==================== aibnd_txdat_stage
aibnd_txdat_stage, floorplan with the power grid:
Bar = 20 um. Pins as bars on the die edge. Tap cells in grey.
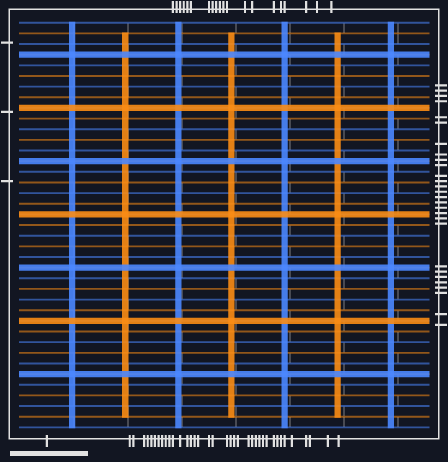

File: src/rtl/aibnd_txdat_stage.sv
// TX data stage: IDLE -> TRAIN -> RUN sequencer that registers either a
// training preamble, core data, or an internal test pattern onto the TX bus
// feeding the downstream delay-mimic stage. Every output is a flop.
module aibnd_txdat_stage #(
  parameter int DW       = 40,
  parameter int WARM_CYC = 16
) (
  input  logic          ihssi_tx_clk,
  input  logic          ihssi_tx_rst,
  input  logic [DW-1:0] idat_core,
  input  logic          idat_vld,
  input  logic          csr_tx_en,
  input  logic          csr_pat_en,
  input  logic [1:0]    csr_pat_sel,
  output logic [DW-1:0] ihssi_tx_data_out,
  output logic          tx_dat_rdy,
  output logic          tx_underrun
);

  // state | meaning
  // IDLE  | TX disabled, bus driven to zero, underrun cleared
  // TRAIN | WARM_CYC cycles of alternating AA../55.. preamble
  // RUN   | core data or internal test pattern on the bus
  typedef enum logic [1:0] {
    ST_IDLE  = 2'd0,
    ST_TRAIN = 2'd1,
    ST_RUN   = 2'd2
  } state_t;

  localparam logic [DW-1:0] WORD_A     = {(DW/2){2'b10}};
  localparam logic [DW-1:0] WORD_ONES  = {DW{1'b1}};
  localparam logic [DW-1:0] WALK_INIT  = {{(DW-1){1'b0}}, 1'b1};
  localparam logic [8:0]    TRAIN_LAST = 9'(WARM_CYC - 1);

  state_t          state;
  state_t          state_nxt;
  logic [8:0]      train_cnt;
  logic [7:0]      cnt8;
  logic [DW-1:0]   walk;
  logic [DW-1:0]   tog;
  logic [1:0]      sel_q;

  logic            run_stay;
  logic            pat_active;
  logic            sel_chg;
  logic [7:0]      cnt8_eff;
  logic [DW-1:0]   walk_eff;
  logic [DW-1:0]   tog_eff;
  logic [DW-1:0]   pat_word;

  // Next-state decode; a low enable wins over every other transition.
  always_comb begin
    state_nxt = state;
    if (!csr_tx_en) begin
      state_nxt = ST_IDLE;
    end else begin
      case (state)
        ST_IDLE:  state_nxt = ST_TRAIN;
        ST_TRAIN: if (train_cnt == TRAIN_LAST) state_nxt = ST_RUN;
        ST_RUN:   state_nxt = ST_RUN;
        default:  state_nxt = ST_IDLE;
      endcase
    end
  end

  // State register.
  always_ff @(posedge ihssi_tx_clk or posedge ihssi_tx_rst) begin
    if (ihssi_tx_rst) state <= ST_IDLE;
    else              state <= state_nxt;
  end

  // Train counter: zero outside TRAIN so it is already clear on entry.
  always_ff @(posedge ihssi_tx_clk or posedge ihssi_tx_rst) begin
    if (ihssi_tx_rst) train_cnt <= '0;
    else if (state == ST_TRAIN && state_nxt == ST_TRAIN) train_cnt <= train_cnt + 9'd1;
    else train_cnt <= '0;
  end

  // Pattern selection: a select change restarts from the new pattern's
  // initial word on the very edge that sees the change.
  always_comb begin
    run_stay   = (state == ST_RUN) && (state_nxt == ST_RUN);
    pat_active = run_stay && csr_pat_en;
    sel_chg    = (csr_pat_sel != sel_q);
    cnt8_eff   = sel_chg ? 8'd0 : cnt8;
    walk_eff   = sel_chg ? WALK_INIT : walk;
    tog_eff    = sel_chg ? WORD_A : tog;
    pat_word   = '0;
    case (csr_pat_sel)
      2'd0:    pat_word = {(DW/8){cnt8_eff}};
      2'd1:    pat_word = walk_eff;
      2'd2:    pat_word = tog_eff;
      default: pat_word = WORD_ONES;
    endcase
  end

  // Pattern generator state holds the next word; idle whenever not emitting.
  always_ff @(posedge ihssi_tx_clk or posedge ihssi_tx_rst) begin
    if (ihssi_tx_rst) begin
      cnt8 <= 8'd0;
      walk <= WALK_INIT;
      tog  <= WORD_A;
    end else if (pat_active) begin
      cnt8 <= cnt8_eff + 8'd1;
      walk <= {walk_eff[DW-2:0], walk_eff[DW-1]};
      tog  <= ~tog_eff;
    end else begin
      cnt8 <= 8'd0;
      walk <= WALK_INIT;
      tog  <= WORD_A;
    end
  end

  // Previous select, used to detect a select change.
  always_ff @(posedge ihssi_tx_clk or posedge ihssi_tx_rst) begin
    if (ihssi_tx_rst) sel_q <= 2'd0;
    else              sel_q <= csr_pat_sel;
  end

  // Output word keyed on the state being entered. The TRAIN->RUN edge holds
  // the last preamble word: RUN data rules apply only from the first RUN cycle.
  always_ff @(posedge ihssi_tx_clk or posedge ihssi_tx_rst) begin
    if (ihssi_tx_rst) begin
      ihssi_tx_data_out <= '0;
    end else begin
      case (state_nxt)
        ST_TRAIN: ihssi_tx_data_out <= (state == ST_TRAIN) ? ~ihssi_tx_data_out : WORD_A;
        ST_RUN: begin
          if (state == ST_RUN) begin
            if (csr_pat_en)    ihssi_tx_data_out <= pat_word;
            else if (idat_vld) ihssi_tx_data_out <= idat_core;
          end
        end
        default:  ihssi_tx_data_out <= '0;
      endcase
    end
  end

  // Ready flag mirrors the RUN state.
  always_ff @(posedge ihssi_tx_clk or posedge ihssi_tx_rst) begin
    if (ihssi_tx_rst) tx_dat_rdy <= 1'b0;
    else              tx_dat_rdy <= (state_nxt == ST_RUN);
  end

  // Sticky underrun: set on missing core data in RUN, cleared only in IDLE.
  always_ff @(posedge ihssi_tx_clk or posedge ihssi_tx_rst) begin
    if (ihssi_tx_rst) tx_underrun <= 1'b0;
    else if (state_nxt == ST_IDLE) tx_underrun <= 1'b0;
    else if (run_stay && !csr_pat_en && !idat_vld) tx_underrun <= 1'b1;
  end

endmodule

File: config.mk
export PLATFORM = sky130hd
export DESIGN_NAME = aibnd_txdat_stage
export DESIGN_NICKNAME = d
export VERILOG_FILES = /design/src/rtl/aibnd_txdat_stage.sv
export SDC_FILE = /design/constraint.sdc
export NUM_CORES = 1
export LEC_CHECK = 0
export CAP_MARGIN = 20
export CORE_MARGIN = 2
export CORE_UTILIZATION = 59
export DETAILED_ROUTE_END_ITERATION = 6
export PLACE_DENSITY_LB_ADDON = 0.08
export SKIP_LAST_GASP = 1
export SLEW_MARGIN = 20
export SYNTH_ARGS = -nofsm -noshare
export SYNTH_HDL_FRONTEND = slang
export SYNTH_SLANG_ARGS = --single-unit
File: constraint.sdc
create_clock -name ihssi_tx_clk -period 10.2 [get_ports ihssi_tx_clk]
set_input_delay 2.55 -clock ihssi_tx_clk [delete_from_list [all_inputs] [get_ports ihssi_tx_clk]]
set_output_delay 2.55 -clock ihssi_tx_clk [all_outputs]
set_load 0.01 [all_outputs]
==================== ram32x4_sp
$ cat src/rtl/ram32x4_sp.sv
// ram32x4_sp: single-port synchronous RAM, 32 words x 4 bits.
// The address is registered on the way in and the read data on the way out,
// so read latency is two rising edges. A write and the read of the same
// address on the same edge return the new data (write-through).
// Optional macro RAM32X4_SP_CLEAR_ON_RESET_EN: when defined, reset_n low also
// clears every storage word asynchronously; when undefined, storage keeps its
// contents across reset and powers up uninitialised.
module ram32x4_sp #(
  parameter int DATA_WIDTH = 4,
  parameter int ADDR_WIDTH = 5
) (
  input  logic                  clock,
  input  logic                  reset_n,
  input  logic [ADDR_WIDTH-1:0] address,
  input  logic [DATA_WIDTH-1:0] data,
  input  logic                  wren,
  output logic [DATA_WIDTH-1:0] q
);

  localparam int DEPTH = 2 ** ADDR_WIDTH;

  logic [DATA_WIDTH-1:0] r_mem [DEPTH];
  logic [ADDR_WIDTH-1:0] r_addr;
  logic [DATA_WIDTH-1:0] r_q;

  // Address register and output register; reset drops any read in flight.
  // r_q reads the array after the previous edge's write has landed, which is
  // what gives write-through behaviour for a same-address read.
  always_ff @(posedge clock or negedge reset_n) begin
    if (!reset_n) begin
      r_addr <= '0;
      r_q    <= '0;
    end else begin
      r_addr <= address;
      r_q    <= r_mem[r_addr];
    end
  end

`ifdef RAM32X4_SP_CLEAR_ON_RESET_EN
  // Storage write port; reset clears the whole array and blocks writes.
  always_ff @(posedge clock or negedge reset_n) begin
    if (!reset_n) begin
      for (int i = 0; i < DEPTH; i++) begin
        r_mem[i] <= '0;
      end
    end else if (wren) begin
      r_mem[address] <= data;
    end
  end
`else
  logic w_we;

  // A write is only honoured while reset is released.
  assign w_we = wren & reset_n;

  // Storage write port; contents survive reset.
  always_ff @(posedge clock) begin
    if (w_we) begin
      r_mem[address] <= data;
    end
  end
`endif

  assign q = r_q;

endmodule

$ cat config.mk
export PLATFORM = sky130hd
export DESIGN_NAME = ram32x4_sp
export DESIGN_NICKNAME = d
export VERILOG_FILES = /design/src/rtl/ram32x4_sp.sv
export SDC_FILE = /design/constraint.sdc
export NUM_CORES = 1
export LEC_CHECK = 0
export CAP_MARGIN = 15
export CORE_ASPECT_RATIO = 1.1
export CORE_UTILIZATION = 25
export CTS_CLUSTER_DIAMETER = 30
export DETAILED_ROUTE_END_ITERATION = 12
export PLACE_DENSITY_LB_ADDON = 0.12
export SKIP_CTS_REPAIR_TIMING = 1
export SLEW_MARGIN = 20
export SYNTH_ARGS = -nofsm -noshare
export SYNTH_HDL_FRONTEND = slang
export SYNTH_SLANG_ARGS = --single-unit
$ cat constraint.sdc
create_clock -name clock -period 2.7 [get_ports clock]
set_clock_uncertainty 0.1 [all_clocks]
set_input_delay 0.405 -clock clock [delete_from_list [all_inputs] [get_ports clock]]
set_output_delay 0.405 -clock clock [all_outputs]
set_load 0.01 [all_outputs]
==================== mac_parallel_ctrl_flat
--- src/rtl/mac_parallel_ctrl_pkg.sv ---
`default_nettype none
// +----------------------------------------------------------------------+
// | mac_parallel_ctrl_pkg : shared state encoding and size defaults        |
// | Revision 1.0                                                           |
// +----------------------------------------------------------------------+
package mac_parallel_ctrl_pkg;

    localparam int CNT_WIDTH_DEF  = 16;
    localparam int PERF_WIDTH_DEF = 32;

    typedef enum logic [1:0] {
        IDLE  = 2'd0,
        RUN   = 2'd1,
        DRAIN = 2'd2,
        DONE  = 2'd3
    } state_e;

endpackage
`default_nettype wire

--- src/rtl/mac_parallel_ctrl_if.sv ---
`default_nettype none
// +----------------------------------------------------------------------+
// | mac_parallel_ctrl_if : job, chunk, MAC-control and done handshake bus  |
// | Revision 1.0                                                           |
// +----------------------------------------------------------------------+
interface mac_parallel_ctrl_if
    import mac_parallel_ctrl_pkg::*;
#(
    parameter int CNT_WIDTH  = CNT_WIDTH_DEF,
    parameter int PERF_WIDTH = PERF_WIDTH_DEF
) ();

    logic                  start;
    logic [CNT_WIDTH-1:0]  num_chunks;
    logic                  load_init;
    logic                  busy;
    logic                  in_valid;
    logic                  in_ready;
    logic                  mac_en;
    logic                  mac_load_accum;
    logic                  mac_reset;
    logic                  done_valid;
    logic                  done_ready;
    logic [PERF_WIDTH-1:0] perf_busy_cycles;
    logic [PERF_WIDTH-1:0] perf_stall_cycles;

    modport master (
        output start, num_chunks, load_init, in_valid, done_ready,
        input  busy, in_ready, mac_en, mac_load_accum, mac_reset, done_valid,
        input  perf_busy_cycles, perf_stall_cycles
    );

    modport slave (
        input  start, num_chunks, load_init, in_valid, done_ready,
        output busy, in_ready, mac_en, mac_load_accum, mac_reset, done_valid,
        output perf_busy_cycles, perf_stall_cycles
    );

endinterface
`default_nettype wire

--- src/rtl/mac_parallel_ctrl.sv ---
`default_nettype none
// +----------------------------------------------------------------------+
// | mac_parallel_ctrl : sequences chunked MAC jobs (IDLE/RUN/DRAIN/DONE).  |
// | Optional perf counters enabled by MAC_CTRL_PERF_CNT_EN.                |
// | Revision 1.0                                                           |
// +----------------------------------------------------------------------+
module mac_parallel_ctrl
    import mac_parallel_ctrl_pkg::*;
#(
    parameter int CNT_WIDTH  = CNT_WIDTH_DEF,
    parameter int PERF_WIDTH = PERF_WIDTH_DEF
) (
    input  logic              clk,
    input  logic              reset_n,
    mac_parallel_ctrl_if.slave bus
);

    localparam logic [CNT_WIDTH-1:0] C_CNT_ONE = {{(CNT_WIDTH-1){1'b0}}, 1'b1};

    state_e               state_q, state_d;
    logic [CNT_WIDTH-1:0] cnt_q, cnt_d;
    logic                 load_init_q, load_init_d;
    logic                 first_q, first_d;

    logic w_run;
    logic w_accept;
    logic w_mac_en;

    assign w_run    = (state_q == RUN);
    assign w_accept = w_run && bus.in_valid;
    assign w_mac_en = w_accept || (state_q == DRAIN);

    assign bus.in_ready       = w_run;
    assign bus.mac_en         = w_mac_en;
    assign bus.mac_reset      = (state_q == IDLE);
    assign bus.busy           = (state_q != IDLE);
    assign bus.done_valid     = (state_q == DONE);
    // first_q marks the job's first MAC-enable cycle, where the seed is taken
    assign bus.mac_load_accum = w_mac_en && first_q && load_init_q;

    always_comb begin
        state_d     = state_q;
        cnt_d       = cnt_q;
        load_init_d = load_init_q;
        first_d     = first_q;
        if (w_mac_en) begin
            first_d = 1'b0;
        end
        case (state_q)
            IDLE: begin
                if (bus.start) begin
                    cnt_d       = bus.num_chunks;
                    load_init_d = bus.load_init;
                    first_d     = 1'b1;
                    state_d     = (bus.num_chunks == '0) ? DRAIN : RUN;
                end
            end
            RUN: begin
                if (bus.in_valid) begin
                    cnt_d = cnt_q - C_CNT_ONE;
                    if (cnt_q == C_CNT_ONE) begin
                        state_d = DRAIN;
                    end
                end
            end
            DRAIN: begin
                state_d = DONE;
            end
            DONE: begin
                if (bus.done_ready) begin
                    state_d = IDLE;
                end
            end
            default: begin
                state_d = IDLE;
            end
        endcase
    end

    always_ff @(posedge clk or negedge reset_n) begin
        if (!reset_n) begin
            state_q     <= IDLE;
            cnt_q       <= '0;
            load_init_q <= 1'b0;
            first_q     <= 1'b0;
        end else begin
            state_q     <= state_d;
            cnt_q       <= cnt_d;
            load_init_q <= load_init_d;
            first_q     <= first_d;
        end
    end

`ifdef MAC_CTRL_PERF_CNT_EN
    localparam logic [PERF_WIDTH-1:0] C_PERF_ONE = {{(PERF_WIDTH-1){1'b0}}, 1'b1};
    localparam logic [PERF_WIDTH-1:0] C_PERF_MAX = {PERF_WIDTH{1'b1}};

    logic [PERF_WIDTH-1:0] perf_busy_q, perf_busy_d;
    logic [PERF_WIDTH-1:0] perf_stall_q, perf_stall_d;

    // Both counters stick at all-ones rather than wrapping
    always_comb begin
        perf_busy_d  = perf_busy_q;
        perf_stall_d = perf_stall_q;
        if ((state_q != IDLE) && (perf_busy_q != C_PERF_MAX)) begin
            perf_busy_d = perf_busy_q + C_PERF_ONE;
        end
        if (w_run && !bus.in_valid && (perf_stall_q != C_PERF_MAX)) begin
            perf_stall_d = perf_stall_q + C_PERF_ONE;
        end
    end

    always_ff @(posedge clk or negedge reset_n) begin
        if (!reset_n) begin
            perf_busy_q  <= '0;
            perf_stall_q <= '0;
        end else begin
            perf_busy_q  <= perf_busy_d;
            perf_stall_q <= perf_stall_d;
        end
    end

    assign bus.perf_busy_cycles  = perf_busy_q;
    assign bus.perf_stall_cycles = perf_stall_q;
`else
    assign bus.perf_busy_cycles  = {PERF_WIDTH{1'b0}};
    assign bus.perf_stall_cycles = {PERF_WIDTH{1'b0}};
`endif

endmodule
`default_nettype wire

--- src/flat_wrapper.sv ---
// flat-port wrapper written by rule: the top's interface ports become plain ports
module mac_parallel_ctrl_flat import mac_parallel_ctrl_pkg::*;
#(
    parameter int CNT_WIDTH  = CNT_WIDTH_DEF,
    parameter int PERF_WIDTH = PERF_WIDTH_DEF
)
  (clk, reset_n, bus_start, bus_num_chunks, bus_load_init, bus_in_valid, bus_done_ready, bus_busy, bus_in_ready, bus_mac_en, bus_mac_load_accum, bus_mac_reset, bus_done_valid, bus_perf_busy_cycles, bus_perf_stall_cycles);
  mac_parallel_ctrl_if #(.CNT_WIDTH(CNT_WIDTH), .PERF_WIDTH(PERF_WIDTH)) bus_i ();
  input  logic clk;
  input  logic reset_n;
  input wire logic [$bits(bus_i.start)-1:0] bus_start;
  input wire logic [$bits(bus_i.num_chunks)-1:0] bus_num_chunks;
  input wire logic [$bits(bus_i.load_init)-1:0] bus_load_init;
  input wire logic [$bits(bus_i.in_valid)-1:0] bus_in_valid;
  input wire logic [$bits(bus_i.done_ready)-1:0] bus_done_ready;
  output wire logic [$bits(bus_i.busy)-1:0] bus_busy;
  output wire logic [$bits(bus_i.in_ready)-1:0] bus_in_ready;
  output wire logic [$bits(bus_i.mac_en)-1:0] bus_mac_en;
  output wire logic [$bits(bus_i.mac_load_accum)-1:0] bus_mac_load_accum;
  output wire logic [$bits(bus_i.mac_reset)-1:0] bus_mac_reset;
  output wire logic [$bits(bus_i.done_valid)-1:0] bus_done_valid;
  output wire logic [$bits(bus_i.perf_busy_cycles)-1:0] bus_perf_busy_cycles;
  output wire logic [$bits(bus_i.perf_stall_cycles)-1:0] bus_perf_stall_cycles;
  assign bus_i.start = bus_start;
  assign bus_i.num_chunks = bus_num_chunks;
  assign bus_i.load_init = bus_load_init;
  assign bus_i.in_valid = bus_in_valid;
  assign bus_i.done_ready = bus_done_ready;
  assign bus_busy = bus_i.busy;
  assign bus_in_ready = bus_i.in_ready;
  assign bus_mac_en = bus_i.mac_en;
  assign bus_mac_load_accum = bus_i.mac_load_accum;
  assign bus_mac_reset = bus_i.mac_reset;
  assign bus_done_valid = bus_i.done_valid;
  assign bus_perf_busy_cycles = bus_i.perf_busy_cycles;
  assign bus_perf_stall_cycles = bus_i.perf_stall_cycles;
  mac_parallel_ctrl #(.CNT_WIDTH(CNT_WIDTH), .PERF_WIDTH(PERF_WIDTH)) u_core (.clk(clk), .reset_n(reset_n), .bus(bus_i));
endmodule
--- config.mk ---
export PLATFORM = sky130hd
export DESIGN_NAME = mac_parallel_ctrl_flat
export DESIGN_NICKNAME = d
export VERILOG_FILES = /design/src/rtl/mac_parallel_ctrl_pkg.sv /design/src/rtl/mac_parallel_ctrl_if.sv /design/src/rtl/mac_parallel_ctrl.sv /design/src/flat_wrapper.sv
export SDC_FILE = /design/constraint.sdc
export NUM_CORES = 1
export LEC_CHECK = 0
export CORE_AREA = 2 2 91 58
export CTS_BUF_LIST = sky130_fd_sc_hd__clkbuf_8
export DETAILED_ROUTE_END_ITERATION = 8
export DIE_AREA = 0 0 93 60
export HOLD_SLACK_MARGIN = 0.08
export PLACE_DENSITY = 0.77
export SLEW_MARGIN = 20
export SYNTH_ARGS = -nofsm -noshare
export SYNTH_HDL_FRONTEND = slang
export SYNTH_SLANG_ARGS = --single-unit
--- constraint.sdc ---
create_clock -name clk -period 3.1 [get_ports clk]
set_input_delay 0.62 -clock clk [delete_from_list [all_inputs] [get_ports clk]]
set_output_delay 0.62 -clock clk [all_outputs]
set_load 0.01 [all_outputs]
mac_parallel_ctrl_flat, floorplan with the power grid:
Bar = 20 um. Pins as bars on the die edge. Tap cells in grey.
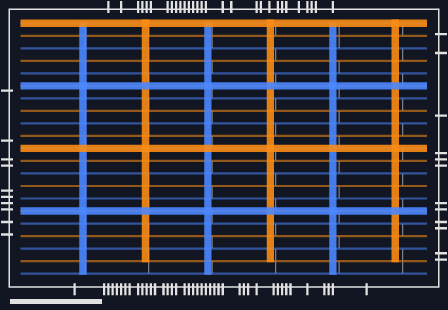
Key: VDD = orange; VSS = blue
4 straps on met5. 66 tap cells. 6 straps on met4. The core has 20 rows. 21 met1 rails follow the rows.

==> impl_metrics.tcl, mac_parallel_ctrl_flat <==
# metrics dict for downstream scripts
set metrics [dict create \
    status "completed" \
    pg_comb_w 0.000944 \
    cellLeakagePower_nw 0.8815 \
    r2r-end "u_core.cnt_q[15]" \
    logic_area_sq_um 1001 \
    chipArea_sq_um 5580 \
    cts_hold_buf 0 \
    ys.flops 20 \
    switching_share_pct 46.62 \
    seqPwrFrac_pct 33.5 \
    max-cap-violations 0 \
    post-route-period-util_pct 83.49 \
    vdd_drop_max_mv 0.4444 \
    rr_startpoint "u_core.state_q[1]" \
    setup_viol_count_final 0 \
    worstSkewPairLatency_ns 0.27 \
    critical_path_class "input port to output pin" \
    layout_top_cell "conb_1" \
    synth.most_common_cell "buf_4" \
    required_ns 2.48 \
    cts-htree-levels 1 \
    rows 20 \
    setup_ws_ns 0.5118 \
    fmax_ghz 0.3864 \
    cts_tree "yes" \
    power_frac_comb_pct 54.3 \
    yosys_warnings 0 \
    p_switching_w 0.0008100 \
    grt_pass1_wl_mm 5.947 \
    synthTopCellsByCount "64 x buf_4, 20 x dfrtp_1, 16 x nand2_1, 15 x a21oi_1, 13 x o22ai_1" \
    final_cell_mix "64 x conb_1, 26 x clkdlybuf4s50_1, 20 x dfrtp_1, 16 x nand2_1, 15 x a21oi_1" \
    largest_registers "u_core.cnt_q: 16 flops, u_core.state_q: 2 flops" \
    worst_clock_skew_ns 0.01141 \
    dp_slack_ns 0.5155 \
    grt_max_degree 30 \
    totalNegativeSetupSlack_ns 0 \
    internal_power_w 0.0009275 \
    first_iter_violations 161 \
    gp_congestion 0.8313 \
    dpl_cell_area_sq_um 1899 \
    vias_per_cell 4.365 \
]
mac_parallel_ctrl_flat: final cells by class:
class / count / share of cell area, %
Tap cell: 66 / 4.236
Sequential cell: 20 / 25.67
Clock buffer: 4 / 2.824
Timing Repair Buffer: 29 / 14.38
Inverter: 8 / 1.540
Multi-Input combinational cell: 180 / 51.35
mac_parallel_ctrl_flat: metal layers:
layer / routed length, um / global-route usage, %
met1: 1734 / 20.39
met3: 265 / 4.414
met4: 48 / 5.462
met5: 0 / 0
met2: 1724 / 20.08
mac_parallel_ctrl_flat: critical path: stages:
cell,delay (ns)
clkdlybuf4s50_1,0.50
a21o_1,0.16
and3_1,0.16
clkdlybuf4s50_1,0.53
mac_parallel_ctrl_flat: worst max-delay path by stage:
stage	start	slack, ns	endpoint	cells past startpoint
after floorplan	u_core.cnt_q[0]	1.0	u_core.cnt_q[14]	7
after global placement	bus_in_valid	0.54	bus_mac_load_accum	4
after detailed placement	bus_in_valid	0.52	bus_mac_load_accum	4
after CTS	bus_in_valid	0.50	bus_mac_load_accum	4
after global routing	bus_in_valid	0.45	bus_mac_load_accum	4
final	bus_in_valid	0.51	bus_mac_load_accum	4
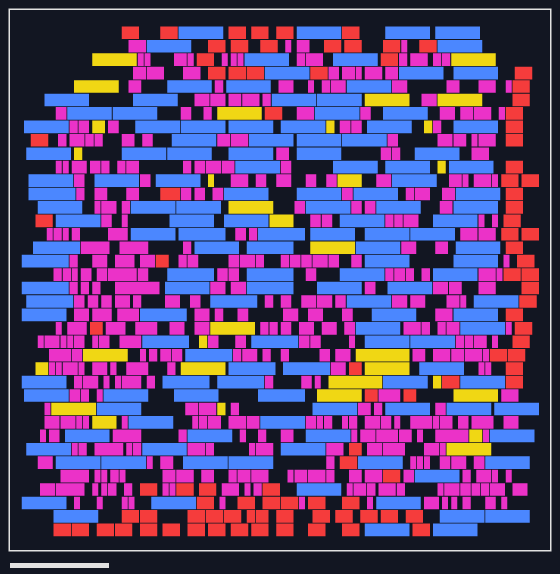
aibnd_txdat_stage: placement by cell class
Bar = 20 um.
Key: clock drivers and dummy loads = yellow [cells 32]; flops = blue [cells 143]; other buffers and delay cells = red [cells 96]; combinational and other logic = magenta [cells 408]
placement row count: 38
Core Util, Final: 74.10%
Seq/total area: 44.88%

aibnd_txdat_stage, signal wires by layer:
Bar = 20 um. Only two layers are drawn.
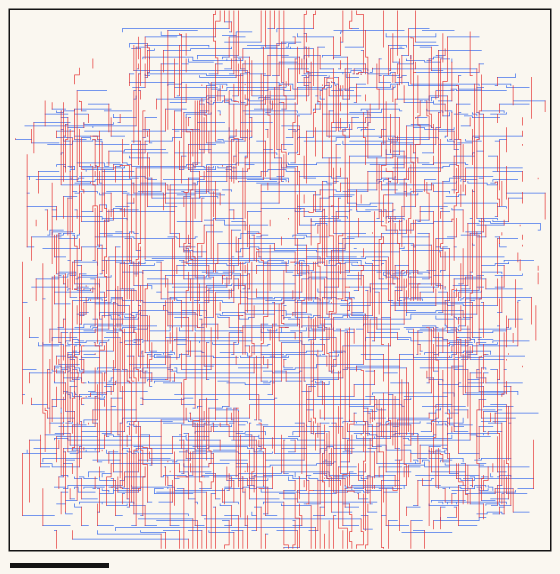
Key: metal 2 = red [wire length 8,000 um]; metal 1 = blue [wire length 6,970 um]

About 'floorplan with the power grid' of aibnd_txdat_stage:
Key: VSS = blue; VDD = orange
7 straps on met4. The core has 38 rows. 39 met1 rails follow the rows. 7 straps on met5. 89 signal pins sit on the boundary.

==> impl_metrics.tcl, aibnd_txdat_stage <==
# metrics dict for downstream scripts
set metrics [dict create \
    grt_overflow 0 \
    status "completed" \
    die_x_um 109.3 \
    logic_area_sq_um 2704 \
    nClkBuffers 20 \
    stdcell_count 819 \
    layout.nets 719 \
    clockRootBuffer "clkbuf_8" \
    post_cts_buffers 0 \
    nonClkBufAreaFrac_pct 11.70 \
    regToRegSetupSlack_ns 7.12 \
    post_route_cells_drive_above_1_share_pct 12.37 \
    ys_seq_share_pct 55.06 \
    dr.max_layer_used "met4" \
    seq_cell_count 143 \
    drt-total-wl_mm 16.25 \
    cts_resized 0 \
    final_cell_mix "122 x dfrtp_1, 87 x clkdlybuf4s50_1, 63 x nor2_1, 45 x and3_1, 43 x a21oi_1" \
    grt_pass1_vias 5101 \
    worst_clock_skew_ns 0.007960 \
    setup_viol_count_final 0 \
    area_growth_pct 22.71 \
    synth.logic.top_family "AND-OR/OR-AND gates" \
    use_met3_pct 7.232 \
    ys_sh_simple_pct 14.28 \
    power.total_w 0.001286 \
    max-cap-violations 0 \
    cts_tree "yes" \
    synthesis.nets 656 \
    logic_gate_count 397 \
    gp_congestion 0.8884 \
    hold_slack_ns 0.4383 \
    post-route-drc-count 0 \
]
==> aibnd_txdat_stage: Yosys cell counts, types with 5 or more instances <==
cell type and count:
a221oi_1 33, clkbuf_1 38, dfrtp_1 122, mux2i_1 35
xor2_1 5, xnor2_1 9, nand2b_1 18, nand4_1 6
and3_1 45, ha_1 6, inv_1 11, nand3_1 10
dfstp_2 21, a21oi_1 43, o31ai_1 35, buf_2 9
nor2_1 63, nand2_1 19, o21ai_0 25
==> aibnd_txdat_stage: critical path, delay by kind of cell <==
| kind | cells | cell delay [ns] |
|---|---|---|
| buf+inv | 1 | 0.83 |
| simple gates | 2 | 1.69 |
| compound gates | 2 | 0.47 |
==> aibnd_txdat_stage: power groups by stage <==
stage / Clock, W / Sequential [W] / Combinational, W
after floorplan: 0 / 0.000596 / 0.0000585
after CTS: 0.000594 / 0.000585 / 0.000112
after detailed placement: 0 / 0.000595 / 0.000111
after global placement: 0 / 0.000595 / 0.000108
final: 0.000589 / 0.000585 / 0.000111
after global routing: 0.000623 / 0.000586 / 0.000122
ram32x4_sp, signal wires by layer:
Bar = 50 um. Only two layers are drawn.
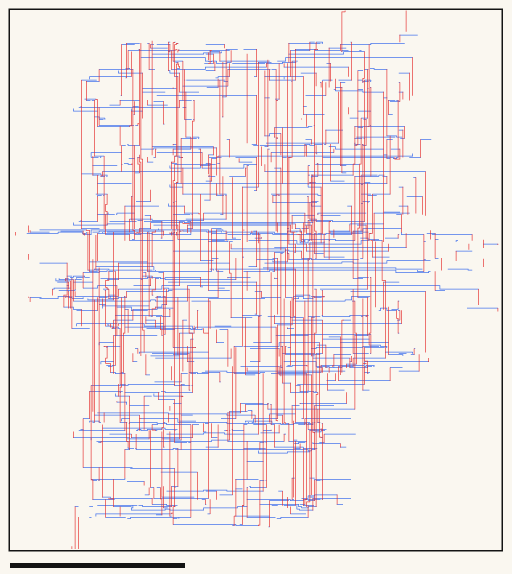
Key: metal 2 = red [wire length 5,490 um]; metal 1 = blue [wire length 5,220 um]
total track usage: 11.62%
WL/cell: 20.75 um
routed vias: 2,419
drt total wl: 11.29 mm

ram32x4_sp, floorplan with the power grid:
Bar = 50 um. Pins as bars on the die edge. Tap cells in grey.
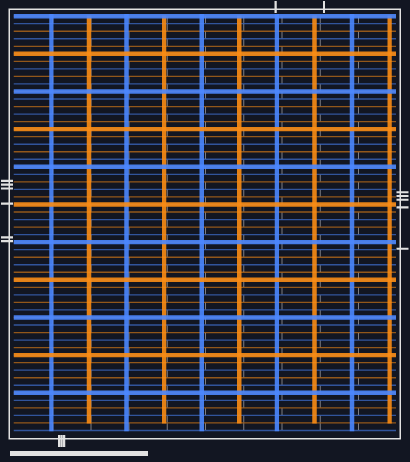
Key: VDD = orange; VSS = blue
16 signal pins sit on the boundary. 10 straps on met4.

==> impl_metrics.tcl, ram32x4_sp <==
# metrics dict for downstream scripts
set metrics [dict create \
    wirelength_met1_mm 5.215 \
    ys_cells 237 \
    port_buffers 15 \
    grt_max_degree 33 \
    synthTopCellsByCount "128 x edfxtp_1, 40 x mux4_2, 33 x nor2_1, 9 x dfrtp_1, 4 x mux2_2" \
    cp.depth 4 \
    synthesis.nets 249 \
    grt_busiest_layer "met2" \
    layout_min_cycle_time_ns 2.367 \
    layout.nets 287 \
    pg_seq_w 0.00236 \
    fp.coreArea_sq_um 20640 \
    critPathMaxStageDelay_ns 0.54 \
    crit_chain "buf_12 > mux4_2 > mux4_2 > mux2_2" \
    crit_fanout 16 \
    clockRootBuffer "clkbuf_16" \
    status "completed" \
    p_clk_share_pct 48.7 \
    antenna_cells 0 \
    cts_tree "yes" \
]
[ram32x4_sp: cell families after synthesis]
| group | after synthesis | synth area share (%) |
|---|---|---|
| flip-flops | 137 | 76.93 |
| AND/OR/NAND/NOR | 46 | 4.022 |
| multiplexers | 44 | 17.88 |
| buffers and inverters | 10 | 1.159 |
[ram32x4_sp: flip-flops by register name (all words and copies together) (netlist names)]
| name | flops |
|---|---|
| r_addr | 5 |
| r_mem | 128 |
| q | 4 |
[ram32x4_sp: how the worst max path moves through the flow]
stage,endpoint
4_1_cts,q[2]
5_1_grt,q[2]
3_3_place_gp,r_mem[3][2]
3_5_place_dp,r_mem[11][0]
6_report,q[2]
2_1_floorplan,q[0]
[ram32x4_sp: final cells by class]
class / count / area share, %
sequential: 137 / 62.88
multi-input combinational: 90 / 17.90
clock buffer: 25 / 7.810
tap: 256 / 4.949
timing repair buffer: 29 / 4.330
clock inverter: 7 / 2.126
[ram32x4_sp: per-stage QoR]
step	total power (W)	hold slack [ns]	instance area [sq um]
after detailed placement	0.002657	0.5398	5829
after global routing	0.005234	0.4293	6472
final	0.005080	0.4374	6472
after global placement	0.002657	0.5365	5829
after floorplan	0.002522	0.009409	5289
after CTS	0.005131	0.4149	6472

==================== load_store_unit
load_store_unit, floorplan with the power grid:
Bar = 50 um. Pins as bars on the die edge. Tap cells in grey.
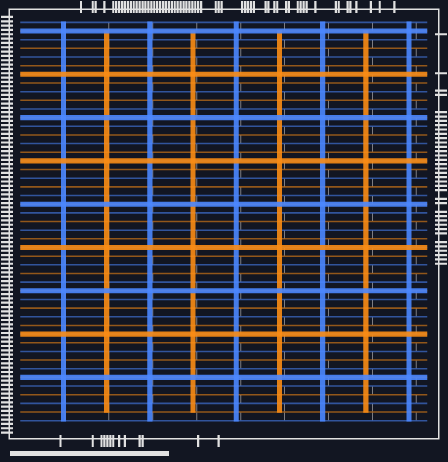

File: src/rtl/load_store_unit.sv
// Load/store unit: one byte-enabled bus access per request with
// alignment checking, zero-extended loads and a bus timeout.
module load_store_unit #(
  parameter int ADDR_W         = 32,
  parameter int TIMEOUT_CYCLES = 255
) (
  input  logic              clk,
  input  logic              rst_n,
  input  logic              req_valid,
  output logic              req_ready,
  input  logic              mem_read,
  input  logic              mem_write,
  input  logic [1:0]        mem_acc_mode,
  input  logic [ADDR_W-1:0] addr,
  input  logic [31:0]       wdata,
  output logic              resp_valid,
  output logic [31:0]       resp_rdata,
  output logic              resp_err,
  output logic              bus_req,
  output logic              bus_we,
  output logic [ADDR_W-1:0] bus_addr,
  output logic [3:0]        bus_be,
  output logic [31:0]       bus_wdata,
  input  logic              bus_ack,
  input  logic [31:0]       bus_rdata
);

  localparam logic [1:0] MEM_MODE_HWORD = 2'b01;
  localparam logic [1:0] MEM_MODE_BYTE  = 2'b10;
  localparam logic [31:0] TO_LAST = 32'(TIMEOUT_CYCLES - 1);

  typedef enum logic [1:0] {S_IDLE, S_BUS, S_RESP} state_t;

  state_t              state_q, state_d;
  logic [31:0]         timer_q, timer_d;
  logic [1:0]          mode_q, mode_d;
  logic [1:0]          off_q, off_d;
  logic [31:0]         pend_rdata_q, pend_rdata_d;
  logic                pend_err_q, pend_err_d;
  logic                bus_req_q, bus_req_d;
  logic                bus_we_q, bus_we_d;
  logic [ADDR_W-1:0]   bus_addr_q, bus_addr_d;
  logic [3:0]          bus_be_q, bus_be_d;
  logic [31:0]         bus_wdata_q, bus_wdata_d;
  logic                resp_valid_q, resp_valid_d;
  logic [31:0]         resp_rdata_q, resp_rdata_d;
  logic                resp_err_q, resp_err_d;

  logic                is_byte, is_half, misal;
  logic [3:0]          be_w;
  logic [31:0]         wd_w;
  logic [31:0]         lane_w;
  logic [31:0]         ld_w;

  assign is_byte = (mem_acc_mode == MEM_MODE_BYTE);
  assign is_half = (mem_acc_mode == MEM_MODE_HWORD);

  always_comb begin
    misal = 1'b0;
    be_w  = 4'b1111;
    wd_w  = wdata;
    unique case (1'b1)
      is_byte: begin
        be_w = 4'(4'b0001 << addr[1:0]);
        wd_w = {4{wdata[7:0]}};
      end
      is_half: begin
        misal = addr[0];
        be_w  = addr[1] ? 4'b1100 : 4'b0011;
        wd_w  = {2{wdata[15:0]}};
      end
      default: misal = (addr[1:0] != 2'b00);
    endcase
  end

  // Shift the addressed lane down to bit 0 before zero-extension.
  assign lane_w = bus_rdata >> {off_q, 3'b000};

  always_comb begin
    ld_w = bus_rdata;
    if (mode_q == MEM_MODE_BYTE) begin
      ld_w = {24'd0, lane_w[7:0]};
    end else if (mode_q == MEM_MODE_HWORD) begin
      ld_w = {16'd0, lane_w[15:0]};
    end
  end

  always_comb begin
    state_d      = state_q;
    timer_d      = timer_q;
    mode_d       = mode_q;
    off_d        = off_q;
    pend_rdata_d = pend_rdata_q;
    pend_err_d   = pend_err_q;
    bus_req_d    = bus_req_q;
    bus_we_d     = bus_we_q;
    bus_addr_d   = bus_addr_q;
    bus_be_d     = bus_be_q;
    bus_wdata_d  = bus_wdata_q;
    resp_valid_d = 1'b0;
    resp_rdata_d = resp_rdata_q;
    resp_err_d   = resp_err_q;
    case (state_q)
      S_IDLE: begin
        if (req_valid) begin
          if (!(mem_write || mem_read) || misal) begin
            pend_rdata_d = '0;
            pend_err_d   = misal && (mem_write || mem_read);
            state_d      = S_RESP;
          end else begin
            bus_req_d   = 1'b1;
            bus_we_d    = mem_write;
            bus_addr_d  = {addr[ADDR_W-1:2], 2'b00};
            bus_be_d    = be_w;
            bus_wdata_d = wd_w;
            mode_d      = mem_acc_mode;
            off_d       = addr[1:0];
            timer_d     = '0;
            state_d     = S_BUS;
          end
        end
      end
      S_BUS: begin
        if (bus_ack) begin
          bus_req_d    = 1'b0;
          pend_rdata_d = bus_we_q ? 32'd0 : ld_w;
          pend_err_d   = 1'b0;
          state_d      = S_RESP;
        end else if (TIMEOUT_CYCLES != 0 && timer_q == TO_LAST) begin
          bus_req_d    = 1'b0;
          pend_rdata_d = '0;
          pend_err_d   = 1'b1;
          state_d      = S_RESP;
        end else begin
          timer_d = timer_q + 32'd1;
        end
      end
      S_RESP: begin
        resp_valid_d = 1'b1;
        resp_rdata_d = pend_rdata_q;
        resp_err_d   = pend_err_q;
        state_d      = S_IDLE;
      end
      default: state_d = S_IDLE;
    endcase
  end

  always_ff @(posedge clk) begin
    if (!rst_n) begin
      state_q      <= S_IDLE;
      timer_q      <= '0;
      mode_q       <= '0;
      off_q        <= '0;
      pend_rdata_q <= '0;
      pend_err_q   <= 1'b0;
      bus_req_q    <= 1'b0;
      bus_we_q     <= 1'b0;
      bus_addr_q   <= '0;
      bus_be_q     <= '0;
      bus_wdata_q  <= '0;
      resp_valid_q <= 1'b0;
      resp_rdata_q <= '0;
      resp_err_q   <= 1'b0;
    end else begin
      state_q      <= state_d;
      timer_q      <= timer_d;
      mode_q       <= mode_d;
      off_q        <= off_d;
      pend_rdata_q <= pend_rdata_d;
      pend_err_q   <= pend_err_d;
      bus_req_q    <= bus_req_d;
      bus_we_q     <= bus_we_d;
      bus_addr_q   <= bus_addr_d;
      bus_be_q     <= bus_be_d;
      bus_wdata_q  <= bus_wdata_d;
      resp_valid_q <= resp_valid_d;
      resp_rdata_q <= resp_rdata_d;
      resp_err_q   <= resp_err_d;
    end
  end

  assign req_ready  = rst_n && (state_q == S_IDLE);
  assign resp_valid = resp_valid_q;
  assign resp_rdata = resp_rdata_q;
  assign resp_err   = resp_err_q;
  assign bus_req    = bus_req_q;
  assign bus_we     = bus_we_q;
  assign bus_addr   = bus_addr_q;
  assign bus_be     = bus_be_q;
  assign bus_wdata  = bus_wdata_q;

endmodule
File: config.mk
export PLATFORM = sky130hd
export DESIGN_NAME = load_store_unit
export DESIGN_NICKNAME = d
export VERILOG_FILES = /design/src/rtl/load_store_unit.sv
export SDC_FILE = /design/constraint.sdc
export NUM_CORES = 1
export LEC_CHECK = 0
export ABC_AREA = 1
export CAP_MARGIN = 10
export CORE_MARGIN = 3
export CORE_UTILIZATION = 50
export DETAILED_ROUTE_END_ITERATION = 7
export DONT_BUFFER_PORTS = 1
export GPL_TIMING_DRIVEN = 0
export PLACE_DENSITY = 0.68
export SYNTH_ARGS = -nofsm -noshare
export SYNTH_HDL_FRONTEND = slang
export SYNTH_SLANG_ARGS = --single-unit
File: constraint.sdc
create_clock -name clk -period 3.3 [get_ports clk]
set_input_delay 0.66 -clock clk [delete_from_list [all_inputs] [get_ports clk]]
set_output_delay 0.66 -clock clk [all_outputs]
set_load 0.005 [all_outputs]
==================== mux4way16_arbiter
**src/rtl/mux4way16_arbiter_pkg.sv**
```systemverilog
// ---------------------------------------------------------------------------
// mux4way16_arbiter_pkg
//   Shared types and constants for the four-requester 16-bit arbiter slice.
//   - state_t       : output channel state (IDLE = empty, FULL = word held)
//   - REQ_A..REQ_D  : requester indices, also the mux select encoding
//   - SEL_RST       : reset value of the registered select
//   - PTR_RST       : reset value of the round-robin pointer; 3 makes a win first
//   - onehot4()     : index -> one-hot ack vector
// ---------------------------------------------------------------------------
package mux4way16_arbiter_pkg;

  typedef enum logic {
    IDLE = 1'b0,
    FULL = 1'b1
  } state_t;

  localparam logic [1:0] REQ_A = 2'd0;
  localparam logic [1:0] REQ_B = 2'd1;
  localparam logic [1:0] REQ_C = 2'd2;
  localparam logic [1:0] REQ_D = 2'd3;

  localparam logic [1:0] SEL_RST = 2'b11;
  localparam logic [1:0] PTR_RST = 2'b11;

  // Turns a requester index into the matching one-hot ack pattern.
  function automatic logic [3:0] onehot4(input logic [1:0] idx);
    logic [3:0] vec;
    vec      = 4'b0000;
    vec[idx] = 1'b1;
    return vec;
  endfunction

endpackage

```
**src/rtl/mux4way16_arbiter_mux.sv**
```systemverilog
// ---------------------------------------------------------------------------
// mux4way16
//   Plain four-way word multiplexer.
//   Ports:
//     sel        in  2      which input to pass (REQ_A..REQ_D)
//     a,b,c,d    in  WIDTH  candidate words
//     out        out WIDTH  selected word
// ---------------------------------------------------------------------------
module mux4way16
  import mux4way16_arbiter_pkg::*;
#(
  parameter int WIDTH = 16
) (
  input  logic [1:0]       sel,
  input  logic [WIDTH-1:0] a,
  input  logic [WIDTH-1:0] b,
  input  logic [WIDTH-1:0] c,
  input  logic [WIDTH-1:0] d,
  output logic [WIDTH-1:0] out
);

  // Select one of the four words; d covers the last encoding.
  always_comb begin
    out = d;
    case (sel)
      REQ_A:   out = a;
      REQ_B:   out = b;
      REQ_C:   out = c;
      default: out = d;
    endcase
  end

endmodule

```
**src/rtl/mux4way16_arbiter.sv**
```systemverilog
// ---------------------------------------------------------------------------
// mux4way16_arbiter
//   Shares one WIDTH-bit output channel between four requesters using
//   round-robin (RR_MODE=1) or fixed a>b>c>d priority (RR_MODE=0). The
//   winning word is registered and offered on a valid/ready handshake.
//   Ports:
//     clk        in   1      rising-edge clock
//     rst_n      in   1      asynchronous active-low reset
//     req        in   4      level requests, req[0]=a .. req[3]=d
//     a,b,c,d    in   WIDTH  requester data
//     ack        out  4      one-hot, high in the cycle the word is captured
//     sel        out  2      index of the last granted requester
//     out        out  WIDTH  captured word
//     out_valid  out  1      out holds a word not yet accepted
//     out_ready  in   1      consumer accepts out when out_valid && out_ready
// ---------------------------------------------------------------------------
module mux4way16_arbiter
  import mux4way16_arbiter_pkg::*;
#(
  parameter int WIDTH   = 16,
  parameter bit RR_MODE = 1'b1
) (
  input  logic             clk,
  input  logic             rst_n,
  input  logic [3:0]       req,
  input  logic [WIDTH-1:0] a,
  input  logic [WIDTH-1:0] b,
  input  logic [WIDTH-1:0] c,
  input  logic [WIDTH-1:0] d,
  output logic [3:0]       ack,
  output logic [1:0]       sel,
  output logic [WIDTH-1:0] out,
  output logic             out_valid,
  input  logic             out_ready
);

  state_t           state;
  state_t           state_next;
  logic [1:0]       ptr;
  logic [1:0]       winner;
  logic [1:0]       start_idx;
  logic [1:0]       idx;
  logic             found;
  logic             load;
  logic [WIDTH-1:0] mux_out;

  // Winner search: start just after the last grant (or at a in fixed mode),
  // walk upward with 2-bit wraparound and take the first active request.
  // With no request the winner is irrelevant because load is low.
  always_comb begin
    start_idx = RR_MODE ? (ptr + 2'd1) : REQ_A;
    winner    = start_idx;
    found     = 1'b0;
    idx       = 2'd0;
    for (int j = 0; j < 4; j++) begin
      idx = start_idx + 2'(j);
      if (!found && req[idx]) begin
        winner = idx;
        found  = 1'b1;
      end
    end
  end

  // A word is taken when someone is asking and the output slot is free or
  // being emptied this cycle. rst_n gates it so ack stays low during reset.
  always_comb begin
    load = rst_n && (|req) && ((state == IDLE) || out_ready);
    ack  = load ? onehot4(winner) : 4'b0000;
  end

  mux4way16 #(.WIDTH(WIDTH)) u_mux (
    .sel (winner),
    .a   (a),
    .b   (b),
    .c   (c),
    .d   (d),
    .out (mux_out)
  );

  // State register.
  always_ff @(posedge clk or negedge rst_n) begin
    if (!rst_n) begin
      state <= IDLE;
    end else begin
      state <= state_next;
    end
  end

  // Next state: a load always leaves the slot FULL; an accept with nothing
  // new to load empties it; a stalled consumer keeps it FULL.
  always_comb begin
    state_next = state;
    out_valid  = (state == FULL);
    case (state)
      IDLE: begin
        if (load) state_next = FULL;
      end
      FULL: begin
        if (load) begin
          state_next = FULL;
        end else if (out_ready) begin
          state_next = IDLE;
        end
      end
      default: state_next = IDLE;
    endcase
  end

  // Output word, select and priority pointer only move on a load, so a
  // stalled consumer neither changes the data nor rotates priority.
  always_ff @(posedge clk or negedge rst_n) begin
    if (!rst_n) begin
      out <= '0;
      sel <= SEL_RST;
      ptr <= PTR_RST;
    end else if (load) begin
      out <= mux_out;
      sel <= winner;
      ptr <= winner;
    end
  end

endmodule

```
**config.mk**
```make
export PLATFORM = sky130hd
export DESIGN_NAME = mux4way16_arbiter
export DESIGN_NICKNAME = d
export VERILOG_FILES = /design/src/rtl/mux4way16_arbiter_pkg.sv /design/src/rtl/mux4way16_arbiter_mux.sv /design/src/rtl/mux4way16_arbiter.sv
export SDC_FILE = /design/constraint.sdc
export NUM_CORES = 1
export LEC_CHECK = 0
export CORE_MARGIN = 2
export CORE_UTILIZATION = 55
export DETAILED_ROUTE_END_ITERATION = 10
export DONT_BUFFER_PORTS = 1
export GPL_ROUTABILITY_DRIVEN = 0
export PLACE_DENSITY = 0.75
export SLEW_MARGIN = 20
export SYNTH_ARGS = -nofsm -noshare
export SYNTH_HDL_FRONTEND = slang
export SYNTH_SLANG_ARGS = --single-unit
```
**constraint.sdc**
```tcl
create_clock -name clk -period 1.8 [get_ports clk]
set_input_delay 0.27 -clock clk [delete_from_list [all_inputs] [get_ports clk]]
set_output_delay 0.27 -clock clk [all_outputs]
set_load 0.005 [all_outputs]
```

==> layout pictures side by side <==
Cell outlines without signal wires.
picture 1
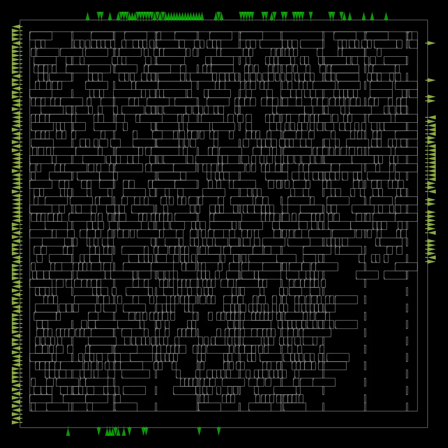
picture 2
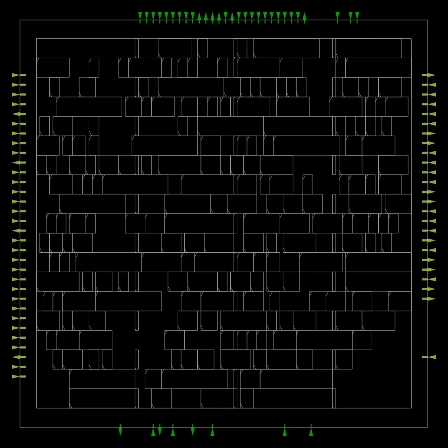
- highest utilization: picture 2
- most cells: picture 1
load_store_unit is picture 1.
mux4way16_arbiter is picture 2.

load_store_unit, routed clock nets over the placement:
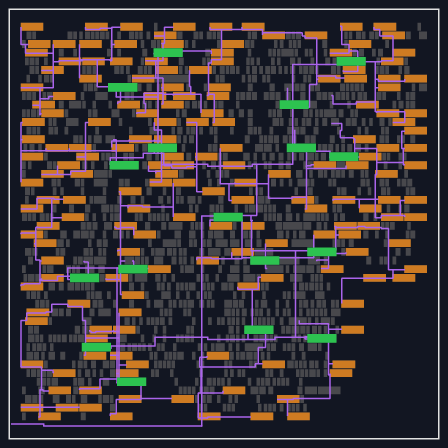
Key: clock drivers = green [count 17]; clock wires = purple [length 2,160 um]; flip-flops = orange [count 173]
There are 18 routed clock nets.

## Picture notes: 'floorplan with the power grid' of load_store_unit
Key: VDD = orange; VSS = blue
The core has 46 rows. 209 signal pins sit on the boundary. 47 met1 rails follow the rows. 9 straps on met5.
Core ar.: 16,000 sq um
VDD IR max: 0.4387 mV
Die Ht: 134.4 um
Horiz. Die Dim: 134.4 um

==> impl_metrics.tcl, load_store_unit <==
# metrics dict for downstream scripts
set metrics [dict create \
    status "completed" \
    synthTopCellsByCount "343 x nand2_1, 193 x nor2_1, 173 x dfxtp_1, 118 x a21oi_1, 107 x o21ai_0" \
    met1_usage_pct 36.12 \
    synth.logic.top_family "simple AND/OR/NAND/NOR gates" \
    dr.max_layer_used "met4" \
    grt_busiest_layer "met2" \
    worstHoldStart "addr[6]" \
    hold_path_class "input port to flip-flop" \
    ys_area_sq_um 8249 \
    worst_pin_slew_ns 0.6403 \
    seq_area_share_pct 37.95 \
    startpoint "mem_acc_mode[0]" \
    start_kind "input port" \
    syn_inst 1219 \
    logic_gate_count 900 \
    tool_warnings 28 \
    mux_share_pct 0 \
    grt_setup_unrepaired "no" \
    setup.worst_path.end_class "flip-flop" \
    first_iter_violations 565 \
    nonClockInverterCount 81 \
    cpMostUsedCell "nand2_1" \
    num_vias 7876 \
    critPathSlowestCell "clkinv_1" \
    cts_resized 0 \
    p_switching_w 0.001595 \
    synth.most_common_cell "nand2_1" \
    tap_cells 216 \
    setup_viol_count_final 0 \
    internal_power_w 0.003551 \
    use_met3_pct 10.43 \
    cts_num_sinks 173 \
    dr_wl_met2_mm 11.13 \
    antenna_cells 1 \
    worst_clock_skew_ns 0.01688 \
    critPathArrivalTime_ns 2.49 \
    critical_path_class "input port to flip-flop" \
    grt_use_total_pct 27.49 \
    hold_viol_final 0 \
]
## load_store_unit: stage by stage
step	setup WS, ns	cell area, sq um	instances	power, W
2_1_floorplan	1.117	8253	1220	0.002913
3_3_place_gp	0.7140	8523	1436	0.003125
3_5_place_dp	0.7093	8523	1436	0.003132
4_1_cts	1.171	9124	1468	0.005167
5_1_grt	1.012	9126	1469	0.005368
6_report	1.140	9126	1469	0.005146
## load_store_unit: cells in the final DEF (no fill, tap or decap), drive strengths merged
cell      synthesis  final
a21boi            2      2
a21oi           123    123
a31oi            25     25
and2              1      1
buf              31     31
bufinv            0      1
clkbuf           35     52
clkinv            1      6
clkinvlp          0      1
conb              1      2
dfxtp           173    173
diode             0      1
ha                4      4
inv              80     88
nand2           353    353
nand3            38     38
nand3b            1      1
nand4            12     12
nor2            203    203
nor3             13     13
nor3b             1      1
o211ai            3      3
o21ai           107    107
o31ai             2      2
or2               1      1
xnor2             1      1
xor2              8      8
## load_store_unit: flip-flops by register name, summed over array words and instances (netlist names), 2 cells and up
register      cells
bus_be            4
resp_rdata       32
bus_wdata        32
mode_q            2
off_q             2
state_q           2
pend_rdata_q     32
bus_addr         30
timer_q          32
mux4way16_arbiter, floorplan with the power grid:
Bar = 20 um. Pins as bars on the die edge. Tap cells in grey.
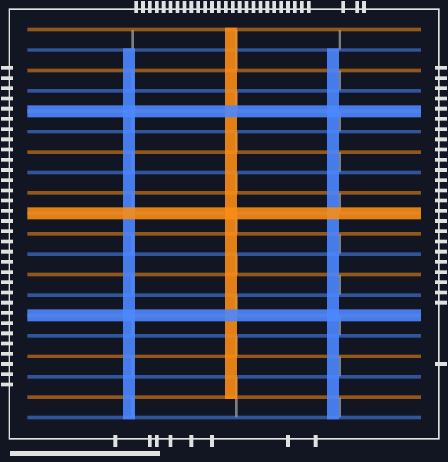
Key: VSS = blue; VDD = orange
94 signal pins sit on the boundary. 3 straps on met5. The core has 19 rows.
Die Ht: 57.01 um
Core ar.: 2710 sq um
Horiz. Die Dim: 57.01 um
VDD IR max: 0.6253 mV

mux4way16_arbiter, signal wires by layer:
Bar = 20 um. Only two layers are drawn.
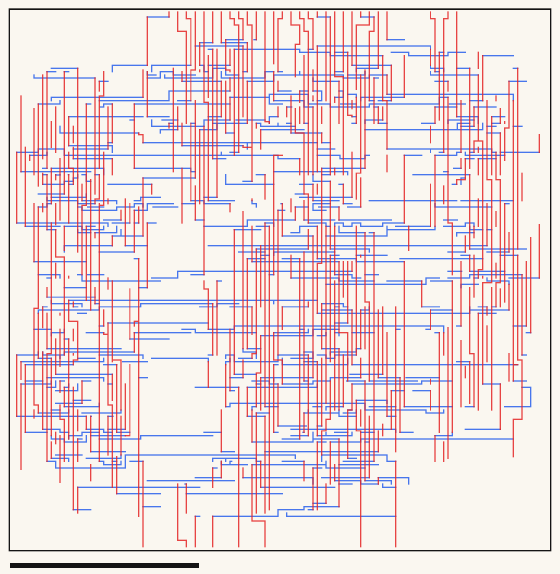
Key: metal 2 = red [wire length 2,360 um]; metal 1 = blue [wire length 1,760 um]

==> impl_metrics.tcl, mux4way16_arbiter <==
# metrics dict for downstream scripts
set metrics [dict create \
    utilization_pct 68.51 \
    area_growth_pct 20.16 \
    stdcell_count 241 \
    seq_area_share_pct 25.74 \
    nClkBuffers 3 \
    critical_path_class "flip-flop to output pin" \
    post-route-drc-count 0 \
    post_cts_buffers 8 \
    postRouteAntennaNets 0 \
    required_ns 1.53 \
    chipArea_sq_um 3250 \
    clockBufferDepth 2 \
    postSynthAreaPerCell_sq_um 7.884 \
    r2r-end "out[0]" \
    status "finished with violations" \
    syn-cell-area_sq_um 1545 \
    nonClkBufAreaFrac_pct 13.27 \
    dpl_cell_area_sq_um 1577 \
    worstHoldEndpoint "out_valid" \
    first_iter_violations 36 \
    tap_cells 31 \
    vias_per_cell 6.407 \
    fill_cells 223 \
    cts_tree "yes" \
    violations "negative setup slack" \
    synthesis.nets 267 \
    grt_use_total_pct 28.98 \
    cts_num_sinks 19 \
    wl_per_cell_um 19.24 \
    setup_ws_ns -0.2096 \
    cts_hold_buf 1 \
    setup_viol_count_final 20 \
    yosys_warnings 0 \
    worstSkewPairLatency_ns 0.31 \
    critPathArrivalTime_ns 1.74 \
]
[mux4way16_arbiter: kinds of logic (layout without fill, tap and decap cells)]
kind of cell    count (synthesis)  count (layout)  share of synthesized area (%)
flops                          19              19                          30.93
buf+inv                        21              35                          9.959
simple gates                  107             107                          32.15
compound gates                 49              49                          26.96
[mux4way16_arbiter: metal layers]
metal	wire [um]	share of wire, %	GRT usage (%)
met4	69	1.5	9.302
met3	446	9.6	5.215
met2	2360	51	50.41
met1	1760	38	36.47
met5	0	0	0
[mux4way16_arbiter: power breakdown]
part | total (W) | leakage (nW) | internal (W) | switching [W]
registers | 0.000684 | 0.217 | 0.000561 | 0.000123
clock network | 0.000227 | 0.0177 | 0.0000829 | 0.000145
logic | 0.000944 | 0.569 | 0.000459 | 0.000485
total | 0.00186 | 0.804 | 0.00110 | 0.000753
[mux4way16_arbiter: critical path, stage by stage (launching register included)]
cell and delay [ns]:
dfstp_2 0.63, buf_6 0.13, nor2b_1 0.05, o22ai_2 0.23, a211oi_4 0.13, buf_6 0.14, nor2_2 0.13

==================== freq_divider_prog
[src/rtl/freq_divider_prog.sv]
// Programmable clock divider: registered divided clock with auto or programmable duty,
// configuration changes taken only at period boundaries, graceful stop and a per-period tick.
module freq_divider_prog #(
  parameter int WIDTH       = 8,
  parameter int DEFAULT_DIV = 8
) (
  input  logic             clk_in,
  input  logic             rst,
  input  logic             en,
  input  logic             cfg_wr,
  input  logic [WIDTH-1:0] cfg_div,
  input  logic [WIDTH-1:0] cfg_high,
  input  logic             cfg_mode,
  output logic             clk_out,
  output logic             period_tick,
  output logic             running,
  output logic             cfg_pending
);

  typedef enum logic [1:0] {
    S_IDLE  = 2'd0,
    S_RUN   = 2'd1,
    S_DRAIN = 2'd2
  } state_t;

  localparam logic [WIDTH-1:0] C_ZERO    = WIDTH'(0);
  localparam logic [WIDTH-1:0] C_ONE     = WIDTH'(1);
  localparam logic [WIDTH-1:0] C_TWO     = WIDTH'(2);
  localparam logic [WIDTH-1:0] C_DEF_DIV = WIDTH'(DEFAULT_DIV);

  // A divisor of 1 cannot produce a clock, so it is run as 2.
  function automatic logic [WIDTH-1:0] f_div_act(input logic [WIDTH-1:0] div);
    f_div_act = (div == C_ONE) ? C_TWO : div;
  endfunction

  function automatic logic [WIDTH-1:0] f_high_act(input logic [WIDTH-1:0] div,
                                                  input logic [WIDTH-1:0] high,
                                                  input logic             mode);
    logic [WIDTH-1:0] d;
    d = f_div_act(div);
    if (!mode) begin
      f_high_act = d >> 1;
    end else if (high == C_ZERO) begin
      f_high_act = C_ONE;
    end else if (high >= d) begin
      f_high_act = d - C_ONE;
    end else begin
      f_high_act = high;
    end
  endfunction

  state_t           r_state;
  state_t           w_state_nxt;
  logic [WIDTH-1:0] r_cnt;
  logic [WIDTH-1:0] w_cnt_nxt;
  logic             r_clk_out;
  logic             r_tick;
  logic             r_running;
  logic             r_pend;
  logic [WIDTH-1:0] r_div;
  logic [WIDTH-1:0] r_high;
  logic             r_mode;
  logic [WIDTH-1:0] r_pdiv;
  logic [WIDTH-1:0] r_phigh;
  logic             r_pmode;

  logic [WIDTH-1:0] w_div_act;
  logic             w_last;
  logic             w_apply;
  logic [WIDTH-1:0] w_div_new;
  logic [WIDTH-1:0] w_high_raw_new;
  logic             w_mode_new;
  logic [WIDTH-1:0] w_high_new;
  logic             w_clk_nxt;
  logic             w_tick_nxt;
  logic             w_run_nxt;
  logic             w_pend_nxt;

  // The config seen by the next cycle: pending values replace the active ones at a boundary or in IDLE.
  always_comb begin
    w_div_act      = f_div_act(r_div);
    w_last         = (r_cnt == (w_div_act - C_ONE));
    w_apply        = r_pend && ((r_state == S_IDLE) || w_last);
    w_div_new      = w_apply ? r_pdiv  : r_div;
    w_high_raw_new = w_apply ? r_phigh : r_high;
    w_mode_new     = w_apply ? r_pmode : r_mode;
    w_high_new     = f_high_act(w_div_new, w_high_raw_new, w_mode_new);
  end

  // State and counter registers, plus the registered outputs aligned with the counter.
  always_ff @(posedge clk_in or posedge rst) begin
    if (rst) begin
      r_state   <= S_IDLE;
      r_cnt     <= C_ZERO;
      r_clk_out <= 1'b0;
      r_tick    <= 1'b0;
      r_running <= 1'b0;
    end else begin
      r_state   <= w_state_nxt;
      r_cnt     <= w_cnt_nxt;
      r_clk_out <= w_clk_nxt;
      r_tick    <= w_tick_nxt;
      r_running <= w_run_nxt;
    end
  end

  // Next state and count; a stop request landing on the last cycle ends the period directly.
  always_comb begin
    w_state_nxt = r_state;
    w_cnt_nxt   = r_cnt;
    case (r_state)
      S_IDLE: begin
        w_cnt_nxt = C_ZERO;
        if (en && (w_div_new != C_ZERO)) begin
          w_state_nxt = S_RUN;
        end else begin
          w_state_nxt = S_IDLE;
        end
      end
      S_RUN, S_DRAIN: begin
        if (w_last) begin
          w_cnt_nxt = C_ZERO;
          if ((w_div_new != C_ZERO) && en) begin
            w_state_nxt = S_RUN;
          end else begin
            w_state_nxt = S_IDLE;
          end
        end else begin
          w_cnt_nxt   = r_cnt + C_ONE;
          w_state_nxt = en ? S_RUN : S_DRAIN;
        end
      end
      default: begin
        w_state_nxt = S_IDLE;
        w_cnt_nxt   = C_ZERO;
      end
    endcase
  end

  // Output values for the coming cycle.
  always_comb begin
    w_run_nxt  = (w_state_nxt != S_IDLE);
    w_clk_nxt  = w_run_nxt && (w_cnt_nxt < w_high_new);
    w_tick_nxt = w_run_nxt && (w_cnt_nxt == C_ZERO);
    if (cfg_wr) begin
      w_pend_nxt = 1'b1;
    end else if (w_apply) begin
      w_pend_nxt = 1'b0;
    end else begin
      w_pend_nxt = r_pend;
    end
  end

  // Pending and active configuration registers; a write racing an apply becomes the new pending.
  always_ff @(posedge clk_in or posedge rst) begin
    if (rst) begin
      r_div   <= C_DEF_DIV;
      r_high  <= C_ZERO;
      r_mode  <= 1'b0;
      r_pdiv  <= C_ZERO;
      r_phigh <= C_ZERO;
      r_pmode <= 1'b0;
      r_pend  <= 1'b0;
    end else begin
      r_pend <= w_pend_nxt;
      if (w_apply) begin
        r_div  <= r_pdiv;
        r_high <= r_phigh;
        r_mode <= r_pmode;
      end
      if (cfg_wr) begin
        r_pdiv  <= cfg_div;
        r_phigh <= cfg_high;
        r_pmode <= cfg_mode;
      end
    end
  end

  assign clk_out     = r_clk_out;
  assign period_tick = r_tick;
  assign running     = r_running;
  assign cfg_pending = r_pend;

endmodule

[config.mk]
export PLATFORM = sky130hd
export DESIGN_NAME = freq_divider_prog
export DESIGN_NICKNAME = d
export VERILOG_FILES = /design/src/rtl/freq_divider_prog.sv
export SDC_FILE = /design/constraint.sdc
export NUM_CORES = 1
export LEC_CHECK = 0
export ABC_AREA = 1
export CAP_MARGIN = 20
export CORE_AREA = 2 2 82 84
export DETAILED_ROUTE_END_ITERATION = 8
export DIE_AREA = 0 0 84 86
export HOLD_SLACK_MARGIN = 0.1
export PLACE_DENSITY = 0.74
export SYNTH_ARGS = -nofsm -noshare
export SYNTH_HDL_FRONTEND = slang
export SYNTH_SLANG_ARGS = --single-unit
[constraint.sdc]
create_clock -name clk_in -period 4.23 [get_ports clk_in]
set_input_delay 0.423 -clock clk_in [delete_from_list [all_inputs] [get_ports clk_in]]
set_output_delay 0.423 -clock clk_in [all_outputs]
set_load 0.1 [all_outputs]
==================== spi_shift_engine_flat
==> config.mk <==
export PLATFORM = sky130hd
export DESIGN_NAME = spi_shift_engine_flat
export DESIGN_NICKNAME = d
export VERILOG_FILES = /design/src/rtl/spi_shift_engine_if.sv /design/src/rtl/spi_shift_engine.sv /design/src/flat_wrapper.sv
export SDC_FILE = /design/constraint.sdc
export NUM_CORES = 1
export LEC_CHECK = 0
export ABC_AREA = 1
export CORE_ASPECT_RATIO = 1.4
export CORE_MARGIN = 3
export CORE_UTILIZATION = 50
export CTS_CLUSTER_DIAMETER = 150
export CTS_CLUSTER_SIZE = 16
export DETAILED_ROUTE_END_ITERATION = 8
export PLACE_DENSITY = 0.74
export SLEW_MARGIN = 30
export SYNTH_ARGS = -nofsm -noshare
export SYNTH_HDL_FRONTEND = slang
export SYNTH_SLANG_ARGS = --single-unit
==> constraint.sdc <==
create_clock -name clk_i -period 3 [get_ports clk_i]
set_clock_uncertainty 0.1 [all_clocks]
set_input_delay 0.6 -clock clk_i [delete_from_list [all_inputs] [get_ports clk_i]]
set_output_delay 0.6 -clock clk_i [all_outputs]
set_load 0.01 [all_outputs]
==> src/rtl/spi_shift_engine_if.sv <==
// Control, TX-pop, RX-push and SPI pad signals of the shift engine, grouped into one bundle.
// master = the engine itself; slave = controller / FIFOs / pads around it.
interface spi_shift_engine_if #(
    parameter int DATA_WIDTH = 32,
    parameter int DIV_WIDTH  = 8,
    parameter int TRL_WIDTH  = 16,
    parameter int NSS_WIDTH  = 4
);
    logic                  st_i;
    logic                  cpol_i;
    logic                  cpha_i;
    logic                  lsb_i;
    logic [DIV_WIDTH-1:0]  div_i;
    logic [1:0]            dsize_i;
    logic [TRL_WIDTH-1:0]  trl_i;
    logic [NSS_WIDTH-1:0]  nss_i;
    logic                  busy_o;
    logic                  last_o;
    logic                  tx_valid_i;
    logic                  tx_ready_o;
    logic [DATA_WIDTH-1:0] tx_data_i;
    logic                  rx_valid_o;
    logic                  rx_ready_i;
    logic [DATA_WIDTH-1:0] rx_data_o;
    logic                  spi_sck_o;
    logic [NSS_WIDTH-1:0]  spi_nss_o;
    logic                  spi_mosi_o;
    logic                  spi_miso_i;

    modport master (
        input  st_i, cpol_i, cpha_i, lsb_i, div_i, dsize_i, trl_i, nss_i,
        input  tx_valid_i, tx_data_i, rx_ready_i, spi_miso_i,
        output busy_o, last_o, tx_ready_o, rx_valid_o, rx_data_o,
        output spi_sck_o, spi_nss_o, spi_mosi_o
    );

    modport slave (
        output st_i, cpol_i, cpha_i, lsb_i, div_i, dsize_i, trl_i, nss_i,
        output tx_valid_i, tx_data_i, rx_ready_i, spi_miso_i,
        input  busy_o, last_o, tx_ready_o, rx_valid_o, rx_data_o,
        input  spi_sck_o, spi_nss_o, spi_mosi_o
    );
endinterface

==> src/rtl/spi_shift_engine.sv <==
// SPI mode 0-3 bit engine: per frame 1 LOAD + 2*nbits*(div+1) SHIFT + 1 PUSH cycles, all outputs registered.
// TX empty stalls in LOAD, RX full stalls in PUSH; SCK parks at cpol and CS stays asserted while stalled.
module spi_shift_engine #(
    parameter int DATA_WIDTH = 32,
    parameter int DIV_WIDTH  = 8,
    parameter int TRL_WIDTH  = 16,
    parameter int NSS_WIDTH  = 4
) (
    input logic                clk_i,
    input logic                rst_n_i,
    spi_shift_engine_if.master bus
);
    typedef enum logic [2:0] {
        S_IDLE, S_SETUP, S_LOAD, S_SHIFT, S_PUSH, S_HOLD, S_LAST
    } state_t;

    state_t                state_q, state_d;
    logic [DIV_WIDTH-1:0]  cnt_q, cnt_d, div_q, div_d;
    logic [5:0]            edge_q, edge_d;
    logic [TRL_WIDTH-1:0]  frame_q, frame_d;
    logic [DATA_WIDTH-1:0] tx_sh_q, tx_sh_d, rx_sh_q, rx_sh_d, rx_data_q, rx_data_d;
    logic                  cpol_q, cpol_d, cpha_q, cpha_d, lsb_q, lsb_d;
    logic [1:0]            dsize_q, dsize_d;
    logic [NSS_WIDTH-1:0]  nss_q, nss_d;
    logic                  sck_q, sck_d, mosi_q, mosi_d, busy_q, busy_d, last_q, last_d;
    logic                  txr_q, txr_d, rxv_q, rxv_d;

    logic [4:0] top_bit;
    logic [4:0] bit_num;
    logic       half_done;

    // {dsize,3'b111} is nbits-1; each bit occupies a leading and a trailing edge.
    assign top_bit   = {dsize_q, 3'b111};
    assign bit_num   = edge_q[5:1];
    assign half_done = (cnt_q == div_q);

    function automatic logic [4:0] bit_pos(input logic [4:0] idx, input logic lsb_first,
                                           input logic [4:0] top);
        return lsb_first ? idx : top - idx;
    endfunction

    always_comb begin
        state_d   = state_q;
        cnt_d     = cnt_q;
        div_d     = div_q;
        edge_d    = edge_q;
        frame_d   = frame_q;
        tx_sh_d   = tx_sh_q;
        rx_sh_d   = rx_sh_q;
        rx_data_d = rx_data_q;
        cpol_d    = cpol_q;
        cpha_d    = cpha_q;
        lsb_d     = lsb_q;
        dsize_d   = dsize_q;
        nss_d     = nss_q;
        sck_d     = sck_q;
        mosi_d    = mosi_q;
        busy_d    = busy_q;
        last_d    = 1'b0;
        txr_d     = txr_q;
        rxv_d     = rxv_q;

        case (state_q)
            S_IDLE: begin
                sck_d  = bus.cpol_i;
                mosi_d = 1'b0;
                busy_d = 1'b0;
                cnt_d  = '0;
                if (bus.st_i) begin
                    cpol_d  = bus.cpol_i;
                    cpha_d  = bus.cpha_i;
                    lsb_d   = bus.lsb_i;
                    div_d   = bus.div_i;
                    dsize_d = bus.dsize_i;
                    frame_d = bus.trl_i;
                    nss_d   = ~bus.nss_i;
                    busy_d  = 1'b1;
                    state_d = S_SETUP;
                end
            end

            S_SETUP: begin
                cnt_d = half_done ? '0 : cnt_q + 1'b1;
                if (half_done) begin
                    txr_d   = 1'b1;
                    state_d = S_LOAD;
                end
            end

            S_LOAD: begin
                cnt_d = '0;
                if (bus.tx_valid_i && txr_q) begin
                    tx_sh_d = bus.tx_data_i;
                    rx_sh_d = '0;
                    txr_d   = 1'b0;
                    edge_d  = '0;
                    // CPHA=0 needs the first bit on the line before the first edge.
                    if (!cpha_q)
                        mosi_d = bus.tx_data_i[bit_pos(5'd0, lsb_q, top_bit)];
                    state_d = S_SHIFT;
                end
            end

            S_SHIFT: begin
                cnt_d = half_done ? '0 : cnt_q + 1'b1;
                if (half_done) begin
                    sck_d  = ~sck_q;
                    edge_d = edge_q + 6'd1;
                    // edge_q[0]==0 is a leading edge; CPHA selects which edge samples.
                    if (edge_q[0] == cpha_q)
                        rx_sh_d[bit_pos(bit_num, lsb_q, top_bit)] = bus.spi_miso_i;
                    else if (cpha_q)
                        mosi_d = tx_sh_q[bit_pos(bit_num, lsb_q, top_bit)];
                    else if (bit_num != top_bit)
                        mosi_d = tx_sh_q[bit_pos(bit_num + 5'd1, lsb_q, top_bit)];
                    if (edge_q == {dsize_q, 4'hF}) begin
                        rx_data_d = rx_sh_d;
                        rxv_d     = 1'b1;
                        state_d   = S_PUSH;
                    end
                end
            end

            S_PUSH: begin
                cnt_d = '0;
                if (bus.rx_ready_i && rxv_q) begin
                    rxv_d = 1'b0;
                    if (frame_q != '0) begin
                        frame_d = frame_q - 1'b1;
                        txr_d   = 1'b1;
                        state_d = S_LOAD;
                    end else begin
                        state_d = S_HOLD;
                    end
                end
            end

            S_HOLD: begin
                cnt_d = half_done ? '0 : cnt_q + 1'b1;
                if (half_done) begin
                    nss_d   = '1;
                    last_d  = 1'b1;
                    state_d = S_LAST;
                end
            end

            S_LAST: begin
                busy_d  = 1'b0;
                state_d = S_IDLE;
            end

            default: state_d = S_IDLE;
        endcase
    end

    always_ff @(posedge clk_i or negedge rst_n_i) begin
        if (!rst_n_i) begin
            state_q   <= S_IDLE;
            cnt_q     <= '0;
            div_q     <= '0;
            edge_q    <= '0;
            frame_q   <= '0;
            tx_sh_q   <= '0;
            rx_sh_q   <= '0;
            rx_data_q <= '0;
            cpol_q    <= 1'b0;
            cpha_q    <= 1'b0;
            lsb_q     <= 1'b0;
            dsize_q   <= '0;
            nss_q     <= '1;
            sck_q     <= 1'b0;
            mosi_q    <= 1'b0;
            busy_q    <= 1'b0;
            last_q    <= 1'b0;
            txr_q     <= 1'b0;
            rxv_q     <= 1'b0;
        end else begin
            state_q   <= state_d;
            cnt_q     <= cnt_d;
            div_q     <= div_d;
            edge_q    <= edge_d;
            frame_q   <= frame_d;
            tx_sh_q   <= tx_sh_d;
            rx_sh_q   <= rx_sh_d;
            rx_data_q <= rx_data_d;
            cpol_q    <= cpol_d;
            cpha_q    <= cpha_d;
            lsb_q     <= lsb_d;
            dsize_q   <= dsize_d;
            nss_q     <= nss_d;
            sck_q     <= sck_d;
            mosi_q    <= mosi_d;
            busy_q    <= busy_d;
            last_q    <= last_d;
            txr_q     <= txr_d;
            rxv_q     <= rxv_d;
        end
    end

    assign bus.busy_o     = busy_q;
    assign bus.last_o     = last_q;
    assign bus.tx_ready_o = txr_q;
    assign bus.rx_valid_o = rxv_q;
    assign bus.rx_data_o  = rx_data_q;
    assign bus.spi_sck_o  = sck_q;
    assign bus.spi_nss_o  = nss_q;
    assign bus.spi_mosi_o = mosi_q;
endmodule
==> src/flat_wrapper.sv <==
// flat-port wrapper written by rule: the top's interface ports become plain ports
module spi_shift_engine_flat 
#(
    parameter int DATA_WIDTH = 32,
    parameter int DIV_WIDTH  = 8,
    parameter int TRL_WIDTH  = 16,
    parameter int NSS_WIDTH  = 4
)
  (clk_i, rst_n_i, bus_st_i, bus_cpol_i, bus_cpha_i, bus_lsb_i, bus_div_i, bus_dsize_i, bus_trl_i, bus_nss_i, bus_tx_valid_i, bus_tx_data_i, bus_rx_ready_i, bus_spi_miso_i, bus_busy_o, bus_last_o, bus_tx_ready_o, bus_rx_valid_o, bus_rx_data_o, bus_spi_sck_o, bus_spi_nss_o, bus_spi_mosi_o);
  spi_shift_engine_if #(.DATA_WIDTH(DATA_WIDTH), .DIV_WIDTH(DIV_WIDTH), .TRL_WIDTH(TRL_WIDTH), .NSS_WIDTH(NSS_WIDTH)) bus_i ();
  input logic clk_i;
  input logic rst_n_i;
  input wire logic [$bits(bus_i.st_i)-1:0] bus_st_i;
  input wire logic [$bits(bus_i.cpol_i)-1:0] bus_cpol_i;
  input wire logic [$bits(bus_i.cpha_i)-1:0] bus_cpha_i;
  input wire logic [$bits(bus_i.lsb_i)-1:0] bus_lsb_i;
  input wire logic [$bits(bus_i.div_i)-1:0] bus_div_i;
  input wire logic [$bits(bus_i.dsize_i)-1:0] bus_dsize_i;
  input wire logic [$bits(bus_i.trl_i)-1:0] bus_trl_i;
  input wire logic [$bits(bus_i.nss_i)-1:0] bus_nss_i;
  input wire logic [$bits(bus_i.tx_valid_i)-1:0] bus_tx_valid_i;
  input wire logic [$bits(bus_i.tx_data_i)-1:0] bus_tx_data_i;
  input wire logic [$bits(bus_i.rx_ready_i)-1:0] bus_rx_ready_i;
  input wire logic [$bits(bus_i.spi_miso_i)-1:0] bus_spi_miso_i;
  output wire logic [$bits(bus_i.busy_o)-1:0] bus_busy_o;
  output wire logic [$bits(bus_i.last_o)-1:0] bus_last_o;
  output wire logic [$bits(bus_i.tx_ready_o)-1:0] bus_tx_ready_o;
  output wire logic [$bits(bus_i.rx_valid_o)-1:0] bus_rx_valid_o;
  output wire logic [$bits(bus_i.rx_data_o)-1:0] bus_rx_data_o;
  output wire logic [$bits(bus_i.spi_sck_o)-1:0] bus_spi_sck_o;
  output wire logic [$bits(bus_i.spi_nss_o)-1:0] bus_spi_nss_o;
  output wire logic [$bits(bus_i.spi_mosi_o)-1:0] bus_spi_mosi_o;
  assign bus_i.st_i = bus_st_i;
  assign bus_i.cpol_i = bus_cpol_i;
  assign bus_i.cpha_i = bus_cpha_i;
  assign bus_i.lsb_i = bus_lsb_i;
  assign bus_i.div_i = bus_div_i;
  assign bus_i.dsize_i = bus_dsize_i;
  assign bus_i.trl_i = bus_trl_i;
  assign bus_i.nss_i = bus_nss_i;
  assign bus_i.tx_valid_i = bus_tx_valid_i;
  assign bus_i.tx_data_i = bus_tx_data_i;
  assign bus_i.rx_ready_i = bus_rx_ready_i;
  assign bus_i.spi_miso_i = bus_spi_miso_i;
  assign bus_busy_o = bus_i.busy_o;
  assign bus_last_o = bus_i.last_o;
  assign bus_tx_ready_o = bus_i.tx_ready_o;
  assign bus_rx_valid_o = bus_i.rx_valid_o;
  assign bus_rx_data_o = bus_i.rx_data_o;
  assign bus_spi_sck_o = bus_i.spi_sck_o;
  assign bus_spi_nss_o = bus_i.spi_nss_o;
  assign bus_spi_mosi_o = bus_i.spi_mosi_o;
  spi_shift_engine #(.DATA_WIDTH(DATA_WIDTH), .DIV_WIDTH(DIV_WIDTH), .TRL_WIDTH(TRL_WIDTH), .NSS_WIDTH(NSS_WIDTH)) u_core (.clk_i(clk_i), .rst_n_i(rst_n_i), .bus(bus_i));
endmodule
==================== buffer_reader
<file path="config.mk">
export PLATFORM = sky130hd
export DESIGN_NAME = buffer_reader
export DESIGN_NICKNAME = d
export VERILOG_FILES = /design/src/rtl/buffer_reader.sv
export SDC_FILE = /design/constraint.sdc
export NUM_CORES = 1
export LEC_CHECK = 0
export CORE_MARGIN = 4
export CORE_UTILIZATION = 46
export DETAILED_ROUTE_END_ITERATION = 12
export GPL_ROUTABILITY_DRIVEN = 0
export GPL_TIMING_DRIVEN = 0
export PLACE_DENSITY = 0.81
export SKIP_LAST_GASP = 1
export SLEW_MARGIN = 20
export SYNTH_ARGS = -nofsm -noshare
export SYNTH_HDL_FRONTEND = slang
export SYNTH_SLANG_ARGS = --single-unit
</file>
<file path="constraint.sdc">
create_clock -name clk -period 3 [get_ports clk]
set_input_delay 0.3 -clock clk [delete_from_list [all_inputs] [get_ports clk]]
set_output_delay 0.3 -clock clk [all_outputs]
set_load 0.05 [all_outputs]
</file>
<file path="src/rtl/buffer_reader.sv">
// Drain side of the four-queue packet buffer: round-robin pick of each buffer's head
// entry, valid/ready presentation, then a clear command back to the capture stage.
module buffer_reader #(
   parameter int unsigned NUM_SLOTS   = 6,
   parameter int unsigned CLR_TIMEOUT = 4
) (
   input  logic                   clk,
   input  logic                   rst_n,
   input  logic [3*NUM_SLOTS-1:0] buffer1_i,
   input  logic [3*NUM_SLOTS-1:0] buffer2_i,
   input  logic [3*NUM_SLOTS-1:0] buffer3_i,
   input  logic [3*NUM_SLOTS-1:0] buffer4_i,
   input  logic                   pkt_ready,
   output logic                   pkt_valid,
   output logic [1:0]             pkt_buf,
   output logic [1:0]             pkt_data,
   output logic                   clr_en,
   output logic [1:0]             clr_buf,
   output logic [2:0]             clr_slot,
   output logic                   busy,
   output logic                   err
);

   localparam int unsigned NUM_BUFS  = 4;
   localparam int unsigned BUF_IDX_W = 2;
   localparam int unsigned SLOT_W    = 3;
   localparam int unsigned BUF_W     = SLOT_W * NUM_SLOTS;
   localparam int unsigned PTR_W     = 3;
   localparam int unsigned CNT_W     = $clog2(CLR_TIMEOUT + 1);

   typedef enum logic [1:0] {
      IDLE     = 2'd0,
      PRESENT  = 2'd1,
      CLEAR    = 2'd2,
      WAIT_CLR = 2'd3
   } state_t;

   state_t                 state_q, state_d;
   logic [PTR_W-1:0]       rd_ptr_q [NUM_BUFS];
   logic [PTR_W-1:0]       rd_ptr_d [NUM_BUFS];
   logic [BUF_IDX_W-1:0]   rr_q, rr_d;
   logic [BUF_IDX_W-1:0]   g_q, g_d;
   logic [PTR_W-1:0]       s_q, s_d;
   logic [CNT_W-1:0]       cnt_q, cnt_d;

   logic                   pkt_valid_d;
   logic [1:0]             pkt_buf_d;
   logic [1:0]             pkt_data_d;
   logic                   clr_en_d;
   logic [1:0]             clr_buf_d;
   logic [2:0]             clr_slot_d;
   logic                   busy_d;
   logic                   err_d;

   logic [BUF_W-1:0]       bufs [NUM_BUFS];
   logic [SLOT_W-1:0]      head_slot [NUM_BUFS];
   logic [NUM_BUFS-1:0]    req;
   logic                   win_found;
   logic [BUF_IDX_W-1:0]   win;
   logic [SLOT_W-1:0]      win_slot;
   logic [SLOT_W-1:0]      cur_slot;
   logic                   advance;
   logic [PTR_W-1:0]       next_ptr;

   assign bufs[0] = buffer1_i;
   assign bufs[1] = buffer2_i;
   assign bufs[2] = buffer3_i;
   assign bufs[3] = buffer4_i;

   // Select slot s ({data, valid}) out of a packed buffer view.
   function automatic logic [SLOT_W-1:0] slot_of(input logic [BUF_W-1:0] v,
                                                 input logic [PTR_W-1:0] s);
      logic [SLOT_W-1:0] r;
      r = '0;
      for (int unsigned i = 0; i < NUM_SLOTS; i++) begin
         if (s == PTR_W'(i)) r = v[SLOT_W*i +: SLOT_W];
      end
      return r;
   endfunction

   // Only the head slot of each buffer can request.
   always_comb begin
      req = '0;
      for (int unsigned b = 0; b < NUM_BUFS; b++) begin
         head_slot[b] = slot_of(bufs[b], rd_ptr_q[b]);
         req[b]       = head_slot[b][0];
      end
   end

   // Round-robin search starting just after the last granted buffer.
   always_comb begin
      logic [BUF_IDX_W-1:0] cand;
      cand      = '0;
      win_found = 1'b0;
      win       = rr_q;
      for (int unsigned k = 1; k <= NUM_BUFS; k++) begin
         cand = rr_q + BUF_IDX_W'(k);
         if (!win_found && req[cand]) begin
            win_found = 1'b1;
            win       = cand;
         end
      end
   end

   assign win_slot = head_slot[win];
   assign cur_slot = slot_of(bufs[g_q], s_q);
   assign next_ptr = (rd_ptr_q[g_q] == PTR_W'(NUM_SLOTS - 1)) ? '0
                                                              : rd_ptr_q[g_q] + PTR_W'(1);

   always_comb begin
      state_d     = state_q;
      rd_ptr_d    = rd_ptr_q;
      rr_d        = rr_q;
      g_d         = g_q;
      s_d         = s_q;
      cnt_d       = cnt_q;
      pkt_valid_d = pkt_valid;
      pkt_buf_d   = pkt_buf;
      pkt_data_d  = pkt_data;
      clr_en_d    = 1'b0;
      clr_buf_d   = clr_buf;
      clr_slot_d  = clr_slot;
      err_d       = err;
      advance     = 1'b0;

      case (state_q)
         IDLE: begin
            if (win_found) begin
               state_d     = PRESENT;
               g_d         = win;
               s_d         = rd_ptr_q[win];
               pkt_valid_d = 1'b1;
               pkt_buf_d   = win;
               pkt_data_d  = win_slot[2:1];
            end
         end
         PRESENT: begin
            if (pkt_ready) begin
               state_d     = CLEAR;
               pkt_valid_d = 1'b0;
               clr_en_d    = 1'b1;
               clr_buf_d   = g_q;
               clr_slot_d  = s_q;
            end
         end
         CLEAR: begin
            state_d = WAIT_CLR;
            cnt_d   = '0;
         end
         WAIT_CLR: begin
            if (!cur_slot[0]) begin
               advance = 1'b1;
            end else begin
               cnt_d = cnt_q + CNT_W'(1);
               // Give up on a clear that never lands, but keep the queue moving.
               if (cnt_q == CNT_W'(CLR_TIMEOUT - 1)) begin
                  err_d   = 1'b1;
                  advance = 1'b1;
               end
            end
         end
         default: state_d = IDLE;
      endcase

      if (advance) begin
         rd_ptr_d[g_q] = next_ptr;
         rr_d          = g_q;
         state_d       = IDLE;
      end

      busy_d = (state_d != IDLE);
   end

   always_ff @(posedge clk or negedge rst_n) begin
      if (!rst_n) begin
         state_q   <= IDLE;
         for (int unsigned b = 0; b < NUM_BUFS; b++) rd_ptr_q[b] <= '0;
         rr_q      <= BUF_IDX_W'(NUM_BUFS - 1);
         g_q       <= '0;
         s_q       <= '0;
         cnt_q     <= '0;
         pkt_valid <= 1'b0;
         pkt_buf   <= '0;
         pkt_data  <= '0;
         clr_en    <= 1'b0;
         clr_buf   <= '0;
         clr_slot  <= '0;
         busy      <= 1'b0;
         err       <= 1'b0;
      end else begin
         state_q   <= state_d;
         rd_ptr_q  <= rd_ptr_d;
         rr_q      <= rr_d;
         g_q       <= g_d;
         s_q       <= s_d;
         cnt_q     <= cnt_d;
         pkt_valid <= pkt_valid_d;
         pkt_buf   <= pkt_buf_d;
         pkt_data  <= pkt_data_d;
         clr_en    <= clr_en_d;
         clr_buf   <= clr_buf_d;
         clr_slot  <= clr_slot_d;
         busy      <= busy_d;
         err       <= err_d;
      end
   end

   // Output-port protocol properties.
   a_hold_stable: assert property (@(posedge clk) disable iff (!rst_n)
      (pkt_valid && !pkt_ready) |=> (pkt_valid && $stable(pkt_buf) && $stable(pkt_data)));
   a_clr_pulse: assert property (@(posedge clk) disable iff (!rst_n)
      clr_en |=> !clr_en);
   a_valid_busy: assert property (@(posedge clk) disable iff (!rst_n)
      pkt_valid |-> busy);

endmodule

</file>
==================== neo_pixel_receiver
==> src/rtl/neo_pixel_receiver.sv <==
// Purpose: WS2812-style single-wire decoder; classifies high-pulse widths into bits and commits a packet on the latch gap.
// Latency: input to synchronized line 2 cycles; commit LATCH_CYCLES+3 cycles after the last falling edge on the line.
// Backpressure: none; the line is free-running and the decoded packet is held in display_packet_o until the next good commit.
module neo_pixel_receiver #(
   parameter int NUM_PIXELS    = 5,
   parameter int BIT_THRESHOLD = 27,
   parameter int MIN_HIGH      = 8,
   parameter int MAX_HIGH      = 60,
   parameter int LATCH_CYCLES  = 2000
) (
   input  logic                         clock_i,
   input  logic                         reset_n_i,
   input  logic                         neo_data_i,
   input  logic [2:0]                   pixel_index_i,
   input  logic [1:0]                   color_index_i,
   output logic [7:0]                   color_level_o,
   output logic [24*NUM_PIXELS-1:0]     display_packet_o,
   output logic                         frame_valid_o,
   output logic                         frame_error_o,
   output logic                         busy_o,
   output logic [6:0]                   bit_count_o
);

   localparam int NUM_BITS = 24 * NUM_PIXELS;

   localparam logic [1:0] ST_SYNC = 2'd0;
   localparam logic [1:0] ST_IDLE = 2'd1;
   localparam logic [1:0] ST_HIGH = 2'd2;
   localparam logic [1:0] ST_LOW  = 2'd3;

   localparam logic [6:0]  THR_CNT   = 7'(BIT_THRESHOLD);
   localparam logic [6:0]  MIN_CNT   = 7'(MIN_HIGH);
   localparam logic [6:0]  MAX_CNT   = 7'(MAX_HIGH);
   localparam logic [6:0]  NB_CNT    = 7'(NUM_BITS);
   localparam logic [11:0] LATCH_CNT = 12'(LATCH_CYCLES);

   logic                sync1_q;
   logic                s_q;
   logic [1:0]          state_q, state_d;
   logic [6:0]          hi_cnt_q, hi_cnt_d;
   logic [11:0]         lo_cnt_q, lo_cnt_d;
   logic [6:0]          bit_cnt_q, bit_cnt_d;
   logic [NUM_BITS-1:0] shadow_q, shadow_d;
   logic [NUM_BITS-1:0] disp_q, disp_d;
   logic                fv_q, fv_d;
   logic                fe_q, fe_d;
   logic [6:0]          hi_inc;
   logic [11:0]         lo_inc;
   logic [6:0]          bit_inc;
   logic [7:0]          color_lvl;

   // Saturating increments shared by every state.
   always_comb begin
      hi_inc  = (hi_cnt_q  == 7'h7F)   ? hi_cnt_q  : hi_cnt_q  + 7'd1;
      lo_inc  = (lo_cnt_q  == 12'hFFF) ? lo_cnt_q  : lo_cnt_q  + 12'd1;
      bit_inc = (bit_cnt_q == 7'h7F)   ? bit_cnt_q : bit_cnt_q + 7'd1;
   end

   // Decode FSM. The high counter is loaded with 1 on a rise because the rise
   // sample is itself the first high cycle, so a W-cycle pulse measures W.
   always_comb begin
      state_d   = state_q;
      hi_cnt_d  = hi_cnt_q;
      lo_cnt_d  = lo_cnt_q;
      bit_cnt_d = bit_cnt_q;
      shadow_d  = shadow_q;
      disp_d    = disp_q;
      fv_d      = 1'b0;
      fe_d      = 1'b0;
      case (state_q)
         ST_SYNC: begin
            if (s_q) begin
               lo_cnt_d = '0;
            end else begin
               lo_cnt_d = lo_inc;
               if (lo_inc == LATCH_CNT) begin
                  state_d = ST_IDLE;
               end
            end
         end
         ST_IDLE: begin
            if (s_q) begin
               bit_cnt_d = '0;
               hi_cnt_d  = 7'd1;
               state_d   = ST_HIGH;
            end
         end
         ST_HIGH: begin
            if (s_q) begin
               hi_cnt_d = hi_inc;
               if (hi_inc > MAX_CNT) begin
                  fe_d     = 1'b1;
                  lo_cnt_d = '0;
                  state_d  = ST_SYNC;
               end
            end else if (hi_cnt_q < MIN_CNT) begin
               fe_d     = 1'b1;
               lo_cnt_d = '0;
               state_d  = ST_SYNC;
            end else begin
               // Bits past the packet length are counted but not stored.
               if (bit_cnt_q < NB_CNT) begin
                  shadow_d[bit_cnt_q] = (hi_cnt_q >= THR_CNT);
               end
               bit_cnt_d = bit_inc;
               lo_cnt_d  = '0;
               state_d   = ST_LOW;
            end
         end
         ST_LOW: begin
            lo_cnt_d = lo_inc;
            // Latch takes priority over a rise landing on the same cycle.
            if (lo_inc == LATCH_CNT) begin
               state_d = ST_IDLE;
               if (bit_cnt_q == NB_CNT) begin
                  disp_d = shadow_q;
                  fv_d   = 1'b1;
               end else begin
                  fe_d = 1'b1;
               end
            end else if (s_q) begin
               hi_cnt_d = 7'd1;
               state_d  = ST_HIGH;
            end
         end
      endcase
   end

   // Two-flop synchronizer plus all decoder state.
   always_ff @(posedge clock_i or negedge reset_n_i) begin
      if (!reset_n_i) begin
         sync1_q   <= 1'b0;
         s_q       <= 1'b0;
         state_q   <= ST_SYNC;
         hi_cnt_q  <= '0;
         lo_cnt_q  <= '0;
         bit_cnt_q <= '0;
         shadow_q  <= '0;
         disp_q    <= '0;
         fv_q      <= 1'b0;
         fe_q      <= 1'b0;
      end else begin
         sync1_q   <= neo_data_i;
         s_q       <= sync1_q;
         state_q   <= state_d;
         hi_cnt_q  <= hi_cnt_d;
         lo_cnt_q  <= lo_cnt_d;
         bit_cnt_q <= bit_cnt_d;
         shadow_q  <= shadow_d;
         disp_q    <= disp_d;
         fv_q      <= fv_d;
         fe_q      <= fe_d;
      end
   end

   // Combinational readback: R/B/G byte of the selected pixel, zero when out of range.
   always_comb begin
      color_lvl = '0;
      for (int p = 0; p < NUM_PIXELS; p++) begin
         if (pixel_index_i == 3'(p)) begin
            case (color_index_i)
               2'b00:   color_lvl = disp_q[24*p+8  +: 8];
               2'b01:   color_lvl = disp_q[24*p    +: 8];
               2'b10:   color_lvl = disp_q[24*p+16 +: 8];
               default: color_lvl = '0;
            endcase
         end
      end
   end

   assign color_level_o    = color_lvl;
   assign display_packet_o = disp_q;
   assign frame_valid_o    = fv_q;
   assign frame_error_o    = fe_q;
   assign busy_o           = (state_q == ST_HIGH) || (state_q == ST_LOW);
   assign bit_count_o      = bit_cnt_q;

endmodule

==> config.mk <==
export PLATFORM = sky130hd
export DESIGN_NAME = neo_pixel_receiver
export DESIGN_NICKNAME = d
export VERILOG_FILES = /design/src/rtl/neo_pixel_receiver.sv
export SDC_FILE = /design/constraint.sdc
export NUM_CORES = 1
export LEC_CHECK = 0
export CAP_MARGIN = 40
export CORE_ASPECT_RATIO = 1.75
export CORE_MARGIN = 3
export CORE_UTILIZATION = 29
export DETAILED_ROUTE_END_ITERATION = 8
export HOLD_SLACK_MARGIN = 0.15
export PLACE_DENSITY = 0.52
export SYNTH_ARGS = -nofsm -noshare
export SYNTH_HDL_FRONTEND = slang
export SYNTH_SLANG_ARGS = --single-unit
==> constraint.sdc <==
create_clock -name clock_i -period 5.8 [get_ports clock_i]
set_input_delay 1.16 -clock clock_i [delete_from_list [all_inputs] [get_ports clock_i]]
set_output_delay 1.16 -clock clock_i [all_outputs]
set_load 0.02 [all_outputs]

==> notes/layouts.md <==
Pictures saved along the way, in no particular order.

Placement by cell class.
Plate I
Bar = 20 um.
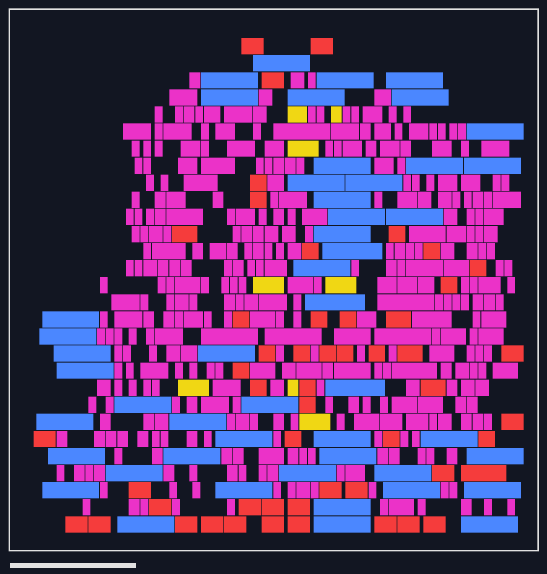
Plate II
Bar = 50 um.
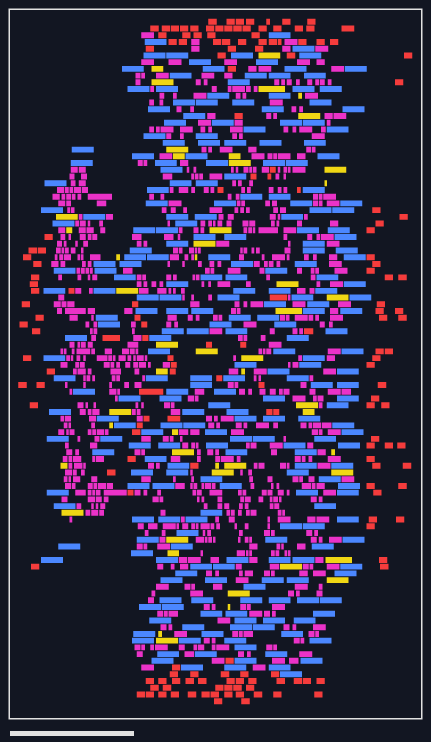
Plate III
Bar = 20 um.
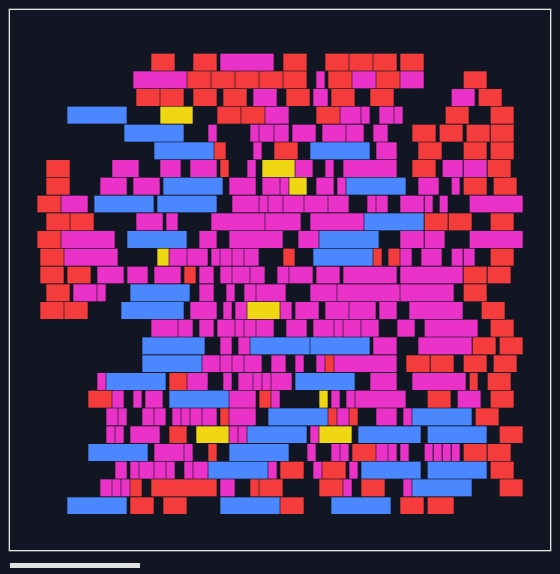
Plate IV
Bar = 20 um.
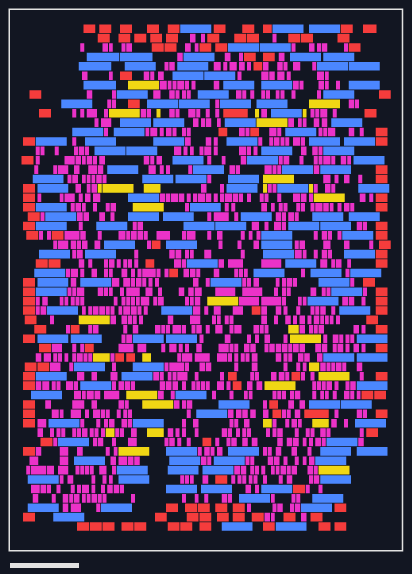
freq_divider_prog is Plate I.
spi_shift_engine_flat is Plate IV.
buffer_reader is Plate III.
neo_pixel_receiver is Plate II.
- most sequential cells: Plate II
- fewest cells: Plate III

Key to Plate I:
Key: flops = blue [cells 48]; other buffers and delay cells = red [cells 51]; combinational and other logic = magenta [cells 354]; clock drivers and dummy loads = yellow [cells 8]

neo_pixel_receiver, routed clock nets over the placement:
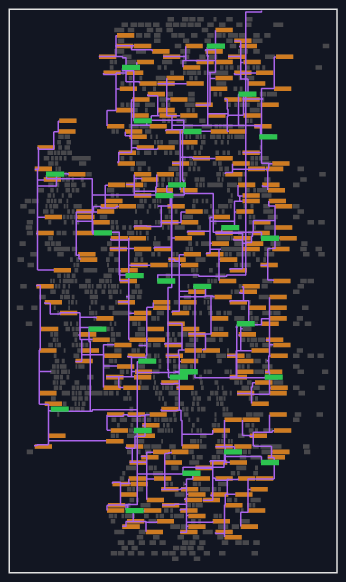
Key: flip-flops = orange [count 272]; clock wires = purple [length 3,790 um]; clock drivers = green [count 27]
There are 28 routed clock nets.

==> impl_metrics.tcl, neo_pixel_receiver <==
# metrics dict for downstream scripts
set metrics [dict create \
    status "completed" \
    r2r_cells 8 \
    firstDrtPassIters 5 \
    synthesis.nets 1159 \
    setup_ws_ns 0.6274 \
    syn-cell-area_sq_um 13020 \
    crit_fanout 16 \
    post-route-drc-count 0 \
    num_vias 9635 \
    setup_viol_count_final 0 \
    dp_slack_ns 0.6708 \
    postRouteAntennaNets 0 \
    antenna_found_initial 0 \
    gp_congestion 0.8432 \
    topCellsByArea "dfrtp_1 52%, mux2_4 10%, a21oi_1 5.0%, o31ai_1 3.8%, a31oi_1 3.4%" \
    fp.coreArea_sq_um 44290 \
    hold_slack_ns 0.3515 \
    ys_area_sq_um 13020 \
    clockRootBuffer "clkbuf_16" \
    worstSkewPairLatency_ns 0.54 \
    fp-utilization_pct 29.40 \
    path_buffers 2 \
    ff_type "dfrtp_1" \
    synthArstFlopShare_pct 100.0 \
    critPathArrivalTime_ns 4.01 \
    die_h_um 286.3 \
    cts.clk_slew.worst_paths_ns 0.06 \
    chipArea_sq_um 47570 \
    grt_use_total_pct 16.11 \
    fmax_ghz 0.1933 \
    max-cap-violations 0 \
    worstHoldStart "sync1_q" \
    vias_per_cell 5.211 \
    rr_startpoint "lo_cnt_q[1]" \
    post_route_cells_drive_above_1_share_pct 15.66 \
    critPathSlowestCell "clkdlybuf4s50_1" \
    layout.nets 1269 \
    worst_pin_slew_ns 1.244 \
    critPathMaxStageDelay_ns 0.86 \
    postSynthAreaPerCell_sq_um 11.35 \
]
## neo_pixel_receiver: state kept, by name, summed over array words and instances (netlist names)
name / cells
display_packet_o: 120
shadow_q: 120
lo_cnt_q: 12
bit_count_o: 7
hi_cnt_q: 7
state_q: 2
frame_error_o: 1
frame_valid_o: 1
s_q: 1
sync1_q: 1
## neo_pixel_receiver: cell type report
cell class              instances  area, sq um
multi-input cells             778         5689
well taps                     572        715.7
inverters                       6        22.52
clock inverters                13        148.9
fillers                      4382        28430
repair buffers                172         1700
flip-flops and latches        272         6807
clock buffers                  36        769.5
## neo_pixel_receiver: metal layers
metal / part of all wire (%) / track usage (%) / wire length, um
met4: 4.1 / 6.743 / 1638
met1: 40 / 19.01 / 15910
met3: 3.4 / 1.902 / 1351
met5: 0 / 0 / 0
met2: 52 / 29.54 / 20580
## neo_pixel_receiver: cells by family after synthesis
| group | count (synthesis) | share of synthesized area (%) |
|---|---|---|
| AOI/OAI and AO/OA | 401 | 18.69 |
| DFF | 272 | 52.28 |
| and+or+nand+nor | 212 | 8.160 |
| muxes | 156 | 15.84 |
| buffers and inverters | 97 | 4.305 |
| xor gates and xnor gates | 5 | 0.3364 |
| adders and majority gates | 4 | 0.3844 |
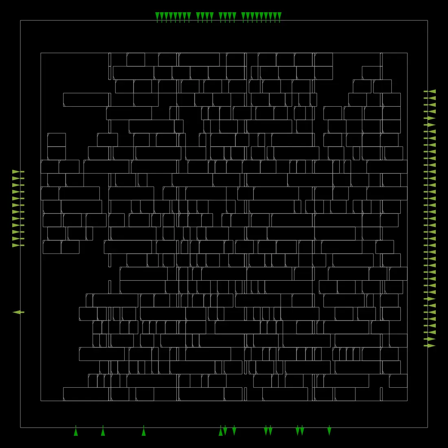
buffer_reader: cell outlines without signal wires
Core ar.: 5270 sq um
placement row count: 26

==> impl_metrics.tcl, buffer_reader <==
# metrics dict for downstream scripts
set metrics [dict create \
    critical_path_class "flip-flop to flip-flop" \
    seq_area_share_pct 23.98 \
    synthesis.nets 325 \
    r2r-end "rd_ptr_q[10]" \
    cts_tree "yes" \
    setup_viol_count_final 0 \
    fmax_ghz 0.3498 \
    synth.most_common_cell "nand2_1" \
    ys.flops 35 \
    post_route_cells_drive_above_1_share_pct 17.92 \
    regToRegSetupSlack_ns 0.14 \
    ys_area_sq_um 2572 \
    postSynthAreaPerCell_sq_um 10.37 \
    rr_startpoint "g_q[1]" \
    final_cell_mix "86 x clkdlybuf4s50_1, 40 x nand2_1, 32 x dfrtp_1, 17 x mux2i_1, 16 x mux4_2" \
    tool_warnings 26 \
    dr_wl_met2_mm 3.446 \
    post-route-drc-count 0 \
    aoi_share_pct 12.50 \
    largest_area_cell "dfrtp_1" \
    cts.clk_slew.worst_paths_ns 0.07 \
    status "completed" \
    nClkBuffers 6 \
    fill_cells 427 \
    wirelength_met1_mm 2.988 \
    yosys.area.top_type_share_pct 32.10 \
    setup.worst_path.end_class "flip-flop" \
    num_vias 2396 \
    setup_ws_ns 0.1410 \
    layout.nets 422 \
    cts_num_sinks 35 \
    slew_violations 0 \
    grt_overflow 0 \
    hold_path_class "input port to async pin" \
    tap_cells 70 \
    antenna_found_initial 0 \
    layout_min_cycle_time_ns 2.859 \
    mux_share_pct 30.40 \
    ys_seq_share_pct 34.14 \
    post_cts_buffers 0 \
]
[buffer_reader: worst max-delay path, stage by stage (launching register included)]
cell and delay (ns):
dfrtp_2 0.38, buf_6 0.14, mux4_1 0.56, mux4_2 0.52, a22oi_4 0.26, nor2_2 0.08, or4_4 0.48, mux2_4 0.32
[buffer_reader: stage by stage]
stage	TNS, ns	std cells	instance area (sq um)	util [%]	hold WS, ns
5_1_grt	0	416	3667	69.59	0.5008
3_3_place_gp	-0.1517	405	3532	67.02	0.4602
6_report	0	416	3667	69.59	0.4555
2_1_floorplan	0	248	2574	-	0.004409
4_1_cts	0	415	3650	69.25	0.4507
3_5_place_dp	-0.2823	406	3555	67.45	0.2412
[buffer_reader: state kept, by name (all words and copies together), names as in the netlist]
signal and count:
rd_ptr_q 12, cnt_q 3, g_q 2, pkt_valid 1
clr_slot 3, clr_en 1, busy 1, s_q 3
err 1, rr_q 2, clr_buf 2, state_q 2
pkt_data 2
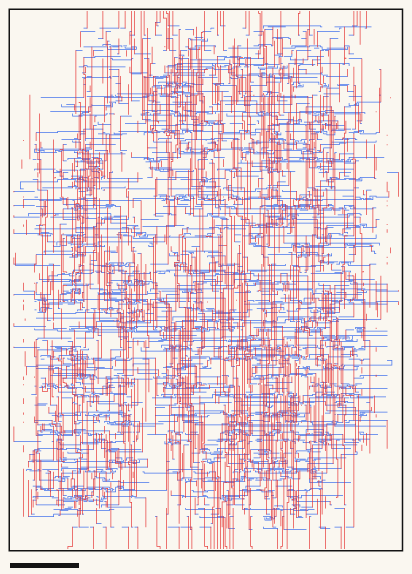
spi_shift_engine_flat: signal wires by layer
Bar = 20 um. Only two layers are drawn.
Key: metal 2 = red [wire length 10,300 um]; metal 1 = blue [wire length 8,640 um]

spi_shift_engine_flat, routed clock nets over the placement:
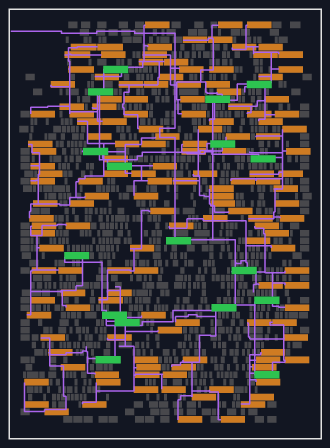
Key: flip-flops = orange [count 151]; clock wires = purple [length 2,030 um]; clock drivers = green [count 17]
There are 18 routed clock nets.

==> impl_metrics.tcl, spi_shift_engine_flat <==
# metrics dict for downstream scripts
set metrics [dict create \
    status "completed" \
    cts-htree-levels 4 \
    synth.distinct_cells 40 \
    ys.flops 151 \
    ys_seq_share_pct 46.84 \
    dr_wl_met2_mm 10.27 \
    post-route-drc-count 0 \
    logic_area_sq_um 3591 \
    postSynthAreaPerCell_sq_um 7.479 \
    stdcell_count 1397 \
    wl_per_cell_um 14.55 \
    layout_min_cycle_time_ns 2.448 \
    antenna_cells 0 \
    ff_type "dfrtp_1" \
    crit_chain "inv_2 > nand2_1 > nand2_1 > buf_4 > nand2_1 > nand2_1 > nand2_1 > nand3_1 > nand3_1 > nand2_1 > o21ai_1 > nand3_1 > nand2_1 > nand2_1 > nand2_1" \
    syn-cell-area_sq_um 8078 \
    met1_usage_pct 30.05 \
    chipArea_sq_um 17740 \
    crit_fanout 12 \
    yosys.area.top_type_share_pct 45.54 \
    fp-utilization_pct 51.31 \
    fmax_ghz 0.4085 \
    yosys_warnings 0 \
    synthArstFlopShare_pct 100.0 \
    maxSlewHeadroom_pct 60.18 \
    die_x_um 113.4 \
]
spi_shift_engine_flat: cells by family (layout without fill, tap and decap cells):
logic type,count (synthesis),in the layout,synth area share (%)
XOR/XNOR,15,15,1.719
AND-OR/OR-AND,221,221,14.87
buffers and inverters,177,298,8.829
adder cells (fa/ha/maj),6,6,0.9293
flip-flops,151,151,46.84
AND/OR/NAND/NOR,510,510,26.81
spi_shift_engine_flat: placed cells by master, fill, tap and decap left out, drive strengths merged, types with 4 or more instances in the layout:
master	Yosys	routed
nor3	20	20
inv	132	133
clkdlybuf4s50	0	111
nand2	333	333
ha	6	6
nand4	8	8
nor2	67	67
o22ai	37	37
o21ai	140	140
buf	27	21
dfrtp	147	147
clkbuf	16	27
dfstp	4	4
o211ai	6	6
xnor2	7	7
xor2	8	8
nand3	77	77
a21oi	28	28
spi_shift_engine_flat: metrics by stage:
step                setup WS, ns
CTS                       0.5672
global route              0.2569
finish                    0.5518
detailed placement        0.5723
floorplan                  1.011
global placement          0.6332
freq_divider_prog, signal wires by layer:
Bar = 20 um. Only two layers are drawn.
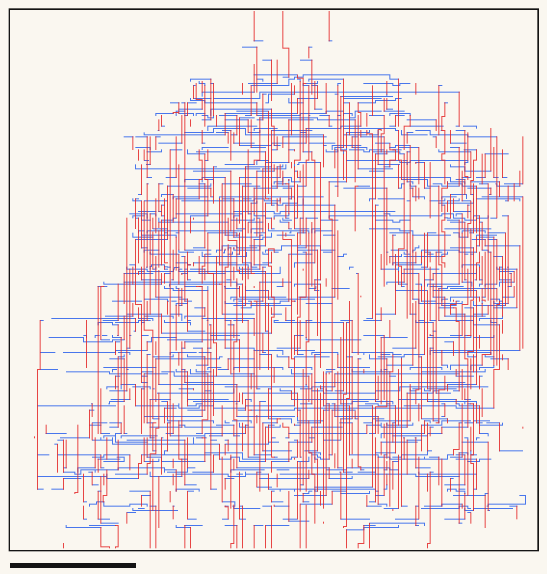
Key: metal 2 = red [wire length 4,040 um]; metal 1 = blue [wire length 3,370 um]

freq_divider_prog, cell outlines without signal wires:
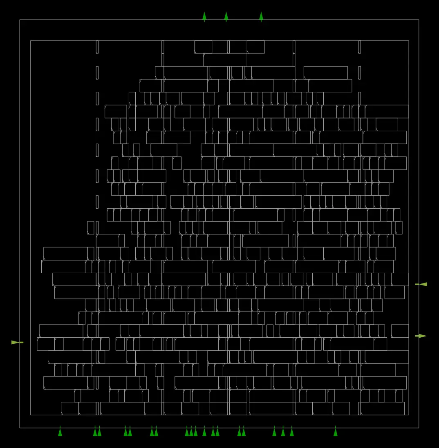
fillcell total: 496
Core ar.: 6277 sq um

==> impl_metrics.tcl, freq_divider_prog <==
# metrics dict for downstream scripts
set metrics [dict create \
    dr_wl_met2_mm 4.036 \
    path_buffers 5 \
    cts_num_sinks 48 \
    ys_seq_share_pct 38.42 \
    grt_setup_unrepaired "yes" \
    cp.depth 31 \
    grt_busiest_layer "met2" \
    utilization_pct 63.62 \
    rows 29 \
    setup_ws_ns 0.1218 \
    numCtsBuffers 5 \
    critPathSlowestCell "dfrtp_2" \
    cts.clk_slew.worst_paths_ns 0.09 \
    synth.most_common_cell "nand2_1" \
    grt_use_total_pct 20.42 \
    r2r-end "clk_out" \
    post_route_cells_drive_above_1_share_pct 25.16 \
    grt_pass1_wl_mm 11.85 \
    layout.nets 503 \
    setup.worst_path.end_class "flip-flop" \
    logic_gate_count 274 \
    cts_tree "yes" \
    status "completed" \
    fmax_ghz 0.2434 \
    synthTopCellsByCount "96 x nand2_1, 71 x inv_1, 47 x dfrtp_1, 32 x nand3_1, 22 x ha_1" \
    vias_per_cell 5.307 \
    aoi_share_pct 8.237 \
    largest_class "multi-input combinational cells" \
    synthArstFlopShare_pct 100.0 \
    wirelength_met1_mm 3.369 \
]
## freq_divider_prog: worst reg2reg max path, delay by kind of cell (launching register included)
kind	cells	cell delay, ns
adder cells (fa/ha/maj)	4	0.88
AND-OR/OR-AND	8	0.77
buffers and inverters	5	0.36
AND/OR/NAND/NOR	12	1.24
flip-flops	1	0.46
XOR/XNOR	2	0.33
## freq_divider_prog: state kept, by name (all words and copies together), names as in the netlist, 2 cells and up
| name | cells |
|---|---|
| r_phigh | 8 |
| r_cnt | 8 |
| r_state | 2 |
| r_pdiv | 8 |
| r_div | 8 |
| r_high | 8 |
## freq_divider_prog: cells in the final DEF, fill, tap and decap left out, types with 6 or more instances in the layout
master | synthesis | final
ha_1 | 22 | 15
a21oi_2 | 0 | 6
inv_1 | 71 | 64
xor2_1 | 10 | 10
clkdlybuf4s50_1 | 0 | 24
inv_2 | 9 | 14
nand2_1 | 96 | 89
nor2_1 | 20 | 18
buf_4 | 0 | 22
dfrtp_1 | 47 | 45
nand3_1 | 32 | 29
o21ai_0 | 21 | 19
nand2_4 | 6 | 11
nand2_2 | 13 | 14
a21oi_1 | 15 | 8

==================== lane_sequencer
lane_sequencer, floorplan with the power grid:
Bar = 100 um. Pins as bars on the die edge. Tap cells in grey.
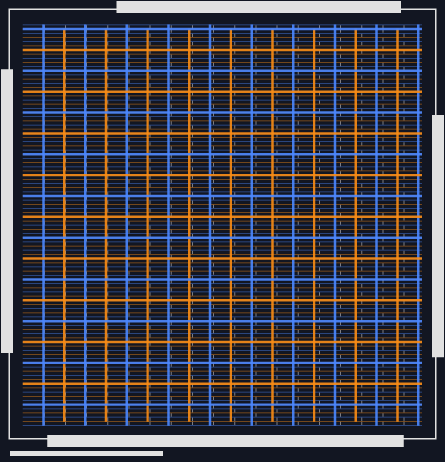
--- config.mk ---
export PLATFORM = sky130hd
export DESIGN_NAME = lane_sequencer
export DESIGN_NICKNAME = d
export VERILOG_FILES = /design/src/rtl/lane_sequencer_pkg.sv /design/src/rtl/lane_sequencer_lane_mux.sv /design/src/rtl/lane_sequencer.sv
export SDC_FILE = /design/constraint.sdc
export NUM_CORES = 1
export LEC_CHECK = 0
export CORE_AREA = 8 8 269 271
export DETAILED_ROUTE_END_ITERATION = 16
export DIE_AREA = 0 0 277 279
export PLACE_DENSITY = 0.43
export SLEW_MARGIN = 0
export SYNTH_ARGS = -nofsm -noshare
export SYNTH_HDL_FRONTEND = slang
export SYNTH_HIERARCHICAL = 1
export SYNTH_SLANG_ARGS = --single-unit
--- constraint.sdc ---
create_clock -name CLK -period 6.3 [get_ports CLK]
set_input_delay 1.26 -clock CLK [delete_from_list [all_inputs] [get_ports CLK]]
set_output_delay 1.26 -clock CLK [all_outputs]
set_load 0.02 [all_outputs]
--- src/rtl/lane_sequencer_pkg.sv ---
// Shared definitions for the lane sequencer: sequencer states and memory bus widths.
package lane_sequencer_pkg;

  typedef enum logic [1:0] {
    ST_IDLE = 2'd0,
    ST_RUN  = 2'd1,
    ST_HALT = 2'd2
  } seq_state_t;

  localparam int MEM_ADDR_W = 24;
  localparam int MEM_DATA_W = 16;

endpackage

--- src/rtl/lane_sequencer_lane_mux.sv ---
// Picks the active lane's register, mask, branch and memory slices out of the flat lane buses.
module lane_mux
  import lane_sequencer_pkg::*;
#(
  parameter int REG_W   = 16,
  parameter int N_REGS  = 8,
  parameter int N_LANES = 2,
  parameter int PC_W    = 15
) (
  input  logic [1:0]                       sel,
  input  logic [N_LANES*N_REGS*REG_W-1:0]  lane_regs,
  input  logic [N_LANES*N_REGS-1:0]        lane_wmask,
  input  logic [N_LANES-1:0]               lane_branch,
  input  logic [N_LANES*PC_W-1:0]          lane_target,
  input  logic [N_LANES*MEM_ADDR_W-1:0]    lane_mem_addr,
  input  logic [N_LANES*MEM_DATA_W-1:0]    lane_mem_wdata,
  input  logic [N_LANES-1:0]               lane_mem_we,
  output logic [N_REGS*REG_W-1:0]          sel_regs,
  output logic [N_REGS-1:0]                sel_wmask,
  output logic                             sel_branch,
  output logic [PC_W-1:0]                  sel_target,
  output logic [MEM_ADDR_W-1:0]            sel_mem_addr,
  output logic [MEM_DATA_W-1:0]            sel_mem_wdata,
  output logic                             sel_mem_we
);

  // An out-of-range select yields all zeros, so no lane can leak through.
  always_comb begin
    sel_regs      = '0;
    sel_wmask     = '0;
    sel_branch    = 1'b0;
    sel_target    = '0;
    sel_mem_addr  = '0;
    sel_mem_wdata = '0;
    sel_mem_we    = 1'b0;
    for (int k = 0; k < N_LANES; k++) begin
      if (sel == 2'(k)) begin
        sel_regs      = lane_regs[k*N_REGS*REG_W +: N_REGS*REG_W];
        sel_wmask     = lane_wmask[k*N_REGS +: N_REGS];
        sel_branch    = lane_branch[k];
        sel_target    = lane_target[k*PC_W +: PC_W];
        sel_mem_addr  = lane_mem_addr[k*MEM_ADDR_W +: MEM_ADDR_W];
        sel_mem_wdata = lane_mem_wdata[k*MEM_DATA_W +: MEM_DATA_W];
        sel_mem_we    = lane_mem_we[k];
      end
    end
  end

endmodule

--- src/rtl/lane_sequencer.sv ---
// Round-robin lane sequencer: each lane owns SLOT_CYC cycles and commits registers/pc at slot end.
module lane_sequencer
  import lane_sequencer_pkg::*;
#(
  parameter int REG_W     = 16,
  parameter int N_REGS    = 8,
  parameter int N_LANES   = 2,
  parameter int SLOT_CYC  = 2,
  parameter int PC_W      = 15,
  parameter int TERM_LINE = 256
) (
  input  logic                             CLK,
  input  logic                             reset,
  input  logic                             run,
  input  logic [N_LANES*N_REGS*REG_W-1:0]  lane_regs,
  input  logic [N_LANES*N_REGS-1:0]        lane_wmask,
  input  logic [N_LANES-1:0]               lane_branch,
  input  logic [N_LANES*PC_W-1:0]          lane_target,
  input  logic [N_LANES*MEM_ADDR_W-1:0]    lane_mem_addr,
  input  logic [N_LANES*MEM_DATA_W-1:0]    lane_mem_wdata,
  input  logic [N_LANES-1:0]               lane_mem_we,
  output logic [N_REGS*REG_W-1:0]          regs,
  output logic [PC_W-1:0]                  pc,
  output logic [1:0]                       active_lane,
  output logic [MEM_ADDR_W-1:0]            mem_addr,
  output logic [MEM_DATA_W-1:0]            mem_wdata,
  output logic                             mem_we,
  output logic [N_REGS*REG_W-1:0]          display,
  output logic                             busy,
  output logic                             halted
);

  localparam int SC_W = (SLOT_CYC > 1) ? $clog2(SLOT_CYC) : 1;
  localparam logic [SC_W-1:0] SLOT_LAST = SC_W'(SLOT_CYC - 1);
  localparam logic [1:0]      LANE_LAST = 2'(N_LANES - 1);
  localparam logic [PC_W:0]   TERM      = (PC_W+1)'(TERM_LINE);

  seq_state_t             state_reg;
  logic [PC_W-1:0]        pc_reg;
  logic [1:0]             lane_reg;
  logic [SC_W-1:0]        slot_reg;
  logic                   busy_reg;
  logic                   halted_reg;
  logic [REG_W-1:0]       regs_reg    [N_REGS];
  logic [REG_W-1:0]       display_reg [N_REGS];

  logic [N_REGS*REG_W-1:0] sel_regs;
  logic [N_REGS-1:0]       sel_wmask;
  logic                    sel_branch;
  logic [PC_W-1:0]         sel_target;
  logic                    sel_mem_we;

  logic                    commit;
  logic [PC_W-1:0]         pc_inc;
  logic [PC_W-1:0]         pc_next;
  logic                    halt_hit;
  logic [1:0]              lane_next;

  lane_mux #(
    .REG_W   (REG_W),
    .N_REGS  (N_REGS),
    .N_LANES (N_LANES),
    .PC_W    (PC_W)
  ) u_lane_mux (
    .sel            (lane_reg),
    .lane_regs      (lane_regs),
    .lane_wmask     (lane_wmask),
    .lane_branch    (lane_branch),
    .lane_target    (lane_target),
    .lane_mem_addr  (lane_mem_addr),
    .lane_mem_wdata (lane_mem_wdata),
    .lane_mem_we    (lane_mem_we),
    .sel_regs       (sel_regs),
    .sel_wmask      (sel_wmask),
    .sel_branch     (sel_branch),
    .sel_target     (sel_target),
    .sel_mem_addr   (mem_addr),
    .sel_mem_wdata  (mem_wdata),
    .sel_mem_we     (sel_mem_we)
  );

  assign commit    = (state_reg == ST_RUN) && (slot_reg == SLOT_LAST);
  // Saturating increment keeps pc from wrapping even if TERM_LINE exceeds the pc range.
  assign pc_inc    = (pc_reg == {PC_W{1'b1}}) ? pc_reg : pc_reg + PC_W'(1);
  assign pc_next   = sel_branch ? sel_target : pc_inc;
  assign halt_hit  = {1'b0, pc_next} >= TERM;
  assign lane_next = (lane_reg == LANE_LAST) ? 2'd0 : lane_reg + 2'd1;

  always_ff @(posedge CLK) begin
    if (reset) begin
      state_reg  <= ST_IDLE;
      pc_reg     <= '0;
      lane_reg   <= 2'd0;
      slot_reg   <= '0;
      busy_reg   <= 1'b0;
      halted_reg <= 1'b0;
    end else begin
      case (state_reg)
        ST_IDLE: begin
          if (run) begin
            state_reg  <= ST_RUN;
            busy_reg   <= 1'b1;
            halted_reg <= 1'b0;
          end
        end
        ST_RUN: begin
          if (slot_reg == SLOT_LAST) begin
            slot_reg <= '0;
            lane_reg <= lane_next;
            pc_reg   <= pc_next;
            if (halt_hit) begin
              state_reg  <= ST_HALT;
              busy_reg   <= 1'b0;
              halted_reg <= 1'b1;
            end
          end else begin
            slot_reg <= slot_reg + SC_W'(1);
          end
        end
        ST_HALT: begin
          if (run) begin
            state_reg  <= ST_RUN;
            pc_reg     <= '0;
            busy_reg   <= 1'b1;
            halted_reg <= 1'b0;
          end
        end
        default: begin
          state_reg  <= ST_IDLE;
          busy_reg   <= 1'b0;
          halted_reg <= 1'b0;
        end
      endcase
    end
  end

  genvar gi;
  generate
    for (gi = 0; gi < N_REGS; gi++) begin : g_reg
      always_ff @(posedge CLK) begin
        if (reset) begin
          regs_reg[gi]    <= '0;
          display_reg[gi] <= '0;
        end else begin
          if (commit && sel_wmask[gi]) begin
            regs_reg[gi] <= sel_regs[gi*REG_W +: REG_W];
          end
          display_reg[gi] <= regs_reg[gi];
        end
      end
      assign regs[gi*REG_W +: REG_W]    = regs_reg[gi];
      assign display[gi*REG_W +: REG_W] = display_reg[gi];
    end
  endgenerate

  assign pc          = pc_reg;
  assign active_lane = lane_reg;
  assign mem_we      = (state_reg == ST_RUN) && sel_mem_we;
  assign busy        = busy_reg;
  assign halted      = halted_reg;

endmodule

==> impl_metrics.tcl <==
# metrics dict for downstream scripts
set metrics [dict create \
    required_ns 5.04 \
    first_iter_violations 486 \
    status "completed" \
    gp_congestion 0.8378 \
    hpwlAfterDp_mm 48.05 \
    hold_path_class "flip-flop to flip-flop" \
    seq_cell_count 277 \
    post-route-drc-count 0 \
    numCtsBuffers 36 \
    fp-utilization_pct 18.54 \
    totalNegativeSetupSlack_ns 0 \
    critical_path.top_delay_family "buffers and inverters" \
    maxSlewHeadroom_pct 16.99 \
    post_cts_buffers 0 \
    startpoint "active_lane[0]" \
    drt-total-wl_mm 61.72 \
    grt_setup_unrepaired "no" \
    grt_overflow 0 \
    crit_fanout 39 \
    firstDrtPassIters 4 \
    postRouteAntennaNets 0 \
    power_density_nw_per_um2 233.9 \
    critPathSlowestCell "buf_4" \
    stdcell_count 2775 \
    num_io_pins 705 \
    setup_ws_ns 2.342 \
    signal_buffers 724 \
    rr_startpoint "active_lane[0]" \
    post-route-period-util_pct 62.82 \
    hold_viol_final 0 \
    setup_viol_count_final 0 \
]
## Picture notes: 'floorplan with the power grid' of lane_sequencer
Key: VSS = blue; VDD = orange
The core has 96 rows. 19 straps on met5. 882 tap cells.
VDD IR max: 0.1397 mV
Horiz. Die Dim: 277 um
Die Ht: 279 um

-- worst paths after layout --
| path | to | slack [ns] | cells after the start |
|---|---|---|---|
| setup / recovery | mem_wdata[9] | 2.34 | 4 |
| hold reg to reg | regs_reg[1][7] | 0.47 | 2 |
| hold / removal | regs_reg[1][7] | 0.47 | 2 |
| setup reg to reg | busy | 2.97 | 11 |
-- cells by family (layout without fill, tap and decap cells) --
kind of cell,after synthesis,count (layout),share of synthesized area [%]
AOI/OAI and AO/OA,79,79,4.060
xor gates and xnor gates,4,4,0.2780
adders and majority gates,1,1,0.09925
buffers and inverters,96,793,5.311
DFF,277,277,52.89
muxes,196,196,15.57
other,0,2,0
and+or+nand+nor,541,541,21.79
-- metal layers --
metal / wire (um) / part of all wire, % / GRT usage (%) / vias to the layer above
met3: 3457 / 5.6 / 3.832 / 67
li1: - / - / - / 5459
met1: 25140 / 41 / 17.37 / 5329
met2: 31630 / 51 / 27.20 / 371
met4: 1489 / 2.4 / 4.327 / 0
met5: 0 / 0 / 0 / -
-- stage by stage --
stage,util [%],area [sq um]
final,31.59,21480
after global routing,31.59,21480
after CTS,31.59,21470
after detailed placement,29.81,20270
after global placement,29.81,20270
after floorplan,-,12600


==> notes/layouts.md <==
Pictures saved along the way, in no particular order.

Floorplan with the power grid.
(a)
Bar = 50 um. Pins as bars on the die edge. Tap cells in grey.
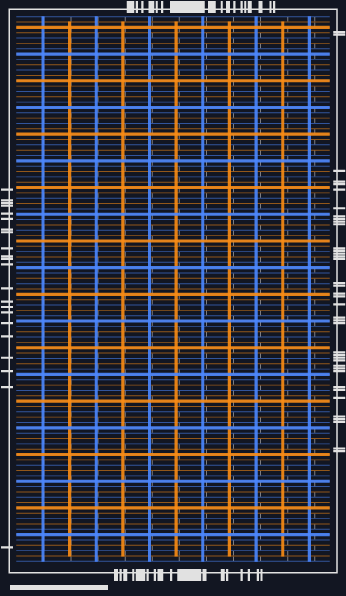
(b)
Bar = 20 um. Pins as bars on the die edge. Tap cells in grey.
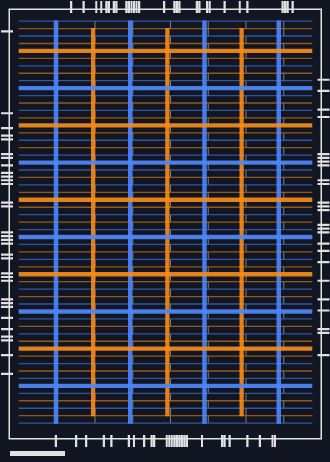
(c)
Bar = 20 um. Pins as bars on the die edge. Tap cells in grey.
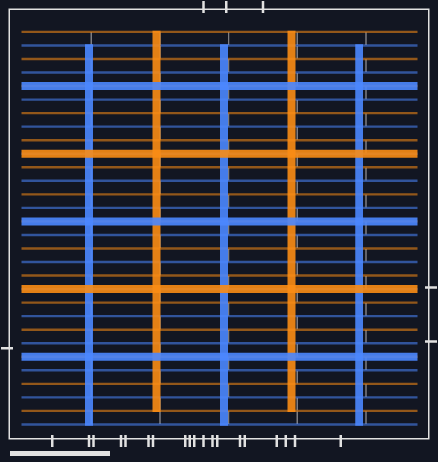
(d)
Bar = 20 um. Pins as bars on the die edge. Tap cells in grey.
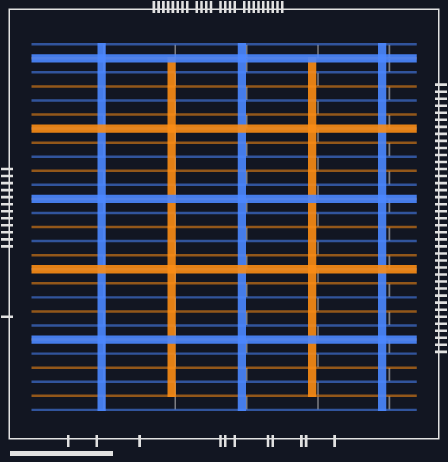
(c): freq_divider_prog
(d): buffer_reader
(b): spi_shift_engine_flat
(a): neo_pixel_receiver
- fewest pins: (c)
- largest die: (a)

Key to (d):
Key: VDD = orange; VSS = blue
27 met1 rails follow the rows. 70 tap cells.


## Gallery

Routed clock nets over the placement.
image #1
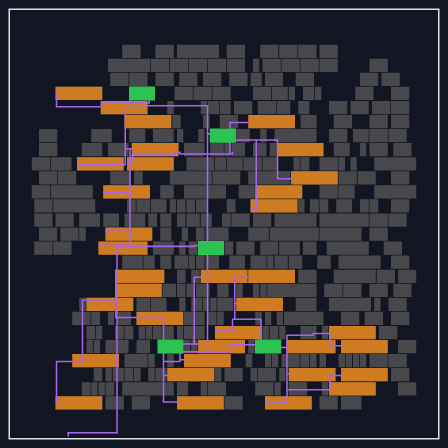
image #2
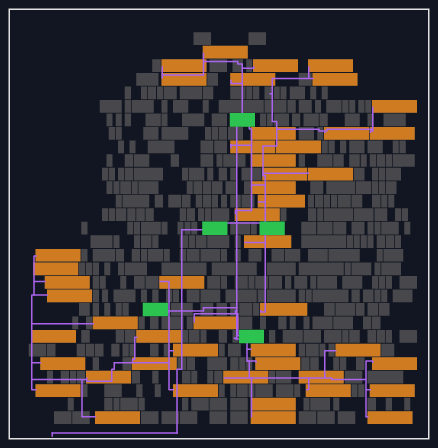
image #3
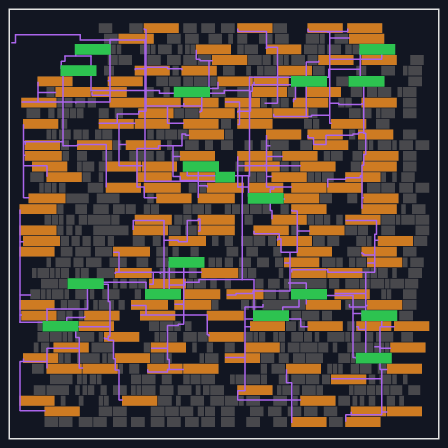
image #4
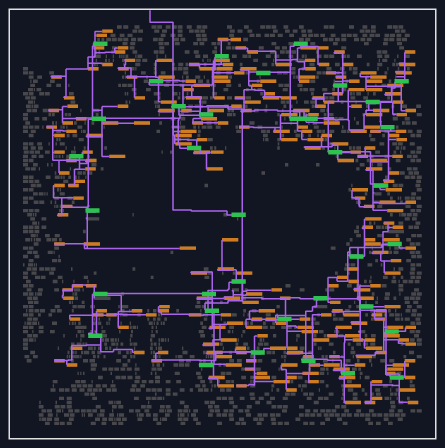
image #5
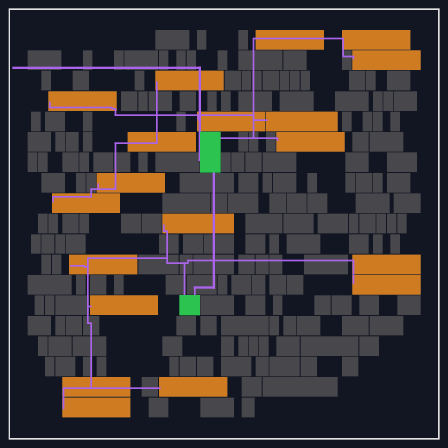
image #6
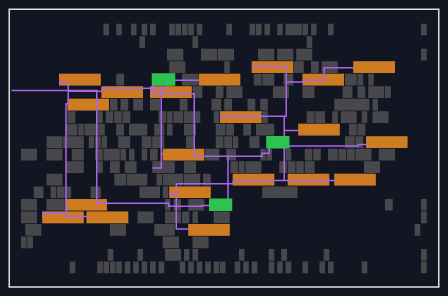
| from | picture |
|---|---|
| mux4way16_arbiter | image #5 |
| mac_parallel_ctrl_flat | image #6 |
| aibnd_txdat_stage | image #3 |
| freq_divider_prog | image #2 |
| lane_sequencer | image #4 |
| buffer_reader | image #1 |

Power and IR drop assume default switching activity.
